==================== ifetch_unit
ifetch_unit, signal wires on met1:
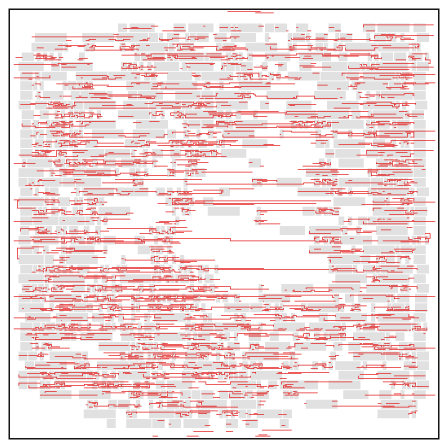
ifetch_unit, metal 2:
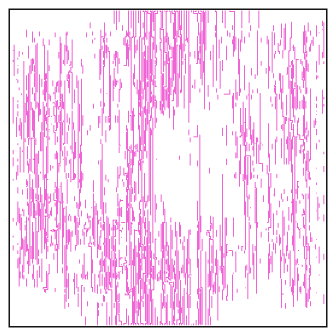
ifetch_unit, M3 wires:
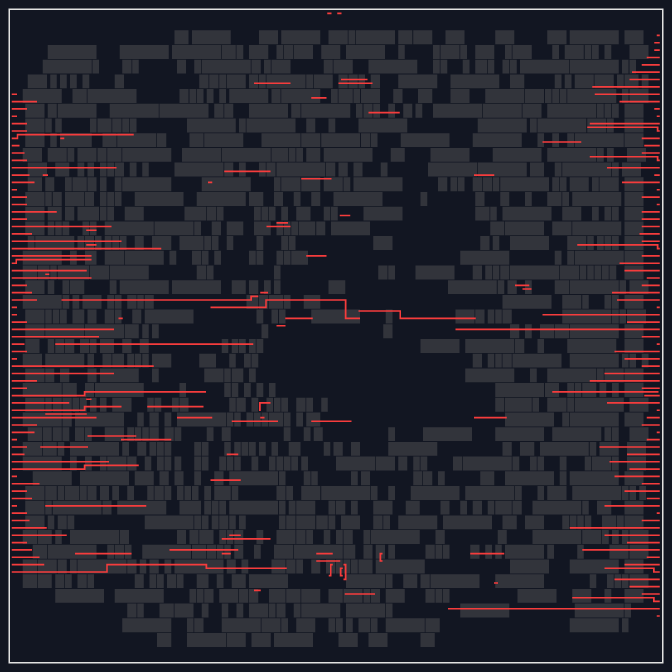
===== config.mk =====
export PLATFORM = sky130hd
export DESIGN_NAME = ifetch_unit
export DESIGN_NICKNAME = d
export VERILOG_FILES = /design/src/rtl/ifetch_unit.sv
export SDC_FILE = /design/constraint.sdc
export NUM_CORES = 1
export LEC_CHECK = 0
export ABC_AREA = 1
export CAP_MARGIN = 20
export CORE_MARGIN = 2
export CORE_UTILIZATION = 39
export DETAILED_ROUTE_END_ITERATION = 10
export PLACE_DENSITY = 0.87
export SKIP_LAST_GASP = 1
export SLEW_MARGIN = 10
export SYNTH_ARGS = -nofsm -noshare
export SYNTH_HDL_FRONTEND = slang
export SYNTH_SLANG_ARGS = --single-unit
export TNS_END_PERCENT = 20

===== constraint.sdc =====
create_clock -name clk -period 3.16 [get_ports clk]
set_clock_uncertainty 0.15 [all_clocks]
set_input_delay 0.316 -clock clk [delete_from_list [all_inputs] [get_ports clk]]
set_output_delay 0.316 -clock clk [all_outputs]
set_load 0.1 [all_outputs]

===== src/rtl/ifetch_unit.sv =====
// Instruction fetch stage: fetches the word at pc over a req/ack memory port and hands it to decode as ir.
// Define FETCH_TIMEOUT_EN to fault after TIMEOUT consecutive unacknowledged request cycles.
module ifetch_unit #(
    parameter int TIMEOUT = 16
) (
    input  logic        clk,
    input  logic        rst,
    input  logic [31:0] pc,
    output logic        imem_req,
    output logic [31:0] imem_addr,
    input  logic        imem_ack,
    input  logic [31:0] imem_rdata,
    output logic [31:0] ir,
    output logic [31:0] ir_pc,
    output logic        ir_valid,
    input  logic        ir_ready,
    input  logic        redirect,
    input  logic [31:0] redirect_pc,
    output logic [31:0] npc,
    output logic        pc_wr,
    output logic        fault
);
    typedef enum logic [2:0] {IDLE, FETCH, VALID, DRAIN, FAULT} state_t;

    state_t      state;
    state_t      state_nxt;
    logic [31:0] addr_q;
    logic [31:0] pc_seq;
    logic        misaligned;
    logic        timeout_hit;
    logic        load_ir;
    logic        load_addr;

    assign pc_seq     = pc + 32'd4;
    assign misaligned = (pc[1:0] != 2'b00);

    // Request side is kept apart from the ack-dependent logic so imem_req never depends on imem_ack.
    always_comb begin
        imem_req  = 1'b0;
        imem_addr = pc;
        case (state)
            FETCH:   imem_req = !misaligned;
            DRAIN: begin
                imem_req  = 1'b1;
                imem_addr = addr_q;
            end
            default: imem_req = 1'b0;
        endcase
    end

    always_comb begin
        state_nxt = state;
        pc_wr     = 1'b0;
        npc       = pc_seq;
        load_ir   = 1'b0;
        load_addr = 1'b0;
        case (state)
            IDLE: begin
                state_nxt = FETCH;
                if (redirect) begin
                    pc_wr = 1'b1;
                    npc   = redirect_pc;
                end
            end
            FETCH: begin
                if (misaligned) begin
                    state_nxt = FAULT;
                end else if (redirect) begin
                    pc_wr = 1'b1;
                    npc   = redirect_pc;
                    // An unacked request must still complete, so it is parked in DRAIN.
                    if (imem_ack) begin
                        state_nxt = FETCH;
                    end else begin
                        state_nxt = DRAIN;
                        load_addr = 1'b1;
                    end
                end else if (imem_ack) begin
                    state_nxt = VALID;
                    load_ir   = 1'b1;
                end else if (timeout_hit) begin
                    state_nxt = FAULT;
                end
            end
            VALID: begin
                if (redirect) begin
                    pc_wr     = 1'b1;
                    npc       = redirect_pc;
                    state_nxt = FETCH;
                end else if (ir_ready) begin
                    pc_wr     = 1'b1;
                    npc       = pc_seq;
                    state_nxt = FETCH;
                end
            end
            DRAIN: begin
                if (redirect) begin
                    pc_wr = 1'b1;
                    npc   = redirect_pc;
                end
                if (imem_ack) begin
                    state_nxt = FETCH;
                end else if (timeout_hit) begin
                    state_nxt = FAULT;
                end
            end
            FAULT:   state_nxt = FAULT;
            default: state_nxt = IDLE;
        endcase
    end

    always_ff @(posedge clk or posedge rst) begin
        if (rst) begin
            state    <= IDLE;
            ir       <= 32'd0;
            ir_pc    <= 32'd0;
            ir_valid <= 1'b0;
            addr_q   <= 32'd0;
            fault    <= 1'b0;
        end else begin
            state    <= state_nxt;
            ir_valid <= (state_nxt == VALID);
            fault    <= (state_nxt == FAULT);
            if (load_ir) begin
                ir    <= imem_rdata;
                ir_pc <= pc;
            end
            if (load_addr) begin
                addr_q <= pc;
            end
        end
    end

`ifdef FETCH_TIMEOUT_EN
    localparam int CNT_W = $clog2(TIMEOUT + 1);

    logic [CNT_W-1:0] wait_cnt;

    // Counts the request cycles already spent waiting; the TIMEOUT-th unacked cycle faults.
    always_ff @(posedge clk or posedge rst) begin
        if (rst) begin
            wait_cnt <= '0;
        end else if ((state_nxt != state) || imem_ack || !imem_req) begin
            wait_cnt <= '0;
        end else begin
            wait_cnt <= wait_cnt + 1'b1;
        end
    end

    assign timeout_hit = (wait_cnt == CNT_W'(TIMEOUT - 1));
`else
    assign timeout_hit = 1'b0;
`endif

endmodule


==> impl_metrics.py <==
# Synthesis and PnR figures
metrics = {
    "layout": {
        "fill_cells": 1139,
        "fin_util_pct": 64.2,
        "seq_share_pct": 29.7,
        "lay_top_count": "nand2_1",
        "layout.nets": 1071,
    },
    "global_routing": {
        "grt_antenna_before_repair": 0,
        "grt_use_total_pct": 24.8,
        "grt_remaining_overflow": 0,
    },
    "yosys": {
        "synth.area.top_cells": "dfrtp_1 48%, nand2_1 19%, nor2_1 7.2%",
        "xor_area_share_pct": 1.49,
        "aoi_share_pct": 12.5,
    },
    "timing": {
        "rsz0062_at_grt": "no",
        "worst_slew_pin_slew_ps": 974,
    },
    "clock_tree": {
        "cts_tree": "built",
        "root_buffer": "clkbuf_16",
    },
    "run": {
        "openroad.warnings": 27,
    },
    "setup_path": {
        "path_cells": "clkdlybuf4s50_1 -> ha_1 -> nand2_1 -> nor2_1 -> nand2_1 -> nor2_1 -> inv_1 -> o21ai_0 -> nand3_1 -> nand2_1 -> buf_12",
        "max_stage_delay_ps": 530,
        "path_class": "primary input to primary output",
    },
    "place": {
        "portBuffers": 232,
    },
    "routing": {
        "route.met2.wl_um": 8380,
    },
    "status": {
        "status": "complete, no violations",
    },
}
About 'signal wires on met1' of ifetch_unit:
longest straight run: 38.6 um
share of all routed wire: 42%
wire length on this layer: 7500 um
DR vias: 5754
M1 GR Usage: 31.1%
DRT Wirelength: 17800 um

About 'metal 2' of ifetch_unit:
wire length on this layer: 8380 um
longest straight run: 57.1 um
main direction: vertical
share of all routed wire: 47%
nets with wire on the layer: 884

About 'M3 wires' of ifetch_unit:
share of all routed wire: 8.2%
nets with wire on the layer: 185
GR Util met3: 6.70%

## critical path, delay by kind of cell
family,cells,cell delay (ps)
simple gates,6,1020
compound gates,1,150
fa+ha+maj,1,200
buf+inv,3,790
## report_power, final
part | total, mW | internal, mW | switching [mW]
Sequential | 1.93 | 1.71 | 0.223
Combinational | 5.13 | 1.26 | 3.87
Clock | 1.10 | 0.570 | 0.529
Total | 8.16 | 3.54 | 4.62
## path summary, 6_finish.rpt
kind,to,slack (ps),start,cells after the start
setup / recovery,npc[20],210,pc[2],11
hold / removal,ir_pc[9],180,rst,2
hold reg to reg,ir[6],320,ir[6],2
max in group asynchronous,ir[7],1980,rst,3
setup reg to reg,ir_pc[16],1110,state[0],8
min in group clk,ir[6],320,ir[6],2
## through the flow
stage               setup WS, ps  TNS [ps]  cells  hold WS [ps]
finish                       213         0   1150           184
global route                28.9         0   1150           209
CTS                          195         0   1150           197
detailed placement           199         0   1134           309
global placement             231         0   1134           302
floorplan                   -519     -2800    744           283
## repair_timing
action | 4_1_cts | 5_1_grt
gates resized | 0 | 1
setup endpoints to repair | 0 | 1
endpoints found under the hold margin | 0 | 0

==================== vec_instr_rx
File: src/rtl/vec_instr_rx.sv
// rtl/vec_instr_rx.sv - OP-V instruction receiver: FIFO, scalar operand fetch, dispatch
// Optional VEC_RX_VSETVL_RS2_EN: vsetvl also fetches rs2 onto op_scalar2.
`ifndef WORD_WIDTH
`define WORD_WIDTH 32
`endif
`ifndef REGFILE_BITS
`define REGFILE_BITS 5
`endif

module vec_instr_rx #(
  parameter int DEPTH    = 4,
  parameter int XREG_LAT = 1
) (
  input  logic                     clk,
  input  logic                     rst,
  input  logic [31:0]              v_instr,
  input  logic                     v_instr_valid,
  output logic                     v_instr_stall,
  output logic [`REGFILE_BITS-1:0] v_rd_xreg_addr,
  input  logic [`WORD_WIDTH-1:0]   xreg_in,
  output logic [31:0]              op_instr,
  output logic [`WORD_WIDTH-1:0]   op_scalar,
`ifdef VEC_RX_VSETVL_RS2_EN
  output logic [`WORD_WIDTH-1:0]   op_scalar2,
`endif
  output logic                     op_valid,
  input  logic                     op_ready,
  output logic                     illegal_instr,
  output logic [$clog2(DEPTH):0]   fifo_count
);

  localparam int PW = $clog2(DEPTH);
  localparam logic [6:0] OPV = 7'b1010111;
  localparam logic [PW:0] FULL_CNT = (PW+1)'(DEPTH);
  localparam logic [PW:0] CNT_ONE = (PW+1)'(1);
  localparam logic [PW-1:0] PTR_ONE = PW'(1);
  localparam logic [2:0] LAT_M1 = 3'(XREG_LAT - 1);

  typedef enum logic [1:0] {IDLE, FETCH, FETCH2, OUT} state_t;

  state_t state, state_n;

  logic [31:0]   mem [DEPTH];
  logic [PW-1:0] wr_ptr, rd_ptr;
  logic [PW:0]   count;
  logic [2:0]    wait_cnt;
  logic [31:0]   head;
  logic          full, empty, push, pop, head_needs_scalar;

  assign head              = mem[rd_ptr];
  // funct3 100..111 (OPIVX, OPFVF, OPMVX, OPCFG) all carry an rs1 operand
  assign head_needs_scalar = head[14];
  assign full              = (count == FULL_CNT);
  assign empty             = (count == '0);
  assign push              = v_instr_valid && (v_instr[6:0] == OPV) && !full;
  assign pop               = (state == OUT) && op_ready;

  assign v_instr_stall = full;
  assign fifo_count    = count;
  assign op_valid      = (state == OUT);

`ifdef VEC_RX_VSETVL_RS2_EN
  localparam logic [2:0] LAT_FULL = 3'(XREG_LAT);
  logic head_vsetvl;
  assign head_vsetvl = (head[14:12] == 3'b111) && head[31] && !head[30];
`endif

  always_ff @(posedge clk) begin
    if (rst) begin
      wr_ptr <= '0;
      rd_ptr <= '0;
      count  <= '0;
    end else begin
      if (push) wr_ptr <= wr_ptr + PTR_ONE;
      if (pop)  rd_ptr <= rd_ptr + PTR_ONE;
      if (push && !pop)      count <= count + CNT_ONE;
      else if (pop && !push) count <= count - CNT_ONE;
    end
  end

  always_ff @(posedge clk) begin
    if (push) mem[wr_ptr] <= v_instr;
  end

  always_ff @(posedge clk) begin
    if (rst) state <= IDLE;
    else     state <= state_n;
  end

  always_comb begin
    state_n = state;
    case (state)
      IDLE:   if (!empty) state_n = head_needs_scalar ? FETCH : OUT;
`ifdef VEC_RX_VSETVL_RS2_EN
      FETCH:  if (wait_cnt == 3'd0) state_n = head_vsetvl ? FETCH2 : OUT;
`else
      FETCH:  if (wait_cnt == 3'd0) state_n = OUT;
`endif
      FETCH2: if (wait_cnt == 3'd0) state_n = OUT;
      OUT:    if (op_ready) state_n = IDLE;
      default: state_n = IDLE;
    endcase
  end

  always_ff @(posedge clk) begin
    if (rst) begin
      wait_cnt       <= '0;
      v_rd_xreg_addr <= '0;
      op_instr       <= '0;
      op_scalar      <= '0;
      illegal_instr  <= 1'b0;
`ifdef VEC_RX_VSETVL_RS2_EN
      op_scalar2     <= '0;
`endif
    end else begin
      illegal_instr <= v_instr_valid && (v_instr[6:0] != OPV);
      case (state)
        IDLE: if (!empty) begin
          op_instr <= head;
`ifdef VEC_RX_VSETVL_RS2_EN
          op_scalar2 <= '0;
`endif
          if (head_needs_scalar) begin
            v_rd_xreg_addr <= `REGFILE_BITS'(head[19:15]);
            wait_cnt       <= LAT_M1;
          end else begin
            op_scalar <= '0;
          end
        end
        FETCH: if (wait_cnt == 3'd0) begin
          op_scalar <= xreg_in;
`ifdef VEC_RX_VSETVL_RS2_EN
          // one extra cycle to present the rs2 index before the latency window
          if (head_vsetvl) begin
            v_rd_xreg_addr <= `REGFILE_BITS'(head[24:20]);
            wait_cnt       <= LAT_FULL;
          end
`endif
        end else begin
          wait_cnt <= wait_cnt - 3'd1;
        end
`ifdef VEC_RX_VSETVL_RS2_EN
        FETCH2: if (wait_cnt == 3'd0) op_scalar2 <= xreg_in;
                else wait_cnt <= wait_cnt - 3'd1;
`endif
        default: ;
      endcase
    end
  end

endmodule

File: config.mk
export PLATFORM = sky130hd
export DESIGN_NAME = vec_instr_rx
export DESIGN_NICKNAME = d
export VERILOG_FILES = /design/src/rtl/vec_instr_rx.sv
export SDC_FILE = /design/constraint.sdc
export NUM_CORES = 1
export LEC_CHECK = 0
export ABC_CLOCK_PERIOD_IN_PS = 2850
export CORE_MARGIN = 2
export CORE_UTILIZATION = 32
export CTS_BUF_LIST = sky130_fd_sc_hd__clkbuf_8 sky130_fd_sc_hd__clkbuf_16
export CTS_CLUSTER_SIZE = 25
export DETAILED_ROUTE_END_ITERATION = 10
export DONT_BUFFER_PORTS = 1
export PLACE_DENSITY_LB_ADDON = 0.12
export SLEW_MARGIN = 20
export SYNTH_ARGS = -nofsm -noshare
export SYNTH_HDL_FRONTEND = slang
export SYNTH_SLANG_ARGS = --single-unit
File: constraint.sdc
create_clock -name clk -period 2.85 [get_ports clk]
set_clock_uncertainty 0.1 [all_clocks]
set_input_delay 0.57 -clock clk [delete_from_list [all_inputs] [get_ports clk]]
set_output_delay 0.57 -clock clk [all_outputs]
set_load 0.01 [all_outputs]
vec_instr_rx, signal wires on met1:
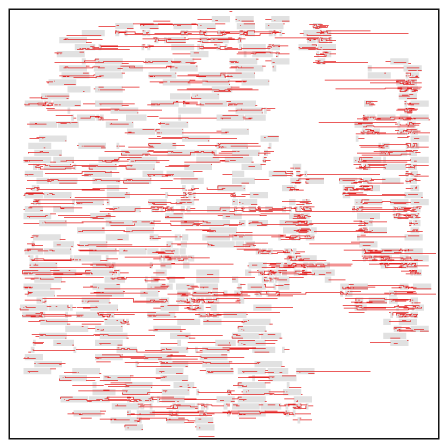
share of all routed wire: 39%
longest straight run: 58.4 um
wire length on this layer: 7680 um
main direction: horizontal
nets with wire on the layer: 639
M1 GR Usage: 16.4%
DR vias: 4948

vec_instr_rx, metal 2:
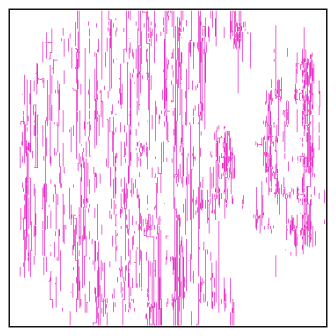
share of all routed wire: 48%
main direction: vertical
nets with wire on the layer: 561

-- report_power, final --
group / leakage [nW] / total [mW] / switching, mW / internal [mW]
logic: 0.913 / 1.13 / 0.702 / 0.424
registers: 1.83 / 3.67 / 0.238 / 3.43
clock network: 0.401 / 2.85 / 1.19 / 1.66
total: 3.15 / 7.64 / 2.13 / 5.51
-- through the flow --
| step | setup WS, ps | hold WS (ps) | cells | total power, mW |
|---|---|---|---|---|
| floorplan | 136 | 327 | 580 | 4.55 |
| global placement | 274 | 338 | 898 | 4.82 |
| detailed placement | 234 | 347 | 898 | 4.87 |
| global route | 470 | 22.3 | 943 | 8.01 |
| finish | 603 | 51.5 | 943 | 7.64 |
| CTS | 607 | 8.87 | 943 | 7.78 |
-- cell type report --
cell class / count / area, um^2
fill: 2476 / 16300
sequential: 212 / 5530
multi-input combinational: 316 / 2580
clock buffer: 28 / 667
tap: 335 / 419
timing repair buffer: 26 / 210
clock inverter: 16 / 72.6
inverter: 10 / 37.5
-- flip-flops by register name, indices dropped and copies added (netlist names), named ones only --
signal          flops
wr_ptr              2
op_instr           32
wait_cnt            3
state               2
v_rd_xreg_addr      5
rd_ptr              2
fifo_count          3
mem               128
op_scalar          32
illegal_instr       1
==> impl_metrics.py <==
# Synthesis and PnR figures
metrics = {
    "routing": {
        "drc": 0,
        "drt-met1-wl_um": 7680,
        "viasPerCell": 5.25,
        "wl_um": 19800,
        "route.met2.wl_um": 9530,
    },
    "timing": {
        "rsz0062_at_grt": "no",
        "finalHoldViolations": 0,
        "setup_violations": 0,
    },
    "global_routing": {
        "grt_use_total_pct": 14.0,
        "use_met3_pct": 5.54,
        "grt_pass1_vias": 4958,
        "grt_pass1_wl_um": 29000,
        "grt_antenna_before_repair": 0,
    },
    "yosys": {
        "synthesis.nets": 660,
        "synthCells": 580,
        "synth_top_flop_cell": "edfxtp_1",
        "synth-seq-cells": 212,
        "yosysUniqueCellTypes": 44,
    },
    "status": {
        "status": "complete, no violations",
    },
    "setup_path": {
        "rr_worst_depth": 8,
        "r2r-end": "fifo_count[2]",
        "critPathArrivalTime_ps": 2590,
        "reg2reg_slack_ps": 600,
    },
    "clock_tree": {
        "clock_sinks": 212,
        "cts.path.max_buffers": 3,
    },
}

==================== inst_fetch
inst_fetch, signal wires on met1:
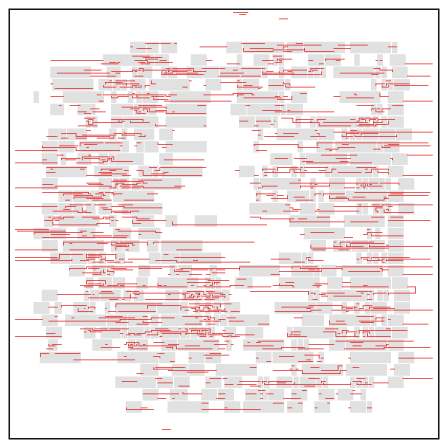
inst_fetch, metal 2:
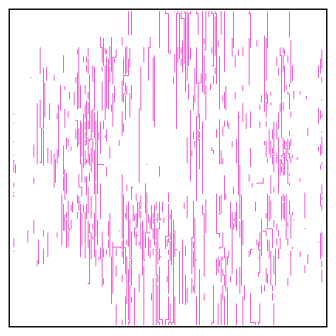
inst_fetch, M3 wires:
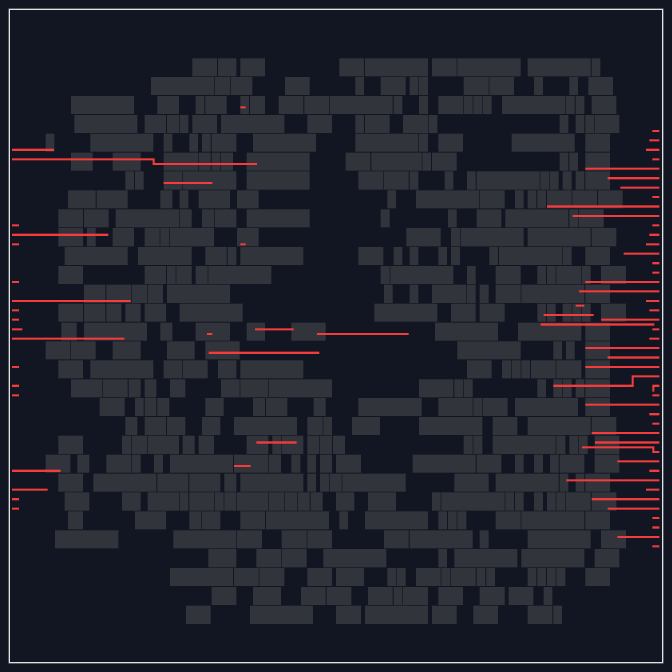
$ cat src/rtl/inst_fetch.sv
// ============================================================================
// inst_fetch : single-issue instruction fetch stage with redirect and halt.
// Rev 1.0
// ============================================================================
`default_nettype none

module inst_fetch #(
  parameter logic [7:0] RESET_PC = 8'h00,
  parameter logic [7:0] LAST_PC  = 8'h4C
) (
  input  logic        clk,
  input  logic        rst,
  output logic [7:0]  imem_addr,
  input  logic [31:0] imem_instr,
  input  logic        redirect_valid,
  input  logic [7:0]  redirect_pc,
  input  logic        id_ready,
  output logic        id_valid,
  output logic [31:0] id_instr,
  output logic [7:0]  id_pc,
  output logic        halted,
  output logic        misalign_err,
  output logic [15:0] fetch_count
);

  typedef enum logic [1:0] {
    S_IDLE  = 2'd0,
    S_FETCH = 2'd1,
    S_HALT  = 2'd2
  } state_t;

  state_t      state_q, state_d;
  logic [7:0]  pc_q, pc_d;
  logic        id_valid_q, id_valid_d;
  logic [31:0] id_instr_q, id_instr_d;
  logic [7:0]  id_pc_q, id_pc_d;
  logic        misalign_q, misalign_d;
  logic [15:0] fetch_count_q, fetch_count_d;

  logic [7:0]  redir_target;
  logic        load_en;

  assign redir_target = {redirect_pc[7:2], 2'b00};
  // Redirect wins over a load, so a load only happens on a quiet FETCH cycle.
  assign load_en = (state_q == S_FETCH) && !redirect_valid && (!id_valid_q || id_ready);

  always_comb begin
    state_d       = state_q;
    pc_d          = pc_q;
    id_valid_d    = id_valid_q;
    id_instr_d    = id_instr_q;
    id_pc_d       = id_pc_q;
    misalign_d    = misalign_q;
    fetch_count_d = fetch_count_q;

    if (redirect_valid && (redirect_pc[1:0] != 2'b00)) begin
      misalign_d = 1'b1;
    end

    case (state_q)
      S_IDLE: begin
        state_d = S_FETCH;
        if (redirect_valid) begin
          pc_d = redir_target;
        end
        if (id_ready) begin
          id_valid_d = 1'b0;
        end
      end

      S_FETCH, S_HALT: begin
        if (redirect_valid) begin
          id_valid_d = 1'b0;
          pc_d       = redir_target;
          state_d    = S_FETCH;
        end else if (load_en) begin
          id_instr_d = imem_instr;
          id_pc_d    = pc_q;
          id_valid_d = 1'b1;
          pc_d       = pc_q + 8'd4;
          if (fetch_count_q != 16'hFFFF) begin
            fetch_count_d = fetch_count_q + 16'd1;
          end
          if (pc_q == LAST_PC) begin
            state_d = S_HALT;
          end
        end else if ((state_q == S_HALT) && id_ready) begin
          id_valid_d = 1'b0;
        end
      end

      default: begin
        state_d = S_IDLE;
      end
    endcase
  end

  always_ff @(posedge clk or posedge rst) begin
    if (rst) begin
      state_q       <= S_IDLE;
      pc_q          <= RESET_PC;
      id_valid_q    <= 1'b0;
      id_instr_q    <= 32'h0;
      id_pc_q       <= 8'h0;
      misalign_q    <= 1'b0;
      fetch_count_q <= 16'h0;
    end else begin
      state_q       <= state_d;
      pc_q          <= pc_d;
      id_valid_q    <= id_valid_d;
      id_instr_q    <= id_instr_d;
      id_pc_q       <= id_pc_d;
      misalign_q    <= misalign_d;
      fetch_count_q <= fetch_count_d;
    end
  end

  assign imem_addr    = pc_q;
  assign id_valid     = id_valid_q;
  assign id_instr     = id_instr_q;
  assign id_pc        = id_pc_q;
  assign halted       = (state_q == S_HALT);
  assign misalign_err = misalign_q;
  assign fetch_count  = fetch_count_q;

endmodule

`default_nettype wire

$ cat config.mk
export PLATFORM = sky130hd
export DESIGN_NAME = inst_fetch
export DESIGN_NICKNAME = d
export VERILOG_FILES = /design/src/rtl/inst_fetch.sv
export SDC_FILE = /design/constraint.sdc
export NUM_CORES = 1
export LEC_CHECK = 0
export CAP_MARGIN = 15
export CORE_MARGIN = 5
export CORE_UTILIZATION = 41
export CTS_BUF_LIST = sky130_fd_sc_hd__clkbuf_8
export CTS_CLUSTER_DIAMETER = 50
export DETAILED_ROUTE_END_ITERATION = 8
export PLACE_DENSITY = 0.79
export SYNTH_ARGS = -nofsm -noshare
export SYNTH_HDL_FRONTEND = slang
export SYNTH_SLANG_ARGS = --single-unit
$ cat constraint.sdc
create_clock -name clk -period 2.1 [get_ports clk]
set_input_delay 0.42 -clock clk [delete_from_list [all_inputs] [get_ports clk]]
set_output_delay 0.42 -clock clk [all_outputs]
set_load 0.02 [all_outputs]
==> impl_metrics.py <==
# Synthesis and PnR figures
metrics = {
    "status": {
        "status": "complete, no violations",
    },
    "routing": {
        "drt_iter0_drc": 46,
        "antenna_left": 0,
    },
    "timing": {
        "fmax_ghz": 0.513,
        "setup_violations": 0,
        "fin_skew_ps": 4.93,
    },
    "layout": {
        "num_antenna_cells": 0,
        "fin_util_pct": 62.2,
        "layout.nets": 458,
    },
    "clock_tree": {
        "hold_buffers": 0,
        "clock_sinks": 64,
        "post_cts.repair.setup_buffers": 0,
        "cts.path.max_buffers": 2,
    },
    "setup_path": {
        "start_kind": "flip-flop",
        "cp-end-kind": "flip-flop",
    },
    "global_routing": {
        "grt_max_degree": 65,
    },
}
About 'signal wires on met1' of inst_fetch:
longest straight run: 24.4 um
wire length on this layer: 3160 um
DR vias: 2464
DRT Wirelength: 7110 um
M1 GR Usage: 21.0%

About 'metal 2' of inst_fetch:
wire length on this layer: 3450 um
nets with wire on the layer: 390
share of all routed wire: 49%
main direction: vertical
met2 Use GR: 29.0%

About 'M3 wires' of inst_fetch:
share of all routed wire: 5.8%
nets with wire on the layer: 68
GR Util met3: 3.93%

layer usage:
layer  up-vias  share of wire, %
met1      1184                44
met2        81                49
met4         0               1.1
met5         -                 0
met3         8               5.8
li1       1191                 -
worst max path at each step:
stage	from	endpoint	slack (ps)	cells after the start
after global routing	state_q[0]	fetch_count[15]	4	7
after detailed placement	redirect_valid	fetch_count[1]	-90	5
after CTS	state_q[0]	halted	10	3
after global placement	redirect_valid	fetch_count[1]	-9	5
final	state_q[0]	fetch_count[1]	150	6
after floorplan	rst	fetch_count[0]	80	1
final cells by class:
cell class                 instances  area, um^2
fill                             603        2580
sequential                        64        1600
multi-input combinational        211        1200
timing repair buffer             113        1130
clock buffer                      10         138
tap                               96         120
inverter                           8        30.0
clock inverter                     6        28.8
power breakdown:
group	total [mW]	switching, mW	internal, mW
clock	0.896	0.452	0.444
combinational	2.63	1.37	1.26
sequential	2.05	0.353	1.70
total	5.58	2.18	3.40
state kept, by name (all words and copies together) (netlist names):
signal	count
id_instr	32
misalign_err	1
id_valid	1
state_q	2
fetch_count	16
id_pc	6
imem_addr	6

==================== board_receiver
==> src/rtl/comms_pkg.sv <==
// Constants shared by the receive and transmit ends of the inter-board checkers link.
package comms_pkg;

    localparam int FRAME_W     = 256;
    localparam int TIMEOUT_DEF = 1024;

    typedef enum logic [2:0] {
        ST_IDLE         = 3'd0,
        ST_RECV         = 3'd1,
        ST_DONE         = 3'd2,
        ST_ERROR        = 3'd3,
        ST_WAIT_RELEASE = 3'd4
    } link_state_t;

endpackage

==> src/rtl/sync_2ff.sv <==
// Two-flop synchronizer for asynchronous level inputs, cleared by a synchronous reset.
module sync_2ff #(
    parameter int W = 1
) (
    input  logic         clk,
    input  logic         rst,
    input  logic [W-1:0] d,
    output logic [W-1:0] q
);

    logic [W-1:0] r_s1;
    logic [W-1:0] r_s2;

    always_ff @(posedge clk) begin
        if (rst) begin
            r_s1 <= '0;
            r_s2 <= '0;
        end else begin
            r_s1 <= d;
            r_s2 <= r_s1;
        end
    end

    assign q = r_s2;

endmodule

==> src/rtl/board_receiver.sv <==
// Serial receive end of the inter-board link: oversamples clkIn, shifts in one frame MSB-first
// under the readyForSend/readyForReceive handshake and publishes it with a newData strobe.
//
// state           | meaning
// ST_IDLE         | waiting for remote ready; readyForReceive follows enable
// ST_RECV         | shifting bits on each clkIn rising edge, watching timeout and remote ready
// ST_DONE         | frame complete, receiveBuffer loaded, newData high
// ST_ERROR        | frame aborted, frameError high, receiveBuffer untouched
// ST_WAIT_RELEASE | waiting for the remote to drop readyForSend before re-arming
module board_receiver
    import comms_pkg::*;
#(
    parameter int WIDTH   = FRAME_W,
    parameter int CNT_W   = 9,
    parameter int TIMEOUT = TIMEOUT_DEF,
    parameter int TO_W    = 11
) (
    input  logic             clk,
    input  logic             rst,
    input  logic             enable,
    input  logic             clkIn,
    input  logic             dataIn,
    input  logic             readyForSend,
    output logic             readyForReceive,
    output logic [WIDTH-1:0] receiveBuffer,
    output logic             newData,
    output logic             frameError,
    output logic             busy
);

    localparam logic [TO_W-1:0]  TO_MAX   = TO_W'(TIMEOUT);
    localparam logic [CNT_W-1:0] LAST_BIT = CNT_W'(WIDTH - 1);

    logic [2:0]       w_sync;
    logic             w_rdy;
    logic             w_clk_s2;
    logic             w_data;
    logic             w_clk_rise;
    logic [WIDTH-1:0] w_shift_next;

    logic             r_clk_s3;
    link_state_t      r_state;
    logic [WIDTH-2:0] r_shift;
    logic [CNT_W-1:0] r_cnt;
    logic [TO_W-1:0]  r_to;
    logic             r_rfr;
    logic             r_busy;
    logic             r_new;
    logic             r_err;
    logic [WIDTH-1:0] r_buf;

    sync_2ff #(.W(3)) u_sync (
        .clk (clk),
        .rst (rst),
        .d   ({readyForSend, clkIn, dataIn}),
        .q   (w_sync)
    );

    assign w_rdy        = w_sync[2];
    assign w_clk_s2     = w_sync[1];
    assign w_data       = w_sync[0];
    assign w_clk_rise   = w_clk_s2 & ~r_clk_s3;
    // Only WIDTH-1 bits are kept; the incoming bit completes the frame on the last edge.
    assign w_shift_next = {r_shift, w_data};

    always_ff @(posedge clk) begin
        if (rst) begin
            r_clk_s3 <= 1'b0;
            r_state  <= ST_IDLE;
            r_shift  <= '0;
            r_cnt    <= '0;
            r_to     <= '0;
            r_rfr    <= 1'b0;
            r_busy   <= 1'b0;
            r_new    <= 1'b0;
            r_err    <= 1'b0;
            r_buf    <= '0;
        end else begin
            r_clk_s3 <= w_clk_s2;
            r_new    <= 1'b0;
            r_err    <= 1'b0;
            case (r_state)
                ST_IDLE: begin
                    r_rfr  <= enable;
                    r_busy <= 1'b0;
                    if (enable && w_rdy) begin
                        r_state <= ST_RECV;
                        r_cnt   <= '0;
                        r_to    <= '0;
                        r_rfr   <= 1'b1;
                        r_busy  <= 1'b1;
                    end
                end
                ST_RECV: begin
                    // Losing the remote or timing out wins over a simultaneous clock edge.
                    if (!w_rdy || r_to == TO_MAX) begin
                        r_state <= ST_ERROR;
                        r_err   <= 1'b1;
                        r_rfr   <= 1'b0;
                        r_busy  <= 1'b0;
                    end else if (w_clk_rise) begin
                        r_shift <= w_shift_next[WIDTH-2:0];
                        r_cnt   <= r_cnt + 1'b1;
                        r_to    <= '0;
                        if (r_cnt == LAST_BIT) begin
                            r_state <= ST_DONE;
                            r_buf   <= w_shift_next;
                            r_new   <= 1'b1;
                            r_rfr   <= 1'b0;
                            r_busy  <= 1'b0;
                        end
                    end else if (r_to != TO_MAX) begin
                        r_to <= r_to + 1'b1;
                    end
                end
                ST_DONE: begin
                    r_state <= ST_WAIT_RELEASE;
                end
                ST_ERROR: begin
                    r_state <= ST_WAIT_RELEASE;
                end
                ST_WAIT_RELEASE: begin
                    r_rfr <= 1'b0;
                    if (!w_rdy) begin
                        r_state <= ST_IDLE;
                    end
                end
                default: begin
                    r_state <= ST_IDLE;
                    r_rfr   <= 1'b0;
                    r_busy  <= 1'b0;
                end
            endcase
        end
    end

    assign readyForReceive = r_rfr;
    assign receiveBuffer   = r_buf;
    assign newData         = r_new;
    assign frameError      = r_err;
    assign busy            = r_busy;

endmodule

==> config.mk <==
export PLATFORM = sky130hd
export DESIGN_NAME = board_receiver
export DESIGN_NICKNAME = d
export VERILOG_FILES = /design/src/rtl/comms_pkg.sv /design/src/rtl/sync_2ff.sv /design/src/rtl/board_receiver.sv
export SDC_FILE = /design/constraint.sdc
export NUM_CORES = 1
export LEC_CHECK = 0
export ABC_AREA = 1
export CAP_MARGIN = 40
export CORE_UTILIZATION = 45
export DETAILED_ROUTE_END_ITERATION = 12
export PLACE_DENSITY = 0.77
export SLEW_MARGIN = 10
export SYNTH_ARGS = -nofsm -noshare
export SYNTH_HDL_FRONTEND = slang
export SYNTH_SLANG_ARGS = --single-unit
==> constraint.sdc <==
create_clock -name clk -period 4.7 [get_ports clk]
set_clock_uncertainty 0.1 [all_clocks]
set_input_delay 0.47 -clock clk [delete_from_list [all_inputs] [get_ports clk]]
set_output_delay 0.47 -clock clk [all_outputs]
set_load 0.05 [all_outputs]
==> impl_metrics.py <==
# Synthesis and PnR figures
metrics = {
    "status": {
        "status": "complete, but fails checks",
        "violations": "max-slew violations",
    },
    "timing": {
        "slew_headroom_pct": -7.92,
        "finalHoldViolations": 0,
        "fin_hold_ws_ps": 305,
        "slew_viol_final": 107,
        "fmax_ghz": 0.275,
    },
    "setup_path": {
        "endpoint": "receiveBuffer[154]",
        "r2r-end": "receiveBuffer[154]",
    },
    "yosys": {
        "netlist_logic_family_top": "simple AND/OR/NAND/NOR gates",
        "ys_seq_share_pct": 56.7,
        "async_flop_share_pct": 0,
        "aoi_share_pct": 7.39,
        "top_cell": "nand2_1",
    },
    "pwr": {
        "peakVddDrop_uv": 251,
    },
    "layout": {
        "final_cell_mix": "973 x nand2_1, 545 x dfxtp_1, 295 x nand3_1",
        "area_growth_pct": 23.6,
    },
    "global_routing": {
        "grt_pass1_vias": 15594,
        "grt_pass1_wl_um": 75100,
    },
    "clock_tree": {
        "cts.path.max_buffers": 3,
        "hold_buffers": 0,
    },
    "floorplanning": {
        "placementRows": 75,
    },
    "routing": {
        "routed-wl-met3_um": 2810,
    },
    "run": {
        "cap_viol_max_count": 0,
    },
}
[cell type report]
class | instances | area (um^2)
fill | 3771 | 18300
timing repair buffer | 278 | 2850
tap | 539 | 674
inverter | 35 | 139
clock buffer | 86 | 1670
clock inverter | 13 | 174
multi-input combinational | 1735 | 7370
sequential | 545 | 10900
[critical path, stage by stage, from the launching register on]
cell	delay [ps]
dfxtp_1	380
ha_1	200
nand3_1	100
nor2_1	170
nand3_1	110
nor2_1	110
ha_1	300
nand2_8	450
nor2_4	260
buf_12	550
nand2_1	190
nand2_1	130
[cell families (layout without fill, tap and decap cells)]
family | after synthesis | after routing
simple gates | 1448 | 1448
flops | 545 | 545
compound gates | 282 | 282
buf+inv | 210 | 412
fa+ha+maj | 4 | 4
xor+xnor | 1 | 1
[registers in the layout, indices dropped and copies added (netlist names)]
signal           count
readyForReceive      1
frameError           1
receiveBuffer      256
r_cnt                9
r_to                11
u_sync.q             3
u_sync.r_s1          3
r_state              3
r_clk_s3             1
newData              1
busy                 1
r_shift            255
[power by group]
part / internal, mW / switching, mW / leakage (nW)
Sequential: 4.63 / 0.00738 / 4.39
Clock: 2.64 / 1.75 / 0.899
Combinational: 0.0268 / 0.113 / 4.39
Total: 7.29 / 1.88 / 9.68
board_receiver, signal wires on met1:
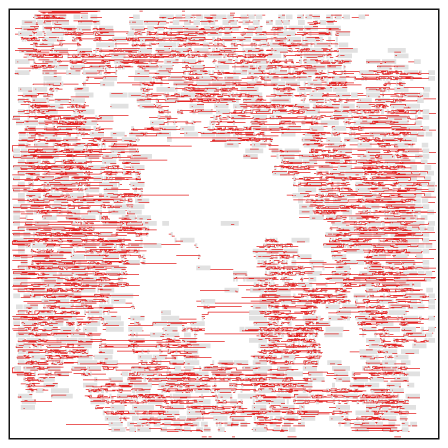
main direction: horizontal
nets with wire on the layer: 2457
M1 GR Usage: 26.8%
DR vias: 16555
DRT Wirelength: 45200 um

board_receiver, signal wires on met4:
Bar = 50 um.
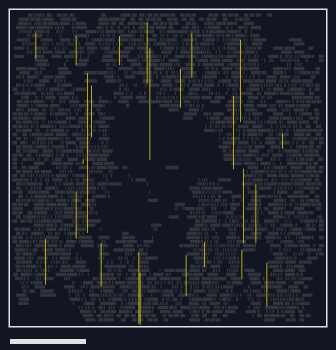
longest straight run: 105 um
nets with wire on the layer: 12
wire length on this layer: 824 um
share of all routed wire: 1.8%
main direction: vertical

board_receiver, track usage over the die:
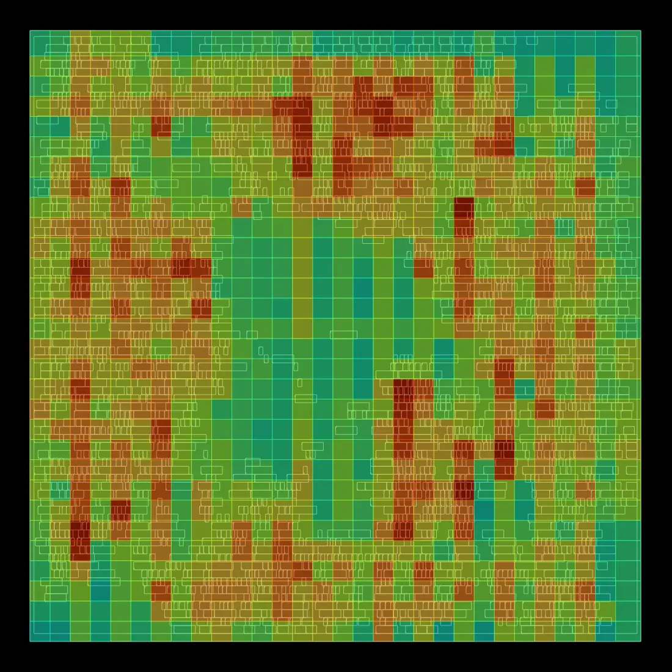
GRT busiest layer: met2
Layout Utilization: 56.6%
met2 Use GR: 33.6%


==================== str_byte_packer
--- src/rtl/str_pkg.sv ---
// Shared state type and tkeep helpers for the stream byte packer.
// Keep masks are zero-extended to KEEP_MAX lanes before being passed to the helpers.
package str_pkg;

    typedef enum logic {
        FILL  = 1'b0,
        FLUSH = 1'b1
    } str_state_e;

    localparam int KEEP_MAX = 64;

    function automatic int str_clog2(input int value);
        int r;
        int v;
        r = 0;
        v = value - 1;
        while (v > 0) begin
            r++;
            v = v >> 1;
        end
        return r;
    endfunction

    function automatic int keep_count(input logic [KEEP_MAX-1:0] keep, input int n);
        int c;
        c = 0;
        for (int i = 0; i < KEEP_MAX; i++) begin
            if (i < n && keep[i]) c++;
        end
        return c;
    endfunction

    // Index of the lowest clear lane, or n when every lane is set.
    function automatic int keep_prefix(input logic [KEEP_MAX-1:0] keep, input int n);
        int  p;
        bit  found;
        p     = n;
        found = 1'b0;
        for (int i = 0; i < KEEP_MAX; i++) begin
            if (!found && i < n && !keep[i]) begin
                p     = i;
                found = 1'b1;
            end
        end
        return p;
    endfunction

    function automatic logic keep_contig(input logic [KEEP_MAX-1:0] keep, input int n);
        return keep_count(keep, n) == keep_prefix(keep, n);
    endfunction

endpackage

--- src/rtl/str_keep_compact.sv ---
// Combinational lane gather: kept lanes move down to the lowest free positions,
// preserving ascending order; lanes above the kept count are zero.
module str_keep_compact #(
    parameter int DATA_WIDTH = 64,
    parameter int WORD_WIDTH = 8
) (
    input  logic [DATA_WIDTH-1:0]            data_i,
    input  logic [DATA_WIDTH/WORD_WIDTH-1:0] keep_i,
    output logic [DATA_WIDTH-1:0]            data_o
);

    localparam int N = DATA_WIDTH / WORD_WIDTH;

    always_comb begin
        int idx;
        data_o = '0;
        idx    = 0;
        for (int i = 0; i < N; i++) begin
            if (keep_i[i]) begin
                data_o[idx*WORD_WIDTH +: WORD_WIDTH] = data_i[i*WORD_WIDTH +: WORD_WIDTH];
                idx++;
            end
        end
    end

endmodule

--- src/rtl/str_byte_packer.sv ---
// AXI-stream byte packer: turns beats with partial tkeep into dense beats, only the last one short.
// Define STR_PACK_SPARSE_EN to gather arbitrary tkeep patterns; otherwise only the contiguous prefix is taken.
module str_byte_packer
    import str_pkg::*;
#(
    parameter int DATA_WIDTH = 64,
    parameter int WORD_WIDTH = 8
) (
    input  logic                             i_clk,
    input  logic                             i_rst,
    input  logic [DATA_WIDTH-1:0]            s_axis_tdata,
    input  logic [DATA_WIDTH/WORD_WIDTH-1:0] s_axis_tkeep,
    input  logic                             s_axis_tlast,
    input  logic                             s_axis_tvld,
    output logic                             s_axis_trdy,
    output logic [DATA_WIDTH-1:0]            m_axis_tdata,
    output logic [DATA_WIDTH/WORD_WIDTH-1:0] m_axis_tkeep,
    output logic                             m_axis_tlast,
    output logic                             m_axis_tvld,
    input  logic                             m_axis_trdy,
    output logic                             o_keep_err
);

    localparam int            N   = DATA_WIDTH / WORD_WIDTH;
    localparam int            CW  = str_clog2(2 * N);
    localparam logic [CW-1:0] N_C = CW'(N);

    str_state_e              state_q, state_d;
    logic [CW-1:0]           cnt_q, cnt_d;
    logic [2*DATA_WIDTH-1:0] buf_q, buf_d;
    logic [DATA_WIDTH-1:0]   out_data_q, out_data_d;
    logic [N-1:0]            out_keep_q, out_keep_d;
    logic                    out_last_q, out_last_d;
    logic                    out_vld_q, out_vld_d;
    logic                    keep_err_q, keep_err_d;

    logic                    out_rdy;
    logic                    in_rdy;
    logic                    accept;
    logic [CW-1:0]           in_cnt;
    logic [CW-1:0]           base_cnt;
    logic [DATA_WIDTH-1:0]   in_lanes;
    logic [DATA_WIDTH-1:0]   in_masked;
    logic [2*DATA_WIDTH-1:0] base_buf;
    logic [N-1:0]            tail_keep;

`ifdef STR_PACK_SPARSE_EN
    str_keep_compact #(
        .DATA_WIDTH(DATA_WIDTH),
        .WORD_WIDTH(WORD_WIDTH)
    ) u_compact (
        .data_i(s_axis_tdata),
        .keep_i(s_axis_tkeep),
        .data_o(in_lanes)
    );
    assign in_cnt     = CW'(keep_count(KEEP_MAX'(s_axis_tkeep), N));
    assign keep_err_d = 1'b0;
`else
    assign in_lanes   = s_axis_tdata;
    assign in_cnt     = CW'(keep_prefix(KEEP_MAX'(s_axis_tkeep), N));
    assign keep_err_d = accept & ~keep_contig(KEEP_MAX'(s_axis_tkeep), N);
`endif

    assign out_rdy     = m_axis_trdy | ~out_vld_q;
    assign in_rdy      = (state_q == FILL) && ((cnt_q < N_C) || out_rdy);
    assign accept      = in_rdy & s_axis_tvld & ~i_rst;
    assign s_axis_trdy = in_rdy & ~i_rst;

    // Lanes at or above cnt are kept zero so appends can simply OR into the buffer.
    always_comb begin
        in_masked = '0;
        tail_keep = '0;
        for (int i = 0; i < N; i++) begin
            if (CW'(i) < in_cnt)
                in_masked[i*WORD_WIDTH +: WORD_WIDTH] = in_lanes[i*WORD_WIDTH +: WORD_WIDTH];
            tail_keep[i] = (CW'(i) < cnt_q);
        end
    end

    always_comb begin
        state_d    = state_q;
        cnt_d      = cnt_q;
        buf_d      = buf_q;
        out_data_d = out_data_q;
        out_keep_d = out_keep_q;
        out_last_d = out_last_q;
        out_vld_d  = out_vld_q & ~m_axis_trdy;
        base_buf   = buf_q;
        base_cnt   = cnt_q;
        case (state_q)
            FILL: begin
                if (cnt_q >= N_C && out_rdy) begin
                    out_data_d = buf_q[DATA_WIDTH-1:0];
                    out_keep_d = '1;
                    out_last_d = 1'b0;
                    out_vld_d  = 1'b1;
                    base_buf   = buf_q >> DATA_WIDTH;
                    base_cnt   = cnt_q - N_C;
                end
                buf_d = base_buf;
                cnt_d = base_cnt;
                if (accept) begin
                    buf_d = base_buf | ({{DATA_WIDTH{1'b0}}, in_masked} << (int'(base_cnt) * WORD_WIDTH));
                    cnt_d = base_cnt + in_cnt;
                    if (s_axis_tlast) state_d = FLUSH;
                end
            end
            FLUSH: begin
                if (out_rdy) begin
                    out_data_d = buf_q[DATA_WIDTH-1:0];
                    out_vld_d  = 1'b1;
                    if (cnt_q > N_C) begin
                        out_keep_d = '1;
                        out_last_d = 1'b0;
                        buf_d      = buf_q >> DATA_WIDTH;
                        cnt_d      = cnt_q - N_C;
                    end else begin
                        out_keep_d = tail_keep;
                        out_last_d = 1'b1;
                        buf_d      = '0;
                        cnt_d      = '0;
                        state_d    = FILL;
                    end
                end
            end
            default: state_d = FILL;
        endcase
    end

    always_ff @(posedge i_clk) begin
        if (i_rst) begin
            state_q    <= FILL;
            cnt_q      <= '0;
            buf_q      <= '0;
            out_data_q <= '0;
            out_keep_q <= '0;
            out_last_q <= 1'b0;
            out_vld_q  <= 1'b0;
            keep_err_q <= 1'b0;
        end else begin
            state_q    <= state_d;
            cnt_q      <= cnt_d;
            buf_q      <= buf_d;
            out_data_q <= out_data_d;
            out_keep_q <= out_keep_d;
            out_last_q <= out_last_d;
            out_vld_q  <= out_vld_d;
            keep_err_q <= keep_err_d;
        end
    end

    assign m_axis_tdata = out_data_q;
    assign m_axis_tkeep = out_keep_q;
    assign m_axis_tlast = out_last_q;
    assign m_axis_tvld  = out_vld_q;
    assign o_keep_err   = keep_err_q;

endmodule
--- config.mk ---
export PLATFORM = sky130hd
export DESIGN_NAME = str_byte_packer
export DESIGN_NICKNAME = d
export VERILOG_FILES = /design/src/rtl/str_pkg.sv /design/src/rtl/str_keep_compact.sv /design/src/rtl/str_byte_packer.sv
export SDC_FILE = /design/constraint.sdc
export NUM_CORES = 1
export LEC_CHECK = 0
export ABC_CLOCK_PERIOD_IN_PS = 12980
export CORE_MARGIN = 2
export CORE_UTILIZATION = 55
export DETAILED_ROUTE_END_ITERATION = 8
export PLACE_DENSITY = 0.9
export SLEW_MARGIN = 20
export SYNTH_ARGS = -nofsm -noshare
export SYNTH_HDL_FRONTEND = slang
export SYNTH_HIERARCHICAL = 1
export SYNTH_SLANG_ARGS = --single-unit
--- constraint.sdc ---
create_clock -name i_clk -period 12.98 [get_ports i_clk]
set_input_delay 1.947 -clock i_clk [delete_from_list [all_inputs] [get_ports i_clk]]
set_output_delay 1.947 -clock i_clk [all_outputs]
set_load 0.01 [all_outputs]
==> impl_metrics.py <==
# Synthesis and PnR figures
metrics = {
    "timing": {
        "min_period_ps": 6500,
        "fmax_ghz": 0.154,
    },
    "place": {
        "placed_area_um2": 12800,
    },
    "setup_path": {
        "cp-end-kind": "flip-flop",
        "reg2reg_slack_ps": 9620,
        "worst_path_most_repeated_cell": "ha_1",
        "crit_family": "simple AND/OR/NAND/NOR gates",
    },
    "routing": {
        "drc": 1,
        "viasPerCell": 6.59,
    },
    "floorplanning": {
        "fp_util_pct": 56.0,
        "n_tap_cell": 270,
    },
    "yosys": {
        "synth-seq-cells": 208,
        "synthesis.area_um2": 11300,
        "ys_seq_share_pct": 36.9,
    },
    "layout": {
        "clock_buffers": 34,
        "inverters": 9,
    },
    "global_routing": {
        "busiest_layer": "met2",
    },
    "pwr": {
        "pwr-share-comb_pct": 15.3,
    },
    "clock_tree": {
        "cts.path.max_buffers": 3,
    },
    "status": {
        "status": "complete, but fails checks",
        "violations": "design-rule violations",
    },
}
==> flip-flops by register name (all words and copies together), names as in the netlist <==
name / cells
buf_q: 128
state_q: 1
m_axis_tlast: 1
m_axis_tvld: 1
m_axis_tkeep: 8
m_axis_tdata: 64
cnt_q: 4
o_keep_err: 1
==> tightest hold or removal path, delay by kind of cell, from the launching register on <==
| family | cells | cell delay (ps) |
|---|---|---|
| DFF | 1 | 300 |
| and+or+nand+nor | 1 | 50 |
| AOI/OAI and AO/OA | 1 | 50 |
==> power groups by stage <==
stage | Clock (mW) | Sequential, mW | Combinational (mW)
after global placement | 0 | 0.665 | 0.213
after floorplan | 0 | 0.664 | 0.140
after global routing | 0.630 | 0.652 | 0.243
final | 0.609 | 0.652 | 0.228
after detailed placement | 0 | 0.666 | 0.220
after CTS | 0.608 | 0.652 | 0.221
==> cells by family after synthesis <==
family | share of synthesized area, %
and+or+nand+nor | 24.3
muxes | 3.01
buffers and inverters | 5.37
AOI/OAI and AO/OA | 27.3
xor gates and xnor gates | 1.79
adders and majority gates | 1.40
DFF | 36.9
str_byte_packer, signal wires on met1:
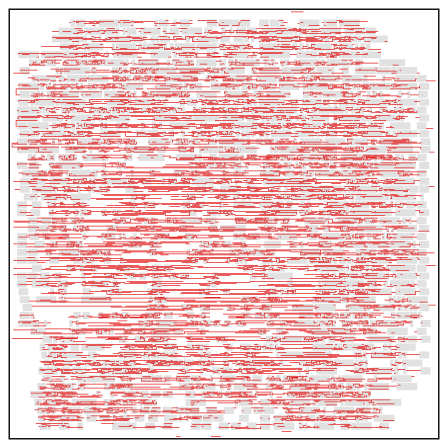
longest straight run: 45.1 um
share of all routed wire: 39%
main direction: horizontal
nets with wire on the layer: 1558


==================== acq_sched
acq_sched, signal wires on met1:
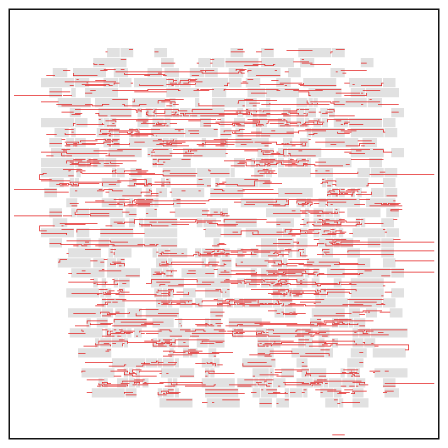
acq_sched, metal 2:
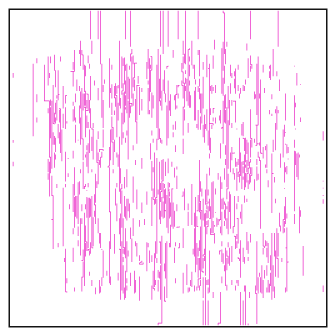
`config.mk`:
```
export PLATFORM = sky130hd
export DESIGN_NAME = acq_sched
export DESIGN_NICKNAME = d
export VERILOG_FILES = /design/src/rtl/acq_sched_pkg.sv /design/src/rtl/acq_sched_rr_pick.sv /design/src/rtl/acq_sched.sv
export SDC_FILE = /design/constraint.sdc
export NUM_CORES = 1
export LEC_CHECK = 0
export CORE_MARGIN = 8
export CORE_UTILIZATION = 50
export DETAILED_ROUTE_END_ITERATION = 10
export GPL_TIMING_DRIVEN = 0
export MAX_ROUTING_LAYER = met4
export PLACE_DENSITY_LB_ADDON = 0.08
export REMOVE_ABC_BUFFERS = 1
export SLEW_MARGIN = 20
export SYNTH_ARGS = -nofsm -noshare
export SYNTH_HDL_FRONTEND = slang
export SYNTH_SLANG_ARGS = --single-unit
```
`constraint.sdc`:
```
create_clock -name clk -period 3.74 [get_ports clk]
set_input_delay 0.374 -clock clk [delete_from_list [all_inputs] [get_ports clk]]
set_output_delay 0.374 -clock clk [all_outputs]
set_load 0.01 [all_outputs]
```
`src/rtl/acq_sched_pkg.sv`:
```
// Shared types and constants for the acquisition scheduler.
// The 110.592 MHz tick constant gives 10 ms per tick.
package acq_pkg;

   localparam int TICK_CYCLES_110M = 1105920;
   localparam int STAMP_W          = 28;

   typedef enum logic [1:0] {
      IDLE        = 2'd0,
      WAIT_PERIOD = 2'd1,
      ISSUE       = 2'd2,
      WAIT_DONE   = 2'd3
   } state_t;

endpackage

```
`src/rtl/acq_sched_rr_pick.sv`:
```
// Combinational round-robin selector: first set bit of mask after last, wrapping.
// any is low when no channel is enabled; idx is then 0 and must be ignored.
module rr_pick #(
   parameter int NUM_CH = 4,
   localparam int CH_W  = $clog2(NUM_CH),
   localparam int CW1   = CH_W + 1
) (
   input  logic [NUM_CH-1:0] mask,
   input  logic [CH_W-1:0]   last,
   output logic [CH_W-1:0]   idx,
   output logic              any
);

   logic [CW1-1:0] cand;

   // Walk from the farthest candidate to the nearest so the nearest set bit wins.
   always_comb begin
      idx  = '0;
      any  = |mask;
      cand = '0;
      for (int k = NUM_CH; k >= 1; k--) begin
         cand = {1'b0, last} + CW1'(k);
         if (cand >= CW1'(NUM_CH)) cand = cand - CW1'(NUM_CH);
         if (mask[cand[CH_W-1:0]]) idx = cand[CH_W-1:0];
      end
   end

endmodule

```
`src/rtl/acq_sched.sv`:
```
// Acquisition scheduler: derives a tick from clk, grants one slot per period to the
// next enabled channel round-robin, timestamps each start, flags timeouts and overruns.
module acq_sched
   import acq_pkg::*;
#(
   parameter int NUM_CH        = 4,
   parameter int TICK_CYCLES   = TICK_CYCLES_110M,
   parameter int TIMEOUT_TICKS = 8,
   localparam int CH_W         = $clog2(NUM_CH)
) (
   input  logic               clk,
   input  logic               rst,
   input  logic               run,
   input  logic [7:0]         period_ticks,
   input  logic [NUM_CH-1:0]  ch_mask,
   input  logic [NUM_CH-1:0]  acq_done,
   output logic [NUM_CH-1:0]  acq_start,
   output logic [CH_W-1:0]    ch_sel,
   output logic               busy,
   output logic [STAMP_W-1:0] stamp,
   output logic               stamp_valid,
   output logic               timeout_err,
   output logic               overrun_err,
   output state_t             dbg_state
);

   localparam int PRE_W = (TICK_CYCLES > 1) ? $clog2(TICK_CYCLES) : 1;
   localparam int TO_W  = $clog2(TIMEOUT_TICKS + 1);

   // Handshake: acq_start[ch] is a one-cycle pulse opening a grant; the grant closes on
   // the first cycle acq_done[ch_sel] is sampled high while busy, or on timeout.
   // acq_done on any other channel, or outside busy, has no effect.

   state_t               state, state_nxt;
   logic [PRE_W-1:0]     prescaler;
   logic [7:0]           per_cnt;
   logic [TO_W-1:0]      to_cnt;
   logic [STAMP_W-1:0]   cyc_cnt;
   logic                 pending;
   logic [CH_W-1:0]      last;

   logic                 tick, expire, done_hit, to_hit;
   logic [7:0]           eff_period;
   logic [CH_W-1:0]      pick_idx;
   logic                 pick_any;

   logic                 grant;
   logic [NUM_CH-1:0]    start_nxt;
   logic                 sv_nxt, to_nxt, ov_nxt;

   rr_pick #(.NUM_CH(NUM_CH)) u_pick (
      .mask (ch_mask),
      .last (last),
      .idx  (pick_idx),
      .any  (pick_any)
   );

   assign tick       = (prescaler == PRE_W'(TICK_CYCLES - 1));
   assign eff_period = (period_ticks == 8'd0) ? 8'd1 : period_ticks;
   // >= rather than == so a period lowered mid-count expires on the next tick.
   assign expire     = tick && ((int'(per_cnt) + 1) >= int'(eff_period));
   assign done_hit   = acq_done[ch_sel];
   assign to_hit     = tick && ((int'(to_cnt) + 1) >= TIMEOUT_TICKS);

   assign busy      = (state == WAIT_DONE);
   assign dbg_state = state;

   always_ff @(posedge clk or negedge rst) begin
      if (!rst) state <= IDLE;
      else      state <= state_nxt;
   end

   always_comb begin
      state_nxt = state;
      if (!run) begin
         state_nxt = IDLE;
      end else begin
         case (state)
            IDLE:        state_nxt = WAIT_PERIOD;
            WAIT_PERIOD: if (pending || expire) state_nxt = ISSUE;
            ISSUE:       state_nxt = pick_any ? WAIT_DONE : WAIT_PERIOD;
            WAIT_DONE:   if (done_hit || to_hit) state_nxt = WAIT_PERIOD;
            default:     state_nxt = IDLE;
         endcase
      end
   end

   always_comb begin
      grant     = 1'b0;
      start_nxt = '0;
      sv_nxt    = 1'b0;
      to_nxt    = 1'b0;
      ov_nxt    = 1'b0;
      if (run) begin
         case (state)
            ISSUE: begin
               if (pick_any) begin
                  grant     = 1'b1;
                  start_nxt = NUM_CH'(1) << pick_idx;
               end
            end
            WAIT_DONE: begin
               ov_nxt = expire;
               sv_nxt = done_hit;
               to_nxt = to_hit && !done_hit;
            end
            default: ;
         endcase
      end
   end

   always_ff @(posedge clk or negedge rst) begin
      if (!rst) begin
         acq_start   <= '0;
         ch_sel      <= '0;
         stamp       <= '0;
         stamp_valid <= 1'b0;
         timeout_err <= 1'b0;
         overrun_err <= 1'b0;
         prescaler   <= '0;
         per_cnt     <= '0;
         to_cnt      <= '0;
         cyc_cnt     <= '0;
         pending     <= 1'b0;
         last        <= CH_W'(NUM_CH - 1);
      end else begin
         acq_start   <= start_nxt;
         stamp_valid <= sv_nxt;
         timeout_err <= to_nxt;
         overrun_err <= ov_nxt;
         if (grant) begin
            ch_sel <= pick_idx;
            last   <= pick_idx;
            stamp  <= cyc_cnt;
         end
         if (!run || state == IDLE) begin
            prescaler <= '0;
            per_cnt   <= '0;
            to_cnt    <= '0;
            cyc_cnt   <= '0;
            pending   <= 1'b0;
            last      <= CH_W'(NUM_CH - 1);
         end else begin
            prescaler <= tick ? '0 : prescaler + PRE_W'(1);
            cyc_cnt   <= cyc_cnt + STAMP_W'(1);
            if (tick) per_cnt <= expire ? 8'd0 : per_cnt + 8'd1;
            if (state == ISSUE) begin
               // A grant consumes any held expiry; one landing in this cycle is kept.
               pending <= expire;
               to_cnt  <= '0;
            end else if (state == WAIT_DONE) begin
               if (expire) pending <= 1'b1;
               if (tick)   to_cnt  <= to_cnt + TO_W'(1);
            end
         end
      end
   end

endmodule
```
==> impl_metrics.py <==
# Synthesis and PnR figures
metrics = {
    "setup_path": {
        "cp.required_ps": 4040,
        "endpoint": "per_cnt[7]",
        "critPathSlowestCell": "dfrtp_1",
    },
    "pwr": {
        "peakVddDrop_uv": 251,
        "power_mw": 2.20,
        "cellLeakagePower_nw": 2.61,
        "powerDensity_nw_per_um2": 369,
    },
    "place": {
        "portBuffers": 58,
        "dp_slack_ps": 806,
        "placed_area_um2": 5790,
        "dp_hpwl_um": 7410,
    },
    "global_routing": {
        "grt_max_degree": 55,
        "grt_antenna_before_repair": 0,
    },
    "floorplanning": {
        "placementRows": 36,
        "io_pins": 59,
        "core_um2": 9770,
    },
    "layout": {
        "fin_cells": 661,
        "reg.largest.list": "cyc_cnt x28, stamp x28, prescaler x21",
        "mi_logic_area_um2": 2340,
    },
    "yosys": {
        "synth-seq-cells": 103,
        "edf_count": 0,
        "synth_top_flop_cell": "dfrtp_1",
        "xor_area_share_pct": 8.53,
        "synthesis.area_um2": 5030,
    },
    "timing": {
        "min_period_ps": 2920,
        "setup_violations": 0,
    },
    "status": {
        "status": "complete, no violations",
    },
    "run": {
        "openroad.warnings": 31,
    },
}
## Picture notes: 'signal wires on met1' of acq_sched
nets with wire on the layer: 492
longest straight run: 28.1 um
wire length on this layer: 4850 um
share of all routed wire: 47%

## Picture notes: 'metal 2' of acq_sched
nets with wire on the layer: 491
wire length on this layer: 4830 um

-- timing repair --
item | 4_1_cts | 5_1_grt
endpoints found under the hold margin | 47 | 0
setup endpoints to repair | 0 | 0
hold buffers | 1 | 0
-- power by group --
part           internal [mW]  switching (mW)
combinational          0.168           0.234
clock                  0.250           0.347
sequential              1.15          0.0445
-- layer usage --
layer  track usage [%]  vias up  part of all wire, %
met2              26.6       54                   47
li1                  -     1754                    -
met1              21.2     1779                   47
met4              4.67        0                  1.2
met5                 -        -                    0
met3              4.45       12                  5.2
-- how the worst min path moves through the flow --
stage	cells after the start	slack [ps]	to	from
after global routing	1	520	prescaler[0]	prescaler[0]
after CTS	2	500	stamp[4]	stamp[4]
after global placement	2	470	stamp[4]	stamp[4]
after detailed placement	1	340	per_cnt[7]	rst
final	1	490	prescaler[0]	prescaler[0]
after floorplan	0	80	acq_start[0]	rst
-- final cells by class --
| type | count | share of cell area [%] |
|---|---|---|
| well taps | 133 | 2.80 |
| clock inverters | 1 | 0.126 |
| multi-input cells | 333 | 39.3 |
| inverters | 18 | 1.14 |
| flip-flops and latches | 103 | 43.4 |
| clock buffers | 12 | 2.44 |
| repair buffers | 61 | 10.9 |

==================== divider_sequential
divider_sequential, signal wires on met1:
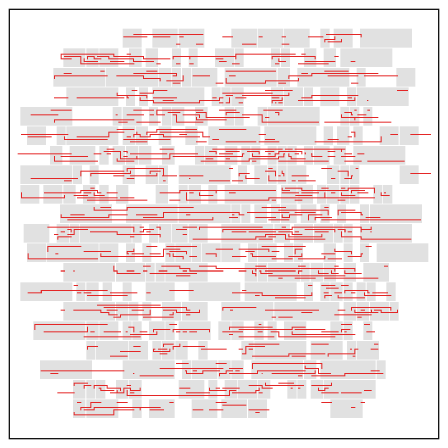
divider_sequential, metal 2:
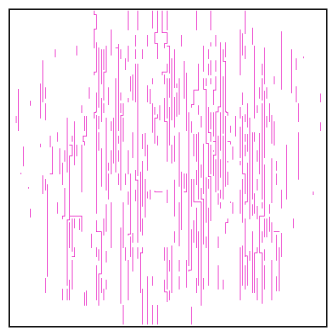
divider_sequential, M3 wires:
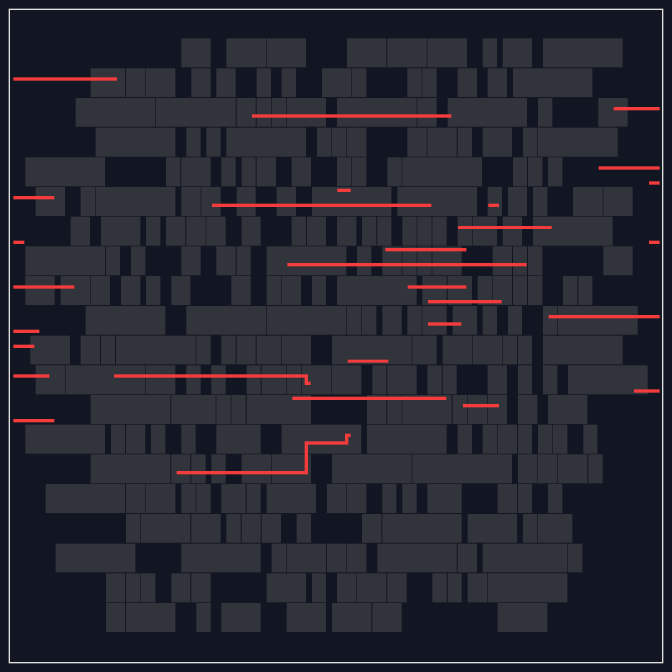
### src/rtl/div_pkg.sv
`default_nettype none
// ============================================================================
//  Module      : div_pkg
//  Description : Shared types and width helpers for the sequential divider.
//  Revision    : 1.0 - initial release
// ============================================================================
package div_pkg;

    localparam int DVD_W_DEFAULT = 8;
    localparam int DVS_W_DEFAULT = 4;

    typedef enum logic [1:0] {
        IDLE = 2'd0,
        RUN  = 2'd1,
        DONE = 2'd2
    } div_state_t;

    // Step counter width: enough to count 0 .. dvd_w-1 without wrapping.
    function automatic int cnt_w(input int dvd_w);
        return $clog2(dvd_w);
    endfunction

endpackage
`default_nettype wire

### src/rtl/div_step.sv
`default_nettype none
// ============================================================================
//  Module      : div_step
//  Description : One restoring-division step. Shifts the next dividend bit
//                into the partial remainder and subtracts the divisor when it
//                fits, producing the next remainder and one quotient bit.
//  Revision    : 1.0 - initial release
// ============================================================================
module div_step #(
    parameter int DVS_W = 4
) (
    input  logic [DVS_W:0]   rem,
    input  logic             msb,
    input  logic [DVS_W-1:0] dvs,
    output logic [DVS_W:0]   rem_next,
    output logic             q_bit
);

    logic [DVS_W:0] w_trial;
    logic [DVS_W:0] w_dvs_ext;
    // The partial remainder is always below the divisor, so its top bit is
    // always zero and drops out of the shift.
    logic           w_unused_rem_top;

    assign w_trial          = {rem[DVS_W-1:0], msb};
    assign w_dvs_ext        = {1'b0, dvs};
    assign w_unused_rem_top = rem[DVS_W];

    // Subtract when the divisor fits, otherwise restore (keep the trial value).
    always_comb begin
        q_bit    = 1'b0;
        rem_next = w_trial;
        if (w_trial >= w_dvs_ext) begin
            q_bit    = 1'b1;
            rem_next = w_trial - w_dvs_ext;
        end
    end

endmodule
`default_nettype wire

### src/rtl/divider_sequential.sv
`default_nettype none
// ============================================================================
//  Module      : divider_sequential
//  Description : Iterative unsigned restoring divider, one quotient bit per
//                clock, with start/busy/done handshake. Divide-by-zero
//                completes immediately with an all-ones quotient.
//  Revision    : 1.0 - initial release
// ============================================================================
module divider_sequential
    import div_pkg::*;
#(
    parameter int DVD_W = DVD_W_DEFAULT,
    parameter int DVS_W = DVS_W_DEFAULT
) (
    input  logic             clk,
    input  logic             rst,
    input  logic             start,
    input  logic [DVD_W-1:0] dividend,
    input  logic [DVS_W-1:0] divisor,
    output logic             busy,
    output logic             done,
    output logic [DVD_W-1:0] quotient,
    output logic [DVS_W-1:0] remainder,
    output logic             div_by_zero
);

    localparam int             CNT_W      = cnt_w(DVD_W);
    localparam logic [CNT_W-1:0] c_cnt_one  = CNT_W'(1);
    localparam logic [CNT_W-1:0] c_cnt_last = CNT_W'(DVD_W - 1);

    div_state_t       r_state;
    div_state_t       w_state_next;
    logic [DVD_W-1:0] r_q;
    logic [DVS_W:0]   r_r;
    logic [DVS_W-1:0] r_d;
    logic [CNT_W-1:0] r_cnt;
    logic [DVS_W:0]   w_rem_next;
    logic             w_q_bit;
    logic             w_dvs_zero;
    logic             w_last;
    logic [DVD_W-1:0] w_q_next;

    assign w_dvs_zero = (divisor == '0);
    assign w_last     = (r_cnt == c_cnt_last);
    assign w_q_next   = {r_q[DVD_W-2:0], w_q_bit};

    div_step #(
        .DVS_W(DVS_W)
    ) u_step (
        .rem      (r_r),
        .msb      (r_q[DVD_W-1]),
        .dvs      (r_d),
        .rem_next (w_rem_next),
        .q_bit    (w_q_bit)
    );

    // State register.
    always_ff @(posedge clk) begin
        if (rst) begin
            r_state <= IDLE;
        end else begin
            r_state <= w_state_next;
        end
    end

    // Next-state and handshake outputs decoded from the current state.
    always_comb begin
        w_state_next = r_state;
        busy         = 1'b0;
        done         = 1'b0;
        case (r_state)
            IDLE: begin
                if (start) begin
                    w_state_next = w_dvs_zero ? DONE : RUN;
                end
            end
            RUN: begin
                busy = 1'b1;
                if (w_last) begin
                    w_state_next = DONE;
                end
            end
            DONE: begin
                done         = 1'b1;
                w_state_next = IDLE;
            end
            default: begin
                w_state_next = IDLE;
            end
        endcase
    end

    // Operand capture, iteration datapath and held result registers.
    always_ff @(posedge clk) begin
        if (rst) begin
            r_q         <= '0;
            r_r         <= '0;
            r_d         <= '0;
            r_cnt       <= '0;
            quotient    <= '0;
            remainder   <= '0;
            div_by_zero <= 1'b0;
        end else begin
            case (r_state)
                IDLE: begin
                    if (start) begin
                        if (w_dvs_zero) begin
                            quotient    <= '1;
                            remainder   <= dividend[DVS_W-1:0];
                            div_by_zero <= 1'b1;
                        end else begin
                            r_q   <= dividend;
                            r_r   <= '0;
                            r_d   <= divisor;
                            r_cnt <= '0;
                        end
                    end
                end
                RUN: begin
                    r_q <= w_q_next;
                    r_r <= w_rem_next;
                    if (w_last) begin
                        quotient    <= w_q_next;
                        remainder   <= w_rem_next[DVS_W-1:0];
                        div_by_zero <= 1'b0;
                    end else begin
                        r_cnt <= r_cnt + c_cnt_one;
                    end
                end
                default: begin
                end
            endcase
        end
    end

endmodule
`default_nettype wire

### config.mk
export PLATFORM = sky130hd
export DESIGN_NAME = divider_sequential
export DESIGN_NICKNAME = d
export VERILOG_FILES = /design/src/rtl/div_pkg.sv /design/src/rtl/div_step.sv /design/src/rtl/divider_sequential.sv
export SDC_FILE = /design/constraint.sdc
export NUM_CORES = 1
export LEC_CHECK = 0
export ABC_AREA = 1
export CORE_UTILIZATION = 50
export CTS_CLUSTER_DIAMETER = 150
export CTS_CLUSTER_SIZE = 14
export DETAILED_ROUTE_END_ITERATION = 10
export PLACE_DENSITY_LB_ADDON = 0.25
export SYNTH_ARGS = -nofsm -noshare
export SYNTH_HDL_FRONTEND = slang
export SYNTH_SLANG_ARGS = --single-unit
### constraint.sdc
create_clock -name clk -period 1.9 [get_ports clk]
set_clock_uncertainty 0.2 [all_clocks]
set_input_delay 0.38 -clock clk [delete_from_list [all_inputs] [get_ports clk]]
set_output_delay 0.38 -clock clk [all_outputs]
set_load 0.05 [all_outputs]
==> impl_metrics.py <==
# Synthesis and PnR figures
metrics = {
    "layout": {
        "seq_area_um2": 682,
        "final-clk-cell-share_pct": 2.08,
        "drive_gt1_share_pct": 17.0,
        "num_antenna_cells": 0,
    },
    "clock_tree": {
        "hold_buffers": 0,
        "cts.htree.levels": 2,
        "cts_buffers": 5,
    },
    "timing": {
        "setup_violations": 0,
        "fin_crit_sh_pct": 95.5,
        "worst_slew_pin_slew_ps": 337,
    },
    "hold_path": {
        "holdCritStartpoint": "r_q[6]",
        "hold_depth": 2,
    },
    "yosys": {
        "synthesis.nets": 256,
        "netlist.top_cell.by_area": "dfxtp_1",
        "async_flop_share_pct": 0,
        "synthCells": 234,
        "xor_area_share_pct": 0.526,
        "aoi_share_pct": 14.6,
        "ys_seq_share_pct": 40.9,
    },
    "setup_path": {
        "endpoint": "busy",
        "start_kind": "flip-flop",
    },
    "routing": {
        "antenna_left": 0,
        "drt_iter0_drc": 70,
    },
    "global_routing": {
        "grt_antenna_before_repair": 0,
    },
    "status": {
        "status": "complete, no violations",
    },
    "floorplanning": {
        "die_y_um": 59.7,
    },
}
## Picture notes: 'signal wires on met1' of divider_sequential
wire length on this layer: 1720 um
nets with wire on the layer: 276

## Picture notes: 'metal 2' of divider_sequential
wire length on this layer: 1740 um
nets with wire on the layer: 237
main direction: vertical
share of all routed wire: 47%
longest straight run: 28.9 um
DR vias: 1592
DRT Wirelength: 3720 um

## Picture notes: 'M3 wires' of divider_sequential
wire length on this layer: 200 um
share of all routed wire: 5.4%
nets with wire on the layer: 23
longest straight run: 21.6 um
main direction: horizontal
GR Util met3: 6.71%

[report_power, final]
group | switching, mW | total (mW) | internal [mW]
registers | 0.0451 | 0.835 | 0.789
logic | 0.417 | 0.687 | 0.269
clock network | 0.225 | 0.364 | 0.139
total | 0.687 | 1.89 | 1.20
[cells in the final DEF (no fill, tap or decap), drive strengths merged]
cell type       n
nand2          34
a21oi          23
inv            39
clkdlybuf4s50  14
nor2           35
o21ai          21
nor3            3
nand3          21
fa              1
dfxtp          34
buf            29
xnor2           1
clkbuf          7
nand4           7
ha              6
o211ai          1
[stage by stage]
stage               std cells  hold WS [ps]  TNS [ps]  area (um^2)
global route              320           270     -43.6         2160
floorplan                 234           223         0         1660
finish                    320           255         0         2160
global placement          313           233      -963         2100
detailed placement        313           234     -1730         2100
CTS                       320           253         0         2140
[sequential cells by signal, summed over array words and instances (netlist names)]
signal	flops
r_d	4
div_by_zero	1
r_q	8
remainder	4
r_r	4
quotient	8
r_state	2
r_cnt	3
[layer usage]
layer  up-vias  share of wire [%]  track usage [%]
li1        835                  -                -
met1       710                 46             29.1
met2        40                 47             37.9
met3         7                5.4             6.71
met4         0                1.6             10.6
met5         -                  0                0

==================== uart_rx_fifo
uart_rx_fifo, signal wires on met1:
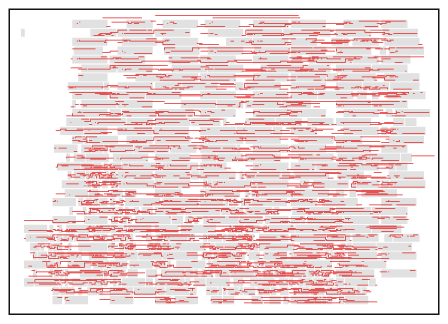
uart_rx_fifo, metal 2:
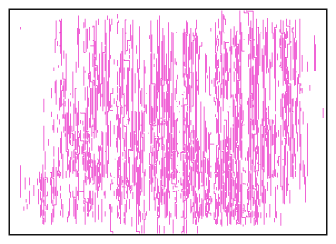
## config.mk

```make
export PLATFORM = sky130hd
export DESIGN_NAME = uart_rx_fifo
export DESIGN_NICKNAME = d
export VERILOG_FILES = /design/src/rtl/uart_rx_fifo.sv
export SDC_FILE = /design/constraint.sdc
export NUM_CORES = 1
export LEC_CHECK = 0
export CAP_MARGIN = 20
export CORE_ASPECT_RATIO = 0.7
export CORE_MARGIN = 2
export CORE_UTILIZATION = 65
export CTS_CLUSTER_SIZE = 24
export DETAILED_ROUTE_END_ITERATION = 12
export PLACE_DENSITY = 0.87
export SLEW_MARGIN = 10
export SYNTH_ARGS = -nofsm -noshare
export SYNTH_HDL_FRONTEND = slang
export SYNTH_SLANG_ARGS = --single-unit
```

## constraint.sdc

```tcl
create_clock -name clk -period 4.8 [get_ports clk]
set_clock_uncertainty 0.05 [all_clocks]
set_input_delay 0.96 -clock clk [delete_from_list [all_inputs] [get_ports clk]]
set_output_delay 0.96 -clock clk [all_outputs]
set_load 0.01 [all_outputs]
```

## src/rtl/uart_rx_fifo.sv

```systemverilog
// 8N1 UART receiver feeding a first-word-fall-through byte FIFO with sticky error flags.
// Define UART_RX_FRAMING_CHECK_EN to drop frames whose stop bit is low and flag them on o_frame_err.
module uart_rx_fifo #(
   parameter int CLKS_PER_BIT = 4618,
   parameter int FIFO_DEPTH   = 16
) (
   input  logic                          clk,
   input  logic                          reset,
   input  logic                          i_UART_TX,
   input  logic                          i_rd,
   input  logic                          i_clr_err,
   input  logic                          i_irq_en,
   output logic [7:0]                    o_data,
   output logic                          o_rx_ready,
   output logic [$clog2(FIFO_DEPTH):0]   o_count,
   output logic                          o_overrun,
   output logic                          o_frame_err,
   output logic                          o_irq
);

   localparam int AW = $clog2(FIFO_DEPTH);
   localparam int CW = $clog2(CLKS_PER_BIT);
   localparam logic [CW-1:0] HALF_CNT = CW'(CLKS_PER_BIT / 2);
   localparam logic [CW-1:0] LAST_CNT = CW'(CLKS_PER_BIT - 1);
   localparam logic [AW:0]   FULL_CNT = (AW + 1)'(FIFO_DEPTH);
   localparam logic [AW:0]   ONE_CNT  = (AW + 1)'(1);

   typedef enum logic [1:0] {S_IDLE, S_START, S_DATA, S_STOP} state_t;

   logic          r_sync1, r_sync2, r_sync_d;
   logic [1:0]    r_prime;
   logic          r_armed;
   state_t        r_state, w_state_next;
   logic [CW-1:0] r_cnt, w_cnt_next;
   logic [2:0]    r_idx, w_idx_next;
   logic [7:0]    r_shift, w_shift_next;

   logic [7:0]    r_mem [FIFO_DEPTH];
   logic [AW-1:0] r_wr_ptr, r_rd_ptr;
   logic [AW:0]   r_count;
   logic          r_overrun, r_irq;

   logic w_fall, w_stop_sample, w_push, w_frame_set;
   logic w_full, w_empty, w_do_push, w_do_pop;

   // Arm only after the synchronized line has been seen high post-reset, so a
   // line already low at reset release cannot masquerade as a start edge.
   assign w_fall = r_armed & r_sync_d & ~r_sync2;

   always_ff @(posedge clk) begin
      if (reset) begin
         r_sync1  <= 1'b1;
         r_sync2  <= 1'b1;
         r_sync_d <= 1'b1;
         r_prime  <= 2'b00;
         r_armed  <= 1'b0;
         r_state  <= S_IDLE;
         r_cnt    <= '0;
         r_idx    <= '0;
         r_shift  <= '0;
      end else begin
         r_sync1  <= i_UART_TX;
         r_sync2  <= r_sync1;
         r_sync_d <= r_sync2;
         r_prime  <= {r_prime[0], 1'b1};
         r_armed  <= r_armed | (r_prime[1] & r_sync2);
         r_state  <= w_state_next;
         r_cnt    <= w_cnt_next;
         r_idx    <= w_idx_next;
         r_shift  <= w_shift_next;
      end
   end

   always_comb begin
      w_state_next = r_state;
      w_cnt_next   = r_cnt + CW'(1);
      w_idx_next   = r_idx;
      w_shift_next = r_shift;
      case (r_state)
         S_IDLE: begin
            w_cnt_next = '0;
            if (w_fall) w_state_next = S_START;
         end
         S_START: begin
            if (r_cnt == HALF_CNT) begin
               w_cnt_next   = '0;
               w_idx_next   = '0;
               w_state_next = r_sync2 ? S_IDLE : S_DATA;
            end
         end
         S_DATA: begin
            if (r_cnt == LAST_CNT) begin
               w_cnt_next          = '0;
               w_shift_next[r_idx] = r_sync2;
               w_idx_next          = r_idx + 3'd1;
               if (r_idx == 3'd7) w_state_next = S_STOP;
            end
         end
         S_STOP: begin
            if (r_cnt == LAST_CNT) begin
               w_cnt_next   = '0;
               w_state_next = S_IDLE;
            end
         end
         default: w_state_next = S_IDLE;
      endcase
   end

   always_comb begin
      w_stop_sample = (r_state == S_STOP) && (r_cnt == LAST_CNT);
`ifdef UART_RX_FRAMING_CHECK_EN
      w_push      = w_stop_sample & r_sync2;
      w_frame_set = w_stop_sample & ~r_sync2;
`else
      w_push      = w_stop_sample;
      w_frame_set = 1'b0;
`endif
   end

   assign w_full    = (r_count == FULL_CNT);
   assign w_empty   = (r_count == '0);
   assign w_do_pop  = i_rd & ~w_empty;
   // A pop in the same cycle frees the slot, so a full FIFO still accepts the byte.
   assign w_do_push = w_push & (~w_full | w_do_pop);

   always_ff @(posedge clk) begin
      if (w_do_push) r_mem[r_wr_ptr] <= r_shift;
   end

   always_ff @(posedge clk) begin
      if (reset) begin
         r_wr_ptr  <= '0;
         r_rd_ptr  <= '0;
         r_count   <= '0;
         r_overrun <= 1'b0;
         r_irq     <= 1'b0;
      end else begin
         if (w_do_push) r_wr_ptr <= r_wr_ptr + AW'(1);
         if (w_do_pop)  r_rd_ptr <= r_rd_ptr + AW'(1);
         case ({w_do_push, w_do_pop})
            2'b10:   r_count <= r_count + ONE_CNT;
            2'b01:   r_count <= r_count - ONE_CNT;
            default: r_count <= r_count;
         endcase
         r_overrun <= (r_overrun & ~i_clr_err) | (w_push & w_full & ~w_do_pop);
         r_irq     <= ~w_empty & i_irq_en;
      end
   end

`ifdef UART_RX_FRAMING_CHECK_EN
   logic r_frame_err;
   always_ff @(posedge clk) begin
      if (reset) r_frame_err <= 1'b0;
      else       r_frame_err <= (r_frame_err & ~i_clr_err) | w_frame_set;
   end
   assign o_frame_err = r_frame_err;
`else
   assign o_frame_err = w_frame_set;
`endif

   assign o_data     = w_empty ? 8'h00 : r_mem[r_rd_ptr];
   assign o_rx_ready = ~w_empty;
   assign o_count    = r_count;
   assign o_overrun  = r_overrun;
   assign o_irq      = r_irq;

endmodule

```

==> impl_metrics.py <==
# Synthesis and PnR figures
metrics = {
    "status": {
        "status": "complete, no violations",
    },
    "timing": {
        "fmax_ghz": 0.237,
        "setup_violations": 0,
        "fin_hold_ws_ps": 361,
    },
    "yosys": {
        "synthesis.nets": 489,
        "synthesis.area_um2": 7300,
        "netlist.top_cell.by_area": "edfxtp_1",
        "netlist_logic_family_top": "multiplexers",
    },
    "place": {
        "placed_area_um2": 7660,
    },
    "layout": {
        "flop-count": 179,
        "mi_logic_area_um2": 2290,
        "fin_util_pct": 75.5,
        "num_antenna_cells": 1,
        "comb_cells": 260,
        "signal_buffers": 29,
    },
    "setup_path": {
        "cp.required_ps": 3790,
    },
    "run": {
        "cap_viol_max_count": 0,
    },
}
Notes on 'signal wires on met1' of uart_rx_fifo above:
main direction: horizontal
nets with wire on the layer: 498
longest straight run: 44.6 um

Notes on 'metal 2' of uart_rx_fifo above:
longest straight run: 54.1 um
main direction: vertical

[layout by cell type (no fill, tap or decap), types with 9 or more instances in the layout]
cell	instances
clkbuf_16	17
nor3_1	13
nor2_1	52
a21oi_1	14
mux2i_1	11
xnor2_1	9
inv_1	11
dfxtp_1	50
edfxtp_1	128
mux4_2	40
nand2_1	19
ha_1	11
clkdlybuf4s50_1	21
nand3_1	18
xor2_1	9
[state kept, by name, summed over array words and instances, names as in the netlist, 2 cells and up, named ones only]
signal    cells
r_mem       128
o_count       5
r_wr_ptr      4
r_prime       2
r_shift       8
r_idx         3
r_cnt        13
r_rd_ptr      4
[per-layer routing]
| layer | vias to the layer above | track usage (%) |
|---|---|---|
| met3 | 47 | 8.90 |
| met4 | 2 | 12.2 |
| met2 | 271 | 48.7 |
| met5 | - | 0 |
| li1 | 1849 | - |
| met1 | 2154 | 40.9 |
[report_power, final]
| part | internal [mW] | total [mW] | switching, mW | leakage [nW] |
|---|---|---|---|---|
| Clock | 0.867 | 1.44 | 0.576 | 0.293 |
| Sequential | 1.66 | 1.74 | 0.0782 | 1.60 |
| Combinational | 0.372 | 0.689 | 0.317 | 0.782 |

==================== serial_byte_collector
serial_byte_collector, signal wires on met1:
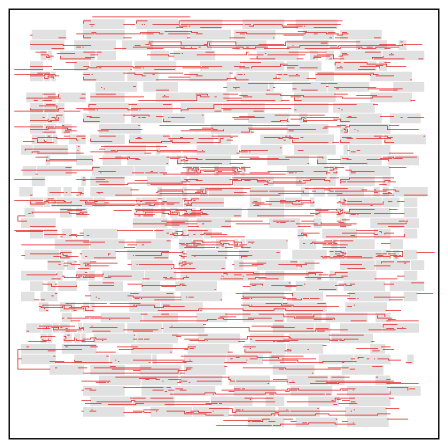
serial_byte_collector, metal 2:
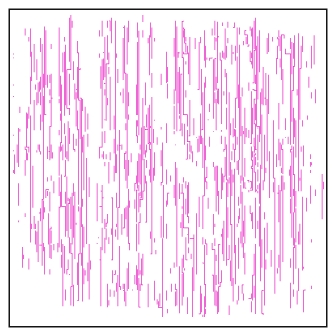
### src/rtl/serial_byte_collector_pkg.sv
// ============================================================================
// Module   : serial_byte_collector_pkg
// Purpose  : Shared sizing constants and loopback pattern values.
// Revision : 1.0
// ============================================================================
`default_nettype none

package serial_byte_collector_pkg;

    localparam int WIDTH = 8;
    localparam int DEPTH = 16;
    localparam int PTR_W = 4;
    localparam int CNT_W = 3;

    localparam logic [WIDTH-1:0] C_PATTERN_CC = 8'hcc;
    localparam logic [WIDTH-1:0] C_PATTERN_AA = 8'haa;

endpackage

`default_nettype wire

### src/rtl/serial_byte_collector_byte_fifo.sv
// ============================================================================
// Module   : byte_fifo
// Purpose  : Synchronous byte FIFO with occupancy count and sticky error flags.
// Revision : 1.0
// ============================================================================
`default_nettype none

module byte_fifo
    import serial_byte_collector_pkg::*;
(
    input  logic             clk,
    input  logic             clear_n,
    input  logic             i_push,
    input  logic [WIDTH-1:0] i_push_data,
    input  logic             i_pop_req,
    output logic [WIDTH-1:0] o_rd_data,
    output logic             o_rd_valid,
    output logic             o_empty,
    output logic             o_full,
    output logic [PTR_W:0]   o_count,
    output logic             o_overflow,
    output logic             o_underflow
);

    logic [WIDTH-1:0] r_mem [DEPTH];
    logic [PTR_W-1:0] r_wptr;
    logic [PTR_W-1:0] r_rptr;
    logic [PTR_W:0]   r_count;
    logic [WIDTH-1:0] r_rd_data;
    logic             r_rd_valid;
    logic             r_overflow;
    logic             r_underflow;

    logic w_empty;
    logic w_full;
    logic w_pop;
    logic w_push_ok;

    assign w_empty   = (r_count == '0);
    assign w_full    = (r_count == (PTR_W+1)'(DEPTH));
    // A pop frees a slot in the same edge, so a full FIFO still accepts a push.
    assign w_pop     = i_pop_req && !w_empty;
    assign w_push_ok = i_push && (!w_full || w_pop);

    always_ff @(posedge clk) begin
        if (w_push_ok) begin
            r_mem[r_wptr] <= i_push_data;
        end
    end

    always_ff @(posedge clk or negedge clear_n) begin
        if (!clear_n) begin
            r_wptr      <= '0;
            r_rptr      <= '0;
            r_count     <= '0;
            r_rd_data   <= '0;
            r_rd_valid  <= 1'b0;
            r_overflow  <= 1'b0;
            r_underflow <= 1'b0;
        end else begin
            r_rd_valid <= w_pop;
            if (w_push_ok) begin
                r_wptr <= r_wptr + 1'b1;
            end
            if (w_pop) begin
                r_rptr    <= r_rptr + 1'b1;
                r_rd_data <= r_mem[r_rptr];
            end
            if (w_push_ok && !w_pop) begin
                r_count <= r_count + 1'b1;
            end else if (!w_push_ok && w_pop) begin
                r_count <= r_count - 1'b1;
            end
            if (i_push && w_full && !w_pop) begin
                r_overflow <= 1'b1;
            end
            if (i_pop_req && w_empty) begin
                r_underflow <= 1'b1;
            end
        end
    end

    assign o_rd_data   = r_rd_data;
    assign o_rd_valid  = r_rd_valid;
    assign o_empty     = w_empty;
    assign o_full      = w_full;
    assign o_count     = r_count;
    assign o_overflow  = r_overflow;
    assign o_underflow = r_underflow;

endmodule

`default_nettype wire

### src/rtl/serial_byte_collector.sv
// ============================================================================
// Module   : serial_byte_collector
// Purpose  : Reassembles MSB-first serial bits into bytes and queues them.
// Revision : 1.0
// ============================================================================
`default_nettype none

module serial_byte_collector
    import serial_byte_collector_pkg::*;
(
    input  logic             clk,
    input  logic             clear_n,
    input  logic             bit_in,
    input  logic             bit_valid,
    input  logic             sync,
    input  logic             rd_en,
    output logic [WIDTH-1:0] rd_data,
    output logic             rd_valid,
    output logic             empty,
    output logic             full,
    output logic [PTR_W:0]   count,
    output logic             overflow,
    output logic             underflow
);

    // Only the first WIDTH-1 bits need storage; the last bit goes straight in.
    logic [WIDTH-2:0] r_shift;
    logic [CNT_W-1:0] r_bitcnt;

    logic             w_push;
    logic [WIDTH-1:0] w_byte;

    assign w_push = bit_valid && !sync && (r_bitcnt == CNT_W'(WIDTH-1));
    assign w_byte = {r_shift, bit_in};

    always_ff @(posedge clk or negedge clear_n) begin
        if (!clear_n) begin
            r_shift  <= '0;
            r_bitcnt <= '0;
        end else if (bit_valid) begin
            if (sync) begin
                r_shift  <= {{(WIDTH-2){1'b0}}, bit_in};
                r_bitcnt <= CNT_W'(1);
            end else begin
                r_shift  <= {r_shift[WIDTH-3:0], bit_in};
                r_bitcnt <= r_bitcnt + 1'b1;
            end
        end
    end

    byte_fifo u_fifo (
        .clk         (clk),
        .clear_n     (clear_n),
        .i_push      (w_push),
        .i_push_data (w_byte),
        .i_pop_req   (rd_en),
        .o_rd_data   (rd_data),
        .o_rd_valid  (rd_valid),
        .o_empty     (empty),
        .o_full      (full),
        .o_count     (count),
        .o_overflow  (overflow),
        .o_underflow (underflow)
    );

endmodule

`default_nettype wire
### config.mk
export PLATFORM = sky130hd
export DESIGN_NAME = serial_byte_collector
export DESIGN_NICKNAME = d
export VERILOG_FILES = /design/src/rtl/serial_byte_collector_pkg.sv /design/src/rtl/serial_byte_collector_byte_fifo.sv /design/src/rtl/serial_byte_collector.sv
export SDC_FILE = /design/constraint.sdc
export NUM_CORES = 1
export LEC_CHECK = 0
export CAP_MARGIN = 5
export CELL_PAD_IN_SITES_DETAIL_PLACEMENT = 0
export CELL_PAD_IN_SITES_GLOBAL_PLACEMENT = 1
export CORE_MARGIN = 2
export CORE_UTILIZATION = 57
export CTS_CLUSTER_SIZE = 8
export DETAILED_ROUTE_END_ITERATION = 8
export PLACE_DENSITY_LB_ADDON = 0.1
export REMOVE_ABC_BUFFERS = 1
export SLEW_MARGIN = 20
export SYNTH_ARGS = -nofsm -noshare
export SYNTH_HDL_FRONTEND = slang
export SYNTH_HIERARCHICAL = 1
export SYNTH_SLANG_ARGS = --single-unit
### constraint.sdc
create_clock -name clk -period 9.4 [get_ports clk]
set_clock_uncertainty 0.2 [all_clocks]
set_input_delay 1.41 -clock clk [delete_from_list [all_inputs] [get_ports clk]]
set_output_delay 1.41 -clock clk [all_outputs]
set_load 0.05 [all_outputs]
==> impl_metrics.py <==
# Synthesis and PnR figures
metrics = {
    "status": {
        "status": "complete, no violations",
    },
    "yosys": {
        "synth-seq-cells": 162,
        "mux_share_pct": 13.5,
        "ys_cells": 347,
        "aoi_share_pct": 4.84,
        "ys_seq_share_pct": 71.8,
    },
    "routing": {
        "drt-met1-wl_um": 5330,
        "top_layer": "met4",
        "antenna_left": 0,
        "wl_um": 12000,
        "routed-wl-met3_um": 735,
    },
    "floorplanning": {
        "die_w_um": 111,
        "die_y_um": 111,
    },
    "clock_tree": {
        "clock_sinks": 162,
        "cts.path.max_buffers": 2,
    },
    "pwr": {
        "power_mw": 2.21,
        "p_comb_mw": 0.592,
        "p_int_mw": 1.55,
        "powerDensity_nw_per_um2": 297,
    },
    "layout": {
        "seq_area_um2": 4700,
        "fin_cells": 528,
        "signal_buffers": 25,
        "lay_top_count": "edfxtp_1",
        "final-clk-cell-share_pct": 8.12,
        "final_area_um2": 7460,
    },
    "hold_path": {
        "holdCritStartpoint": "u_fifo/o_overflow",
    },
    "global_routing": {
        "grt_antenna_before_repair": 0,
    },
    "timing": {
        "setup_violations": 0,
        "worst_slew_pin_slew_ps": 943,
    },
    "place": {
        "dpl.cell_count": 496,
    },
}
About 'signal wires on met1' of serial_byte_collector:
wire length on this layer: 5340 um
longest straight run: 42.8 um

About 'metal 2' of serial_byte_collector:
share of all routed wire: 49%
wire length on this layer: 5820 um

[path summary, 6_finish.rpt]
| check | cells after the start | slack, ps | end |
|---|---|---|---|
| hold / removal | 1 | 260 | u_fifo/o_overflow |
| min in group asynchronous | 1 | 870 | u_fifo/o_rd_data[4] |
| setup reg to reg | 10 | 6040 | u_fifo/o_count[4] |
| hold reg to reg | 1 | 260 | u_fifo/o_overflow |
| setup / recovery | 11 | 5120 | u_fifo/o_count[4] |
| max in group asynchronous | 1 | 7570 | u_fifo/r_rptr[3] |
[cells in the mapped netlist, types with 6 or more instances]
master,instances,share of area (%)
edfxtp_1,128,59
dfrtp_1,34,13
mux4_2,24,8.3
nor2_1,15,0.86
o22ai_1,13,1.2
a21oi_1,11,0.84
ha_1,11,2.1
mux2_2,11,1.9
inv_1,9,0.52
mux4_1,8,3.2
nand2_1,8,0.46
xnor2_1,8,1.1
o21ai_0,7,0.54
nor3_1,6,0.46
[critical path, stage by stage]
cell             delay [ps]
clkdlybuf4s50_1         700
nor2b_4                 250
and2_1                  160
o31a_1                  410
ha_1                    250
inv_1                   110
fa_1                    420
a21o_1                  170
a21oi_1                 160
mux2i_1                 230
xnor2_1                 130

==================== pwm_mixer
<file path="src/rtl/pwm_mixer.sv">
`timescale 1ns / 1ps
// pwm_mixer: mixes CHANNELS unsigned samples into a single 1-bit audio stream, either as
// counter-compare PWM (MODE 0) or first-order sigma-delta (MODE 1).
// A single-entry shadow register decouples the sample handshake from the output period.
// A new level only becomes active at the period wrap, so every period plays one whole level.
module pwm_mixer #(
    parameter int unsigned CHANNELS = 4,
    parameter int unsigned WIDTH    = 4,
    parameter int unsigned MODE     = 0,
    localparam int unsigned SUMW    = WIDTH + $clog2(CHANNELS)
) (
    input  logic                      clk,
    input  logic                      rst_n,
    input  logic                      ena,
    input  logic [CHANNELS*WIDTH-1:0] sample_in,
    input  logic                      sample_valid,
    output logic                      sample_ready,
    input  logic                      mute,
    output logic                      pwm,
    output logic [SUMW-1:0]           level_out,
    output logic                      period_start
);

    localparam int unsigned MAX     = CHANNELS * ((2 ** WIDTH) - 1);
    localparam int unsigned AccW    = SUMW + 1;
    localparam logic [SUMW-1:0] CntLast = SUMW'(MAX - 1);
    localparam logic [AccW-1:0] MaxAcc  = AccW'(MAX);

    logic [CHANNELS*WIDTH-1:0] shadow_q, shadow_d;
    logic                      full_q, full_d;
    logic [SUMW-1:0]           cnt_q, cnt_d;
    logic [SUMW-1:0]           level_q, level_d;
    logic [SUMW-1:0]           mix_sum;
    logic [AccW-1:0]           acc_q, acc_d;
    logic [AccW-1:0]           acc_sum;
    logic                      pwm_q, pwm_d;
    logic                      start_q, start_d;
    logic                      wrap;

    // Unsigned sum of all shadow channels; SUMW bits cannot overflow.
    always_comb begin
        mix_sum = '0;
        for (int i = 0; i < CHANNELS; i++) begin
            mix_sum = mix_sum + SUMW'(shadow_q[i*WIDTH +: WIDTH]);
        end
    end

    // Next state: period counter, modulator, level swap at wrap, and sample capture.
    always_comb begin
        cnt_d    = cnt_q;
        acc_d    = acc_q;
        pwm_d    = pwm_q;
        level_d  = level_q;
        shadow_d = shadow_q;
        full_d   = full_q;
        start_d  = 1'b0;
        acc_sum  = acc_q + {1'b0, level_q};
        wrap     = ena && (cnt_q == CntLast);

        if (ena) begin
            cnt_d = wrap ? '0 : cnt_q + SUMW'(1);
            if (MODE == 0) begin
                pwm_d = (cnt_q < level_q);
            end else if (acc_sum >= MaxAcc) begin
                acc_d = acc_sum - MaxAcc;
                pwm_d = 1'b1;
            end else begin
                acc_d = acc_sum;
                pwm_d = 1'b0;
            end
            // Mute only gates the output; the modulator keeps running underneath.
            if (mute) begin
                pwm_d = 1'b0;
            end
        end

        if (wrap && full_q) begin
            level_d = mix_sum;
            full_d  = 1'b0;
            start_d = 1'b1;
        end

        // Capture needs an empty shadow, so it can never collide with a level swap;
        // a capture on an empty-shadow wrap simply waits for the following wrap.
        if (sample_valid && !full_q) begin
            shadow_d = sample_in;
            full_d   = 1'b1;
        end
    end

    // State registers with synchronous active-low reset; reset discards any offered sample.
    always_ff @(posedge clk) begin
        if (!rst_n) begin
            shadow_q <= '0;
            full_q   <= 1'b0;
            cnt_q    <= '0;
            acc_q    <= '0;
            level_q  <= '0;
            pwm_q    <= 1'b0;
            start_q  <= 1'b0;
        end else begin
            shadow_q <= shadow_d;
            full_q   <= full_d;
            cnt_q    <= cnt_d;
            acc_q    <= acc_d;
            level_q  <= level_d;
            pwm_q    <= pwm_d;
            start_q  <= start_d;
        end
    end

    assign sample_ready = !full_q;
    assign pwm          = pwm_q;
    assign level_out    = level_q;
    assign period_start = start_q;

endmodule
</file>
<file path="config.mk">
export PLATFORM = sky130hd
export DESIGN_NAME = pwm_mixer
export DESIGN_NICKNAME = d
export VERILOG_FILES = /design/src/rtl/pwm_mixer.sv
export SDC_FILE = /design/constraint.sdc
export NUM_CORES = 1
export LEC_CHECK = 0
export CORE_UTILIZATION = 52
export DETAILED_ROUTE_END_ITERATION = 7
export PLACE_DENSITY = 0.87
export SLEW_MARGIN = 20
export SYNTH_ARGS = -nofsm -noshare
export SYNTH_HDL_FRONTEND = slang
export SYNTH_SLANG_ARGS = --single-unit
</file>
<file path="constraint.sdc">
create_clock -name clk -period 3 [get_ports clk]
set_input_delay 0.6 -clock clk [delete_from_list [all_inputs] [get_ports clk]]
set_output_delay 0.6 -clock clk [all_outputs]
set_load 0.01 [all_outputs]
</file>
==> impl_metrics.py <==
# Synthesis and PnR figures
metrics = {
    "status": {
        "status": "complete, no violations",
    },
    "yosys": {
        "async_flop_share_pct": 0,
        "mux_share_pct": 2.38,
        "edf_count": 0,
        "yosys.area_share.adder_pct": 17.7,
        "yosysUniqueCellTypes": 34,
        "common_cells": "40 x nand2_1, 31 x dfxtp_1, 24 x inv_1",
    },
    "layout": {
        "drive_gt1_share_pct": 5.02,
    },
    "setup_path": {
        "reg2reg_from": "shadow_q[1]",
        "reg2reg_slack_ps": 330,
        "cp.required_ps": 3230,
        "cp-startpoint": "shadow_q[1]",
    },
    "place": {
        "dp_hpwl_um": 2010,
        "dp_slack_ps": 326,
    },
    "global_routing": {
        "grt_remaining_overflow": 0,
    },
    "timing": {
        "rsz0062_at_grt": "no",
        "fin_crit_sh_pct": 89.0,
    },
    "pwr": {
        "p_clk_mw": 0.229,
        "peakVddDrop_uv": 339,
        "cellLeakagePower_nw": 0.824,
    },
    "clock_tree": {
        "post_cts.repair.setup_buffers": 0,
        "hold_buffers": 0,
        "root_buffer": "clkbuf_4",
        "cts.htree.levels": 2,
    },
    "floorplanning": {
        "placementRows": 20,
    },
}
[flip-flops by register name, indices dropped and copies added, names as in the netlist]
| register | flops |
|---|---|
| shadow_q | 16 |
| period_start | 1 |
| cnt_q | 6 |
| pwm | 1 |
| level_out | 6 |
| full_q | 1 |
[area by class of cell]
type	instances	area share (%)
Clock buffer	7	2.20
Clock inverter	1	0.245
Inverter	25	4.59
Multi-Input combinational cell	125	45.4
Sequential cell	31	30.3
Tap cell	44	2.69
Timing Repair Buffer	30	14.6
[worst max-delay path: stages (launching register included)]
cell and delay [ps]:
dfxtp_1 350, inv_1 60, fa_1 530, inv_1 50, fa_1 500, ha_1 160, inv_1 50, fa_1 400
xor2_1 200, mux2i_1 90, and2_1 170
[logic make-up after synthesis]
logic type | count (synthesis)
and+or+nand+nor | 65
adders and majority gates | 19
buffers and inverters | 33
muxes | 4
xor gates and xnor gates | 4
AOI/OAI and AO/OA | 33
DFF | 31
[layer usage]
metal	routed length (um)	track usage (%)	vias to the layer above	part of all wire [%]
met4	55	8.50	0	2.1
met5	0	0	-	0
met1	1190	20.1	541	46
li1	-	-	664	-
met3	126	7.47	7	4.8
met2	1230	29.9	25	47
pwm_mixer, track usage over the die:
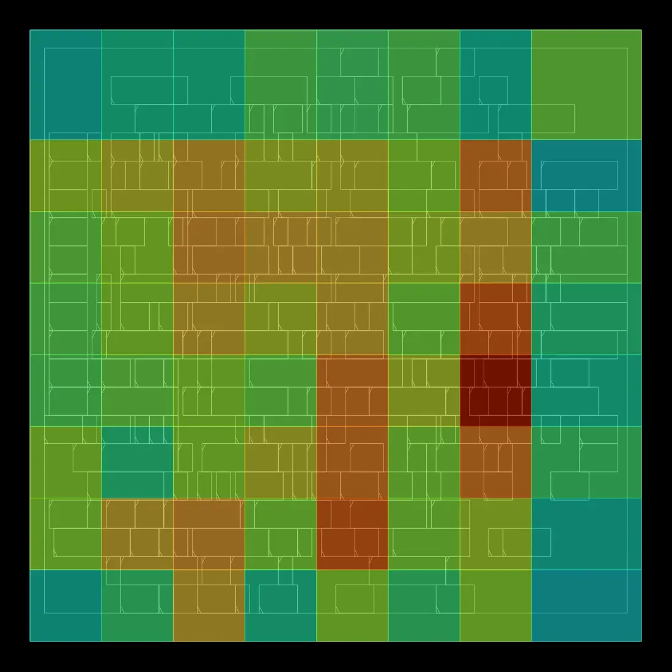
M1 GR Usage: 20.1%
Layout Utilization: 67.0%
met2 Use GR: 29.9%
Avg WL per Cell: 9.89 um
GR Util met3: 7.47%

pwm_mixer, metal 2:
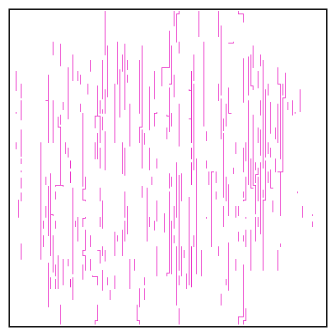
nets with wire on the layer: 188
longest straight run: 21.8 um
main direction: vertical
wire length on this layer: 1230 um
DR vias: 1237
DRT Wirelength: 2600 um


==================== game_seq_ctl
game_seq_ctl, signal wires on met1:
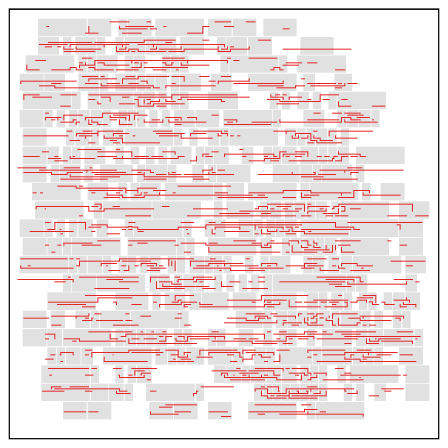
game_seq_ctl, metal 2:
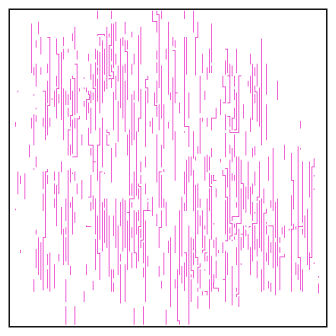
game_seq_ctl, M3 wires:
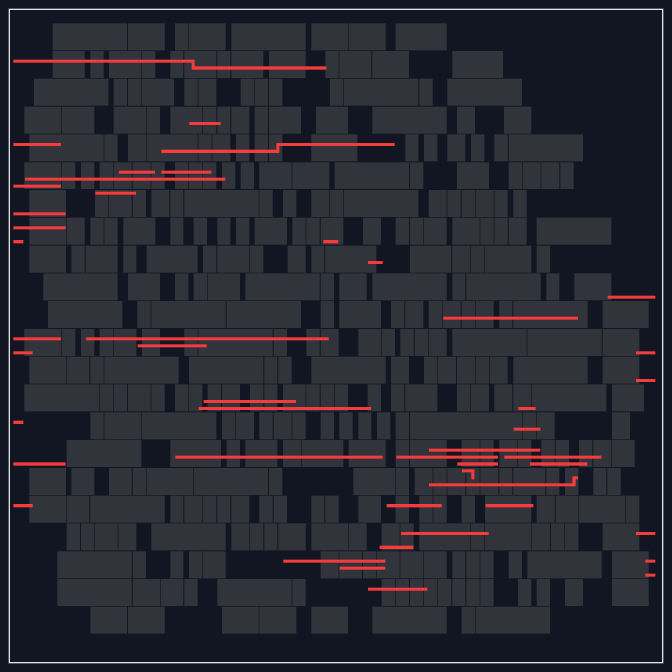
### src/rtl/game_pkg.sv
// Shared types and constants for the game sequencer: state codes, overlay
// encoding, brightness levels and the saturating play-timer increment.
package game_pkg;

    typedef enum logic [2:0] {
        ST_TITLE    = 3'd0,
        ST_START    = 3'd1,
        ST_PLAY     = 3'd2,
        ST_PAUSE    = 3'd3,
        ST_FADE_OUT = 3'd4,
        ST_FADE_IN  = 3'd5,
        ST_WIN      = 3'd6
    } game_state_t;

    typedef enum logic [1:0] {
        SCR_TITLE = 2'd0,
        SCR_GAME  = 2'd1,
        SCR_PAUSE = 2'd2,
        SCR_WIN   = 2'd3
    } screen_sel_t;

    localparam logic [3:0]  FADE_MAX       = 4'd15;
    localparam logic [3:0]  PAUSE_DIM      = 4'd8;
    localparam int          CTL_RST_CYCLES = 4;
    localparam logic [11:0] PLAY_TIME_MAX  = 12'hFFF;

    function automatic logic [11:0] sat_inc12(input logic [11:0] v);
        return (v == PLAY_TIME_MAX) ? v : v + 12'd1;
    endfunction

endpackage

### src/rtl/rise_edge_det.sv
// Registered rising-edge detector: one-cycle pulse the clock after the input
// is first sampled high; a held level yields a single pulse.
module rise_edge_det (
    input  logic clk,
    input  logic rst,
    input  logic din,
    output logic pulse
);

    logic din_q;

    always_ff @(posedge clk) begin
        if (rst) begin
            din_q <= 1'b0;
            pulse <= 1'b0;
        end else begin
            din_q <= din;
            pulse <= din & ~din_q;
        end
    end

endmodule

### src/rtl/game_seq_ctl.sv
// Game sequencer: title / play / pause / level-fade / win flow, per-frame
// physics enable and a saturating play-seconds timer.
//
// state    | meaning
// TITLE    | title overlay, waiting for space
// START    | character controller held in reset, timer cleared
// PLAY     | game running, physics enabled once per frame
// PAUSE    | dimmed pause overlay, waiting for esc
// FADE_OUT | level change, brightness stepping down to black
// FADE_IN  | brightness stepping back up to full
// WIN      | win overlay, timer frozen, waiting for space
module game_seq_ctl
    import game_pkg::*;
#(
    parameter int FADE_STEP_FRAMES = 2,
    parameter int FRAMES_PER_SEC   = 60,
    parameter int WIN_LEVEL        = 3
) (
    input  logic        clk,
    input  logic        rst,
    input  logic        vblnk,
    input  logic        key_space,
    input  logic        key_esc,
    input  logic [1:0]  level_in,
    input  logic        win_zone,
    output logic [2:0]  game_state,
    output logic        phys_en,
    output logic        ctl_rst,
    output logic [3:0]  fade_level,
    output logic [1:0]  screen_sel,
    output logic [11:0] play_time_s
);

    localparam int FRAME_W = (FRAMES_PER_SEC > 1) ? $clog2(FRAMES_PER_SEC) : 1;
    localparam int STEP_W  = (FADE_STEP_FRAMES > 1) ? $clog2(FADE_STEP_FRAMES) : 1;
    localparam logic [FRAME_W-1:0] FRAME_LAST = FRAME_W'(FRAMES_PER_SEC - 1);
    localparam logic [STEP_W-1:0]  STEP_LAST  = STEP_W'(FADE_STEP_FRAMES - 1);
    localparam logic [1:0]         WIN_LVL    = 2'(WIN_LEVEL);
    localparam logic [1:0]         START_LOAD = 2'(CTL_RST_CYCLES - 1);

    game_state_t        state;
    logic [1:0]         level_prev;
    logic [FRAME_W-1:0] frame_cnt;
    logic [STEP_W-1:0]  step_cnt;
    logic [1:0]         start_cnt;
    logic               vblnk_edge;
    logic               space_edge;
    logic               esc_edge;
    logic               timing_state;
    logic               frame_tick;
    logic               step_done;
    logic               sec_done;

    rise_edge_det u_vblnk_det (.clk(clk), .rst(rst), .din(vblnk),     .pulse(vblnk_edge));
    rise_edge_det u_space_det (.clk(clk), .rst(rst), .din(key_space), .pulse(space_edge));
    rise_edge_det u_esc_det   (.clk(clk), .rst(rst), .din(key_esc),   .pulse(esc_edge));

    // The play clock keeps running through level fades but not while paused.
    assign timing_state = (state == ST_PLAY) || (state == ST_FADE_OUT) || (state == ST_FADE_IN);
    assign frame_tick   = vblnk_edge & timing_state;
    assign step_done    = (step_cnt == STEP_LAST);
    assign sec_done     = (frame_cnt == FRAME_LAST);
    assign game_state   = state;

    always_ff @(posedge clk) begin
        if (rst) begin
            state       <= ST_TITLE;
            phys_en     <= 1'b0;
            ctl_rst     <= 1'b1;
            fade_level  <= FADE_MAX;
            screen_sel  <= SCR_TITLE;
            play_time_s <= '0;
            level_prev  <= '0;
            frame_cnt   <= '0;
            step_cnt    <= '0;
            start_cnt   <= '0;
        end else begin
            phys_en <= 1'b0;
            ctl_rst <= 1'b0;

            if (frame_tick) begin
                if (sec_done) begin
                    frame_cnt   <= '0;
                    play_time_s <= sat_inc12(play_time_s);
                end else begin
                    frame_cnt <= frame_cnt + 1'b1;
                end
            end

            case (state)
                ST_TITLE: begin
                    if (space_edge) begin
                        state      <= ST_START;
                        ctl_rst    <= 1'b1;
                        start_cnt  <= START_LOAD;
                        screen_sel <= SCR_GAME;
                        fade_level <= FADE_MAX;
                    end
                end

                ST_START: begin
                    frame_cnt   <= '0;
                    play_time_s <= '0;
                    level_prev  <= level_in;
                    if (start_cnt == 2'd0) begin
                        state <= ST_PLAY;
                    end else begin
                        ctl_rst   <= 1'b1;
                        start_cnt <= start_cnt - 1'b1;
                    end
                end

                ST_PLAY: begin
                    phys_en <= vblnk_edge;
                    if (win_zone && (level_in == WIN_LVL)) begin
                        state      <= ST_WIN;
                        screen_sel <= SCR_WIN;
                        fade_level <= FADE_MAX;
                    end else if (level_in != level_prev) begin
                        state      <= ST_FADE_OUT;
                        level_prev <= level_in;
                        step_cnt   <= '0;
                    end else if (esc_edge) begin
                        state      <= ST_PAUSE;
                        screen_sel <= SCR_PAUSE;
                        fade_level <= PAUSE_DIM;
                    end
                end

                ST_FADE_OUT: begin
                    if (vblnk_edge) begin
                        if (step_done) begin
                            step_cnt   <= '0;
                            fade_level <= fade_level - 4'd1;
                            if (fade_level == 4'd1) begin
                                state <= ST_FADE_IN;
                            end
                        end else begin
                            step_cnt <= step_cnt + 1'b1;
                        end
                    end
                end

                ST_FADE_IN: begin
                    if (vblnk_edge) begin
                        if (step_done) begin
                            step_cnt   <= '0;
                            fade_level <= fade_level + 4'd1;
                            if (fade_level == FADE_MAX - 4'd1) begin
                                state <= ST_PLAY;
                            end
                        end else begin
                            step_cnt <= step_cnt + 1'b1;
                        end
                    end
                end

                ST_PAUSE: begin
                    if (esc_edge) begin
                        state      <= ST_PLAY;
                        screen_sel <= SCR_GAME;
                        fade_level <= FADE_MAX;
                    end
                end

                ST_WIN: begin
                    if (space_edge) begin
                        state      <= ST_TITLE;
                        screen_sel <= SCR_TITLE;
                        fade_level <= FADE_MAX;
                    end
                end

                default: begin
                    state      <= ST_TITLE;
                    screen_sel <= SCR_TITLE;
                    fade_level <= FADE_MAX;
                end
            endcase
        end
    end

endmodule

### config.mk
export PLATFORM = sky130hd
export DESIGN_NAME = game_seq_ctl
export DESIGN_NICKNAME = d
export VERILOG_FILES = /design/src/rtl/game_pkg.sv /design/src/rtl/rise_edge_det.sv /design/src/rtl/game_seq_ctl.sv
export SDC_FILE = /design/constraint.sdc
export NUM_CORES = 1
export LEC_CHECK = 0
export ABC_AREA = 1
export CORE_UTILIZATION = 59
export DETAILED_ROUTE_END_ITERATION = 6
export PLACE_DENSITY = 0.95
export SETUP_SLACK_MARGIN = 0.5
export SLEW_MARGIN = 40
export SYNTH_ARGS = -nofsm -noshare
export SYNTH_HDL_FRONTEND = slang
export SYNTH_HIERARCHICAL = 1
export SYNTH_SLANG_ARGS = --single-unit
### constraint.sdc
create_clock -name clk -period 2.7 [get_ports clk]
set_clock_uncertainty 0.1 [all_clocks]
set_input_delay 0.54 -clock clk [delete_from_list [all_inputs] [get_ports clk]]
set_output_delay 0.54 -clock clk [all_outputs]
set_load 0.01 [all_outputs]
==> impl_metrics.py <==
# Synthesis and PnR figures
metrics = {
    "timing": {
        "min_period_ps": 2080,
        "finalHoldViolations": 0,
        "fin_crit_sh_pct": 77.2,
        "tns_ps": 0,
    },
    "pwr": {
        "power_frac_clock_pct": 25.1,
        "switching_share_pct": 38.4,
        "p_clk_mw": 0.540,
        "peakVddDrop_uv": 563,
    },
    "clock_tree": {
        "cts.htree.levels": 2,
        "clock_sinks": 40,
        "post_cts.repair.setup_buffers": 0,
    },
    "setup_path": {
        "crit_family": "buffers and inverters",
        "critPathSlowestCell": "clkdlybuf4s50_1",
        "endpoint": "game_state[1]",
    },
    "status": {
        "status": "complete, no violations",
    },
    "floorplanning": {
        "dieArea_um2": 4070,
    },
    "layout": {
        "reg.largest.list": "play_time_s x12, frame_cnt x6, fade_level x4",
        "regMostFlops": "play_time_s",
    },
    "yosys": {
        "synthesis.area_um2": 2250,
        "ys_cells": 333,
        "netlist_logic_family_top": "simple AND/OR/NAND/NOR gates",
    },
    "hold_path": {
        "holdCritStartpoint": "u_esc_det/din_q",
    },
    "run": {
        "openroad.warnings": 29,
    },
    "place": {
        "dp_hpwl_um": 3530,
    },
}
About 'signal wires on met1' of game_seq_ctl:
main direction: horizontal
wire length on this layer: 2220 um
M1 GR Usage: 32.9%
DRT Wirelength: 4880 um
DR vias: 2169

About 'metal 2' of game_seq_ctl:
longest straight run: 22.4 um
wire length on this layer: 2280 um
nets with wire on the layer: 310
main direction: vertical
share of all routed wire: 47%
met2 Use GR: 44.0%

About 'M3 wires' of game_seq_ctl:
share of all routed wire: 6.6%
wire length on this layer: 320 um
longest straight run: 23.5 um
nets with wire on the layer: 41
GR Util met3: 6.07%

## stage by stage
step	hold slack (ps)	power, mW	util [%]
after global routing	309	2.31	74.5
after global placement	285	1.58	71.1
final	299	2.15	74.5
after floorplan	282	1.37	-
after detailed placement	289	1.61	71.1
after CTS	302	2.16	74.5
## synthesized netlist by cell type, drive strengths merged
cell type	number	area [um^2]
clkbuf	2	7.51
nand4	6	37.5
nand2	99	394
o22ai	1	6.26
o21ai	10	50.1
ha	7	87.6
a21oi	18	128
inv	46	173
o211ai	1	7.51
xor2	8	70.1
buf	3	21.3
or2	1	6.26
nor3b	1	7.51
nor3	5	25.0
nor2	45	204
xnor2	5	43.8
nand3	32	165
a21o	1	7.51
a31oi	2	12.5
dfxtp	40	801
## metal layers
layer | GRT usage, % | routed length, um | vias up
li1 | - | - | 1114
met1 | 32.9 | 2220 | 975
met2 | 44.0 | 2280 | 72
met3 | 6.07 | 319 | 8
met4 | 9.94 | 60 | 0
met5 | 0 | 0 | -
## area by class of cell
cell class	count	share of cell area (%)
clock inverters	1	1.10
flip-flops and latches	40	29.4
multi-input cells	242	45.9
inverters	46	6.33
repair buffers	32	11.6
clock buffers	7	3.53
well taps	48	2.20

==================== fb_line_prefetch
fb_line_prefetch, signal wires on met1:
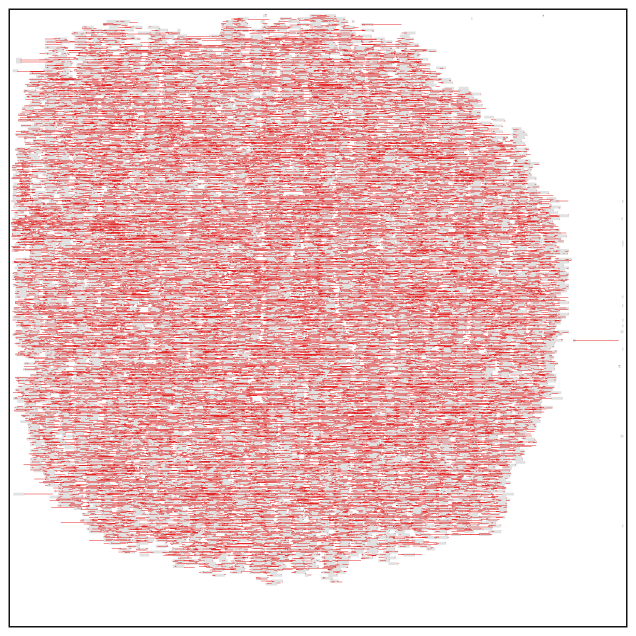
fb_line_prefetch, metal 2:
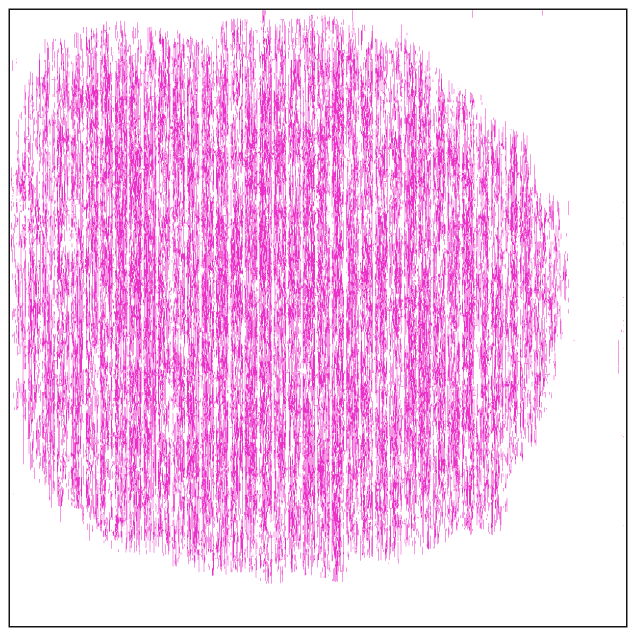
===== config.mk =====
export PLATFORM = sky130hd
export DESIGN_NAME = fb_line_prefetch
export DESIGN_NICKNAME = d
export VERILOG_FILES = /design/src/rtl/fb_line_prefetch.sv
export SDC_FILE = /design/constraint.sdc
export NUM_CORES = 2
export LEC_CHECK = 0
export ABC_AREA = 0
export CAP_MARGIN = 20
export CORE_MARGIN = 2
export CORE_UTILIZATION = 50
export DETAILED_ROUTE_END_ITERATION = 7
export PLACE_DENSITY = 0.75
export SLEW_MARGIN = 20
export SYNTH_ARGS = -nofsm -noshare
export SYNTH_HDL_FRONTEND = slang
export SYNTH_SLANG_ARGS = --single-unit
export TNS_END_PERCENT = 5

===== constraint.sdc =====
create_clock -name clk_pixel -period 5.5 [get_ports clk_pixel]
set_input_delay 1.1 -clock clk_pixel [delete_from_list [all_inputs] [get_ports clk_pixel]]
set_output_delay 1.1 -clock clk_pixel [all_outputs]
set_load 0.005 [all_outputs]

===== src/rtl/fb_line_prefetch.sv =====
// fb_line_prefetch: ping-pong line buffer between the framebuffer read port and
// the palette stage. One source row is fetched ahead of display, then replayed
// for SCREEN_DIV screen lines with horizontal pixel replication.
// Optional: define FB_PREFETCH_STATS_EN for a saturating underrun event counter.
module fb_line_prefetch #(
    parameter int unsigned WIDTH           = 512,
    parameter int unsigned HEIGHT          = 384,
    parameter int unsigned SCREEN_DIV      = 2,
    parameter int unsigned V_ACTIVE        = 768,
    parameter int unsigned DATA_BITS       = 4,
    parameter int unsigned FB_READ_LATENCY = 2,
    parameter int unsigned DIM_BITS        = $clog2(WIDTH)
) (
    input  logic                    clk_pixel,
    input  logic                    rst_n,
    input  logic [11:0]             vga_x,
    input  logic [11:0]             vga_y,
    input  logic                    video_active,
    input  logic                    vga_hsync,
    input  logic                    vga_vsync,
    output logic                    fb_read_en,
    output logic [2*DIM_BITS-1:0]   fb_read_addr,
    input  logic [DATA_BITS-1:0]    fb_read_data,
    output logic [DATA_BITS-1:0]    pix_index,
    output logic                    pix_active,
    output logic                    pix_hsync,
    output logic                    pix_vsync,
    output logic                    fill_busy,
    output logic                    underrun,
    output logic [15:0]             underrun_count
);

    localparam int unsigned SHIFT  = $clog2(SCREEN_DIV);
    localparam int unsigned LAT    = FB_READ_LATENCY;
    localparam int unsigned MEM_AW = DIM_BITS + 1;

    // In-flight read tag travelling alongside each framebuffer read
    typedef struct packed {
        logic                valid;
        logic [DIM_BITS-1:0] col;
        logic                bufsel;
    } wr_tag_t;

    typedef enum logic [1:0] {ST_IDLE, ST_ISSUE, ST_DRAIN} state_t;

    state_t                 state_q, state_d;
    logic                   rd_en_q, rd_en_d;
    logic                   busy_q, busy_d;
    logic [DIM_BITS-1:0]    row_q, row_d;
    logic [DIM_BITS-1:0]    col_q, col_d;
    wr_tag_t [LAT-1:0]      sr_q;
    wr_tag_t                wr_in_c;
    logic                   underrun_q;

    logic [11:0]            src_row_c;
    logic [DIM_BITS-1:0]    src_col_c;
    logic                   trig_c;
    logic [DIM_BITS-1:0]    trig_row_c;
    logic                   under_ev_c;
    logic                   wr_en_c;
    logic                   last_wr_c;
    logic [MEM_AW-1:0]      rd_idx_c;
    logic [MEM_AW-1:0]      wr_idx_c;

    logic [DATA_BITS-1:0]   line_mem [2*WIDTH];
    logic [DATA_BITS-1:0]   rd_data_q;
    logic                   act1_q, hs1_q, vs1_q;
    logic                   pix_active_q, pix_hsync_q, pix_vsync_q;
    logic [DATA_BITS-1:0]   pix_index_q;

    assign src_row_c  = vga_y >> SHIFT;
    assign src_col_c  = DIM_BITS'(vga_x >> SHIFT);
    assign under_ev_c = trig_c && (state_q != ST_IDLE);
    assign wr_en_c    = sr_q[LAT-1].valid && !under_ev_c;
    assign last_wr_c  = wr_en_c && (sr_q[LAT-1].col == DIM_BITS'(WIDTH - 1));
    assign wr_in_c    = {rd_en_q, col_q, row_q[0]};
    assign rd_idx_c   = {src_row_c[0], src_col_c};
    assign wr_idx_c   = {sr_q[LAT-1].bufsel, sr_q[LAT-1].col};

    // Fill trigger: row 0 at the first blanking line, else the next source row
    always_comb begin
        trig_c     = 1'b0;
        trig_row_c = '0;
        if (vga_x == 12'd0) begin
            if (vga_y == 12'(V_ACTIVE)) begin
                trig_c     = 1'b1;
                trig_row_c = '0;
            end else if (video_active
                         && ((vga_y & 12'(SCREEN_DIV - 1)) == 12'd0)
                         && (src_row_c < 12'(HEIGHT - 1))) begin
                trig_c     = 1'b1;
                trig_row_c = DIM_BITS'(src_row_c + 12'd1);
            end
        end
    end

    // Fill FSM state and registered control outputs
    always_ff @(posedge clk_pixel or negedge rst_n) begin
        if (!rst_n) begin
            state_q <= ST_IDLE;
            rd_en_q <= 1'b0;
            busy_q  <= 1'b0;
        end else begin
            state_q <= state_d;
            rd_en_q <= rd_en_d;
            busy_q  <= busy_d;
        end
    end

    // Fill FSM next state; a trigger always (re)starts issuing at col 0
    always_comb begin
        state_d = state_q;
        unique case (state_q)
            ST_IDLE:  if (trig_c) state_d = ST_ISSUE;
            ST_ISSUE: if (trig_c) state_d = ST_ISSUE;
                      else if (col_q == DIM_BITS'(WIDTH - 1)) state_d = ST_DRAIN;
            ST_DRAIN: if (trig_c) state_d = ST_ISSUE;
                      else if (last_wr_c) state_d = ST_IDLE;
            default:  state_d = ST_IDLE;
        endcase
    end

    // Fill FSM outputs, decoded from the next state so they land registered
    always_comb begin
        rd_en_d = (state_d == ST_ISSUE);
        busy_d  = (state_d != ST_IDLE);
    end

    // Target row / column counter
    always_comb begin
        row_d = row_q;
        col_d = col_q;
        if (trig_c) begin
            row_d = trig_row_c;
            col_d = '0;
        end else if (state_q == ST_ISSUE) begin
            col_d = col_q + DIM_BITS'(1);
        end
    end

    // Address counter, return-tracking shift register and sticky underrun flag
    always_ff @(posedge clk_pixel or negedge rst_n) begin
        if (!rst_n) begin
            row_q      <= '0;
            col_q      <= '0;
            sr_q       <= '0;
            underrun_q <= 1'b0;
        end else begin
            row_q <= row_d;
            col_q <= col_d;
            if (under_ev_c) begin
                sr_q       <= '0;
                underrun_q <= 1'b1;
            end else begin
                sr_q[0] <= wr_in_c;
                for (int i = 1; i < int'(LAT); i++) begin
                    sr_q[i] <= sr_q[i-1];
                end
            end
        end
    end

    // Line buffer: fill writes one half while display reads the other
    always_ff @(posedge clk_pixel) begin
        if (wr_en_c) begin
            line_mem[wr_idx_c] <= fb_read_data;
        end
        rd_data_q <= line_mem[rd_idx_c];
    end

    // Two-stage display pipeline; index blanked outside the active area
    always_ff @(posedge clk_pixel or negedge rst_n) begin
        if (!rst_n) begin
            act1_q       <= 1'b0;
            hs1_q        <= 1'b0;
            vs1_q        <= 1'b0;
            pix_active_q <= 1'b0;
            pix_hsync_q  <= 1'b0;
            pix_vsync_q  <= 1'b0;
            pix_index_q  <= '0;
        end else begin
            act1_q       <= video_active;
            hs1_q        <= vga_hsync;
            vs1_q        <= vga_vsync;
            pix_active_q <= act1_q;
            pix_hsync_q  <= hs1_q;
            pix_vsync_q  <= vs1_q;
            pix_index_q  <= act1_q ? rd_data_q : '0;
        end
    end

`ifdef FB_PREFETCH_STATS_EN
    logic [15:0] ucnt_q;

    // Saturating underrun event counter
    always_ff @(posedge clk_pixel or negedge rst_n) begin
        if (!rst_n) begin
            ucnt_q <= 16'd0;
        end else if (under_ev_c && (ucnt_q != 16'hFFFF)) begin
            ucnt_q <= ucnt_q + 16'd1;
        end
    end

    assign underrun_count = ucnt_q;
`else
    assign underrun_count = 16'd0;
`endif

    assign fb_read_en   = rd_en_q;
    assign fb_read_addr = {row_q, col_q};
    assign fill_busy    = busy_q;
    assign underrun     = underrun_q;
    assign pix_index    = pix_index_q;
    assign pix_active   = pix_active_q;
    assign pix_hsync    = pix_hsync_q;
    assign pix_vsync    = pix_vsync_q;

endmodule


==> impl_metrics.py <==
# Synthesis and PnR figures
metrics = {
    "clock_tree": {
        "cts.htree.levels": 5,
        "cts_buffers": 403,
    },
    "yosys": {
        "ys_cells": 8553,
        "ys_sh_simple_pct": 3.78,
        "synth.avg_cell_area_um2": 19.3,
        "ys_seq_share_pct": 75.6,
        "mux_share_pct": 15.0,
    },
    "place": {
        "dp_hpwl_um": 285000,
    },
    "setup_path": {
        "crit_family": "buffers and inverters",
        "cp-end-kind": "flip-flop",
        "start_kind": "primary input",
        "max_stage_delay_ps": 710,
        "cp.required_ps": 6350,
    },
    "routing": {
        "drt_iter0_drc": 16329,
    },
    "floorplanning": {
        "n_tap_cell": 4346,
    },
    "layout": {
        "drive_gt1_share_pct": 21.3,
        "buffer_area_share_pct": 2.68,
        "mi_logic_area_um2": 37000,
        "fill_cells": 23377,
    },
    "timing": {
        "min_period_ps": 4340,
        "tns_ps": 0,
    },
    "status": {
        "status": "complete, no violations",
    },
}
About 'signal wires on met1' of fb_line_prefetch:
share of all routed wire: 34%
main direction: horizontal
M1 GR Usage: 37.3%
DRT Wirelength: 467000 um
DR vias: 90366

About 'metal 2' of fb_line_prefetch:
share of all routed wire: 45%
longest straight run: 156 um
main direction: vertical
nets with wire on the layer: 8062
wire length on this layer: 211 mm

## where the power goes
part | leakage (nW) | switching (mW) | internal [mW]
clock network | 6.39 | 12.1 | 15.4
registers | 37.5 | 0.0218 | 34.8
logic | 14.5 | 2.19 | 1.13
total | 58.4 | 14.3 | 51.3
## how the worst max path moves through the flow
stage,slack [ps],to,startpoint
final,1160,rd_data_q[3],vga_x[9]
after CTS,1350,rd_data_q[1],vga_x[1]
after detailed placement,350,rd_data_q[1],vga_x[1]
after global routing,1250,rd_data_q[1],vga_x[1]
after global placement,100,rd_data_q[0],vga_x[6]
after floorplan,1820,line_mem[1000][0],vga_x[1]
## layer usage
| layer | share of wire, % | routed length [um] |
|---|---|---|
| met1 | 34 | 160000 |
| met2 | 45 | 211000 |
| met3 | 15 | 69900 |
| met4 | 5.5 | 25500 |
| met5 | 0.024 | 114 |
## sequential cells by signal, indices dropped and copies added, names as in the netlist, 2 cells and up
register   flops
sr_q          22
col_q          9
state_q        2
pix_index      4
rd_data_q      4
row_q          9
line_mem    4096
## worst reg2reg max path: stages (launching register included)
cell and delay (ps):
edfxtp_1 400, mux4_2 560, a22o_1 210, a221oi_1 490, o22ai_1 190, nor3_1 470, a311o_1 400, o311ai_0 190
and4_1 250


==> layout pictures side by side <==
Track usage over the die.
image #1
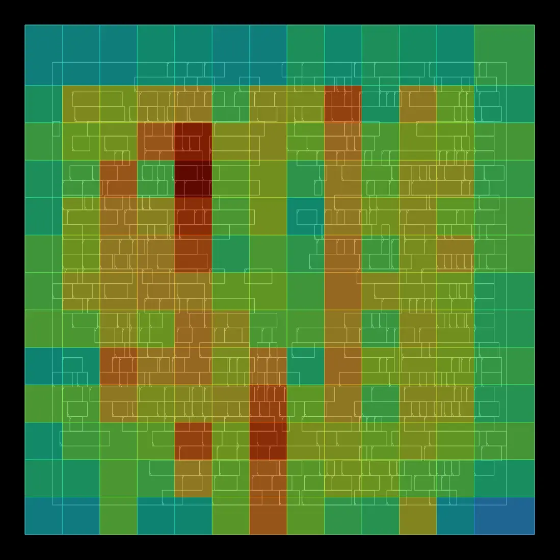
image #2
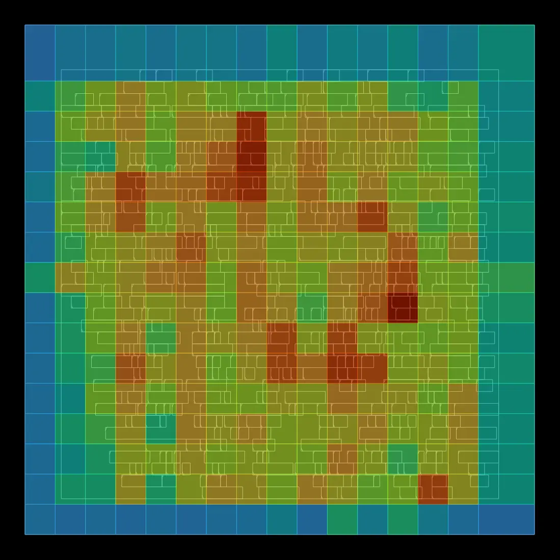
image #3
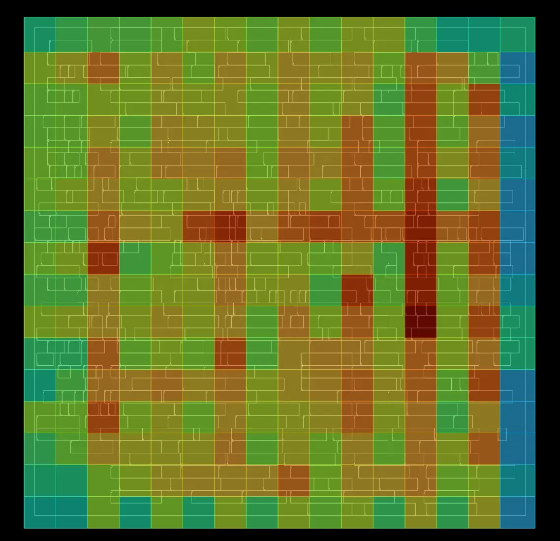
image #4
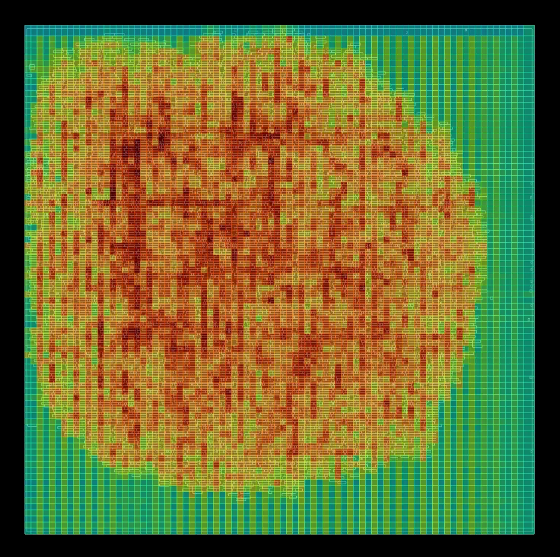
image #5
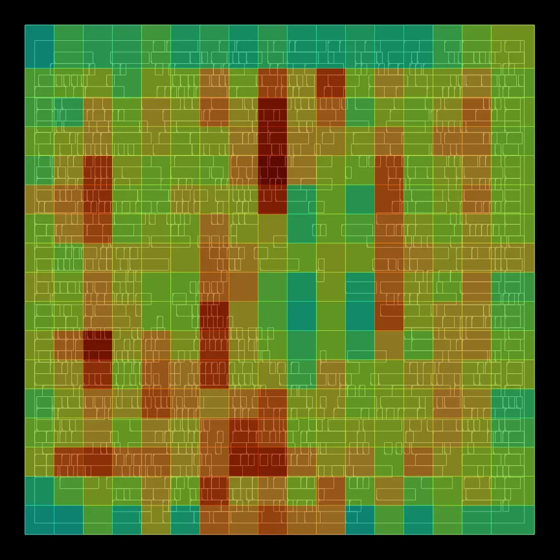
image #6
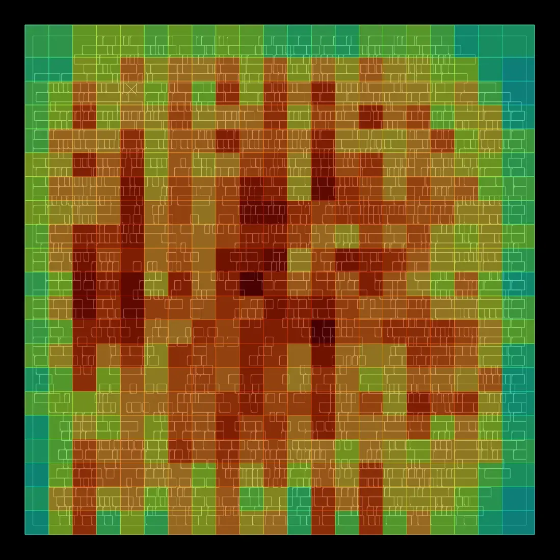
| picture | from |
|---|---|
| image #2 | acq_sched |
| image #3 | serial_byte_collector |
| image #6 | str_byte_packer |
| image #1 | inst_fetch |
| image #5 | ifetch_unit |
| image #4 | fb_line_prefetch |
- most wire per cell: image #4


==> notes/layouts.md <==
Pictures saved along the way, in no particular order.

Where the registers sit.
Bar = 20 um. Other sequential cells in the stronger grey, the rest of the logic in the fainter grey.
panel A
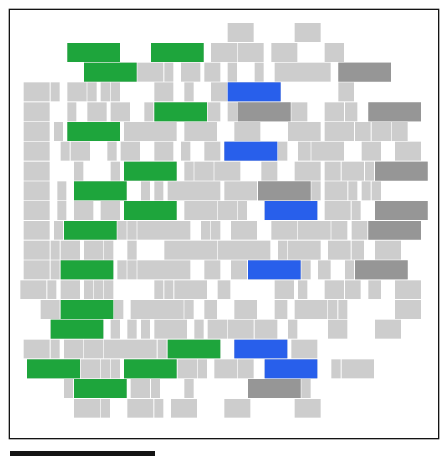
panel B
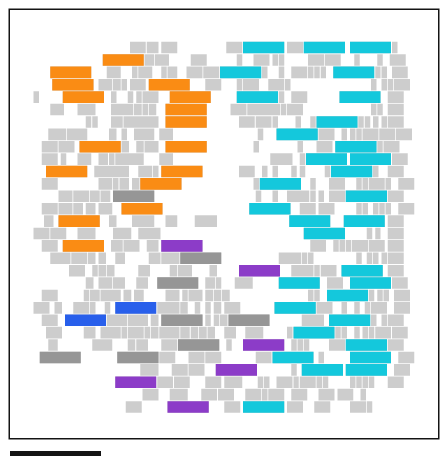
panel C
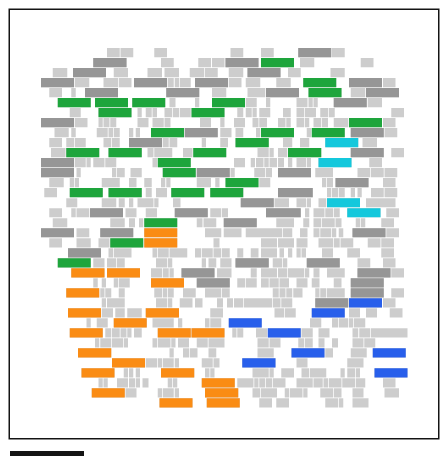
panel D
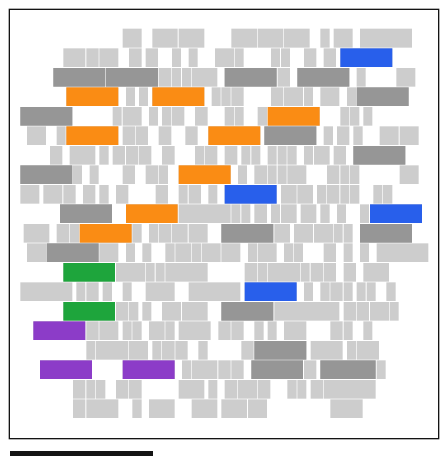
panel D -> divider_sequential
panel C -> acq_sched
panel A -> pwm_mixer
panel B -> inst_fetch

Power is estimated from default activity; no workload was simulated.
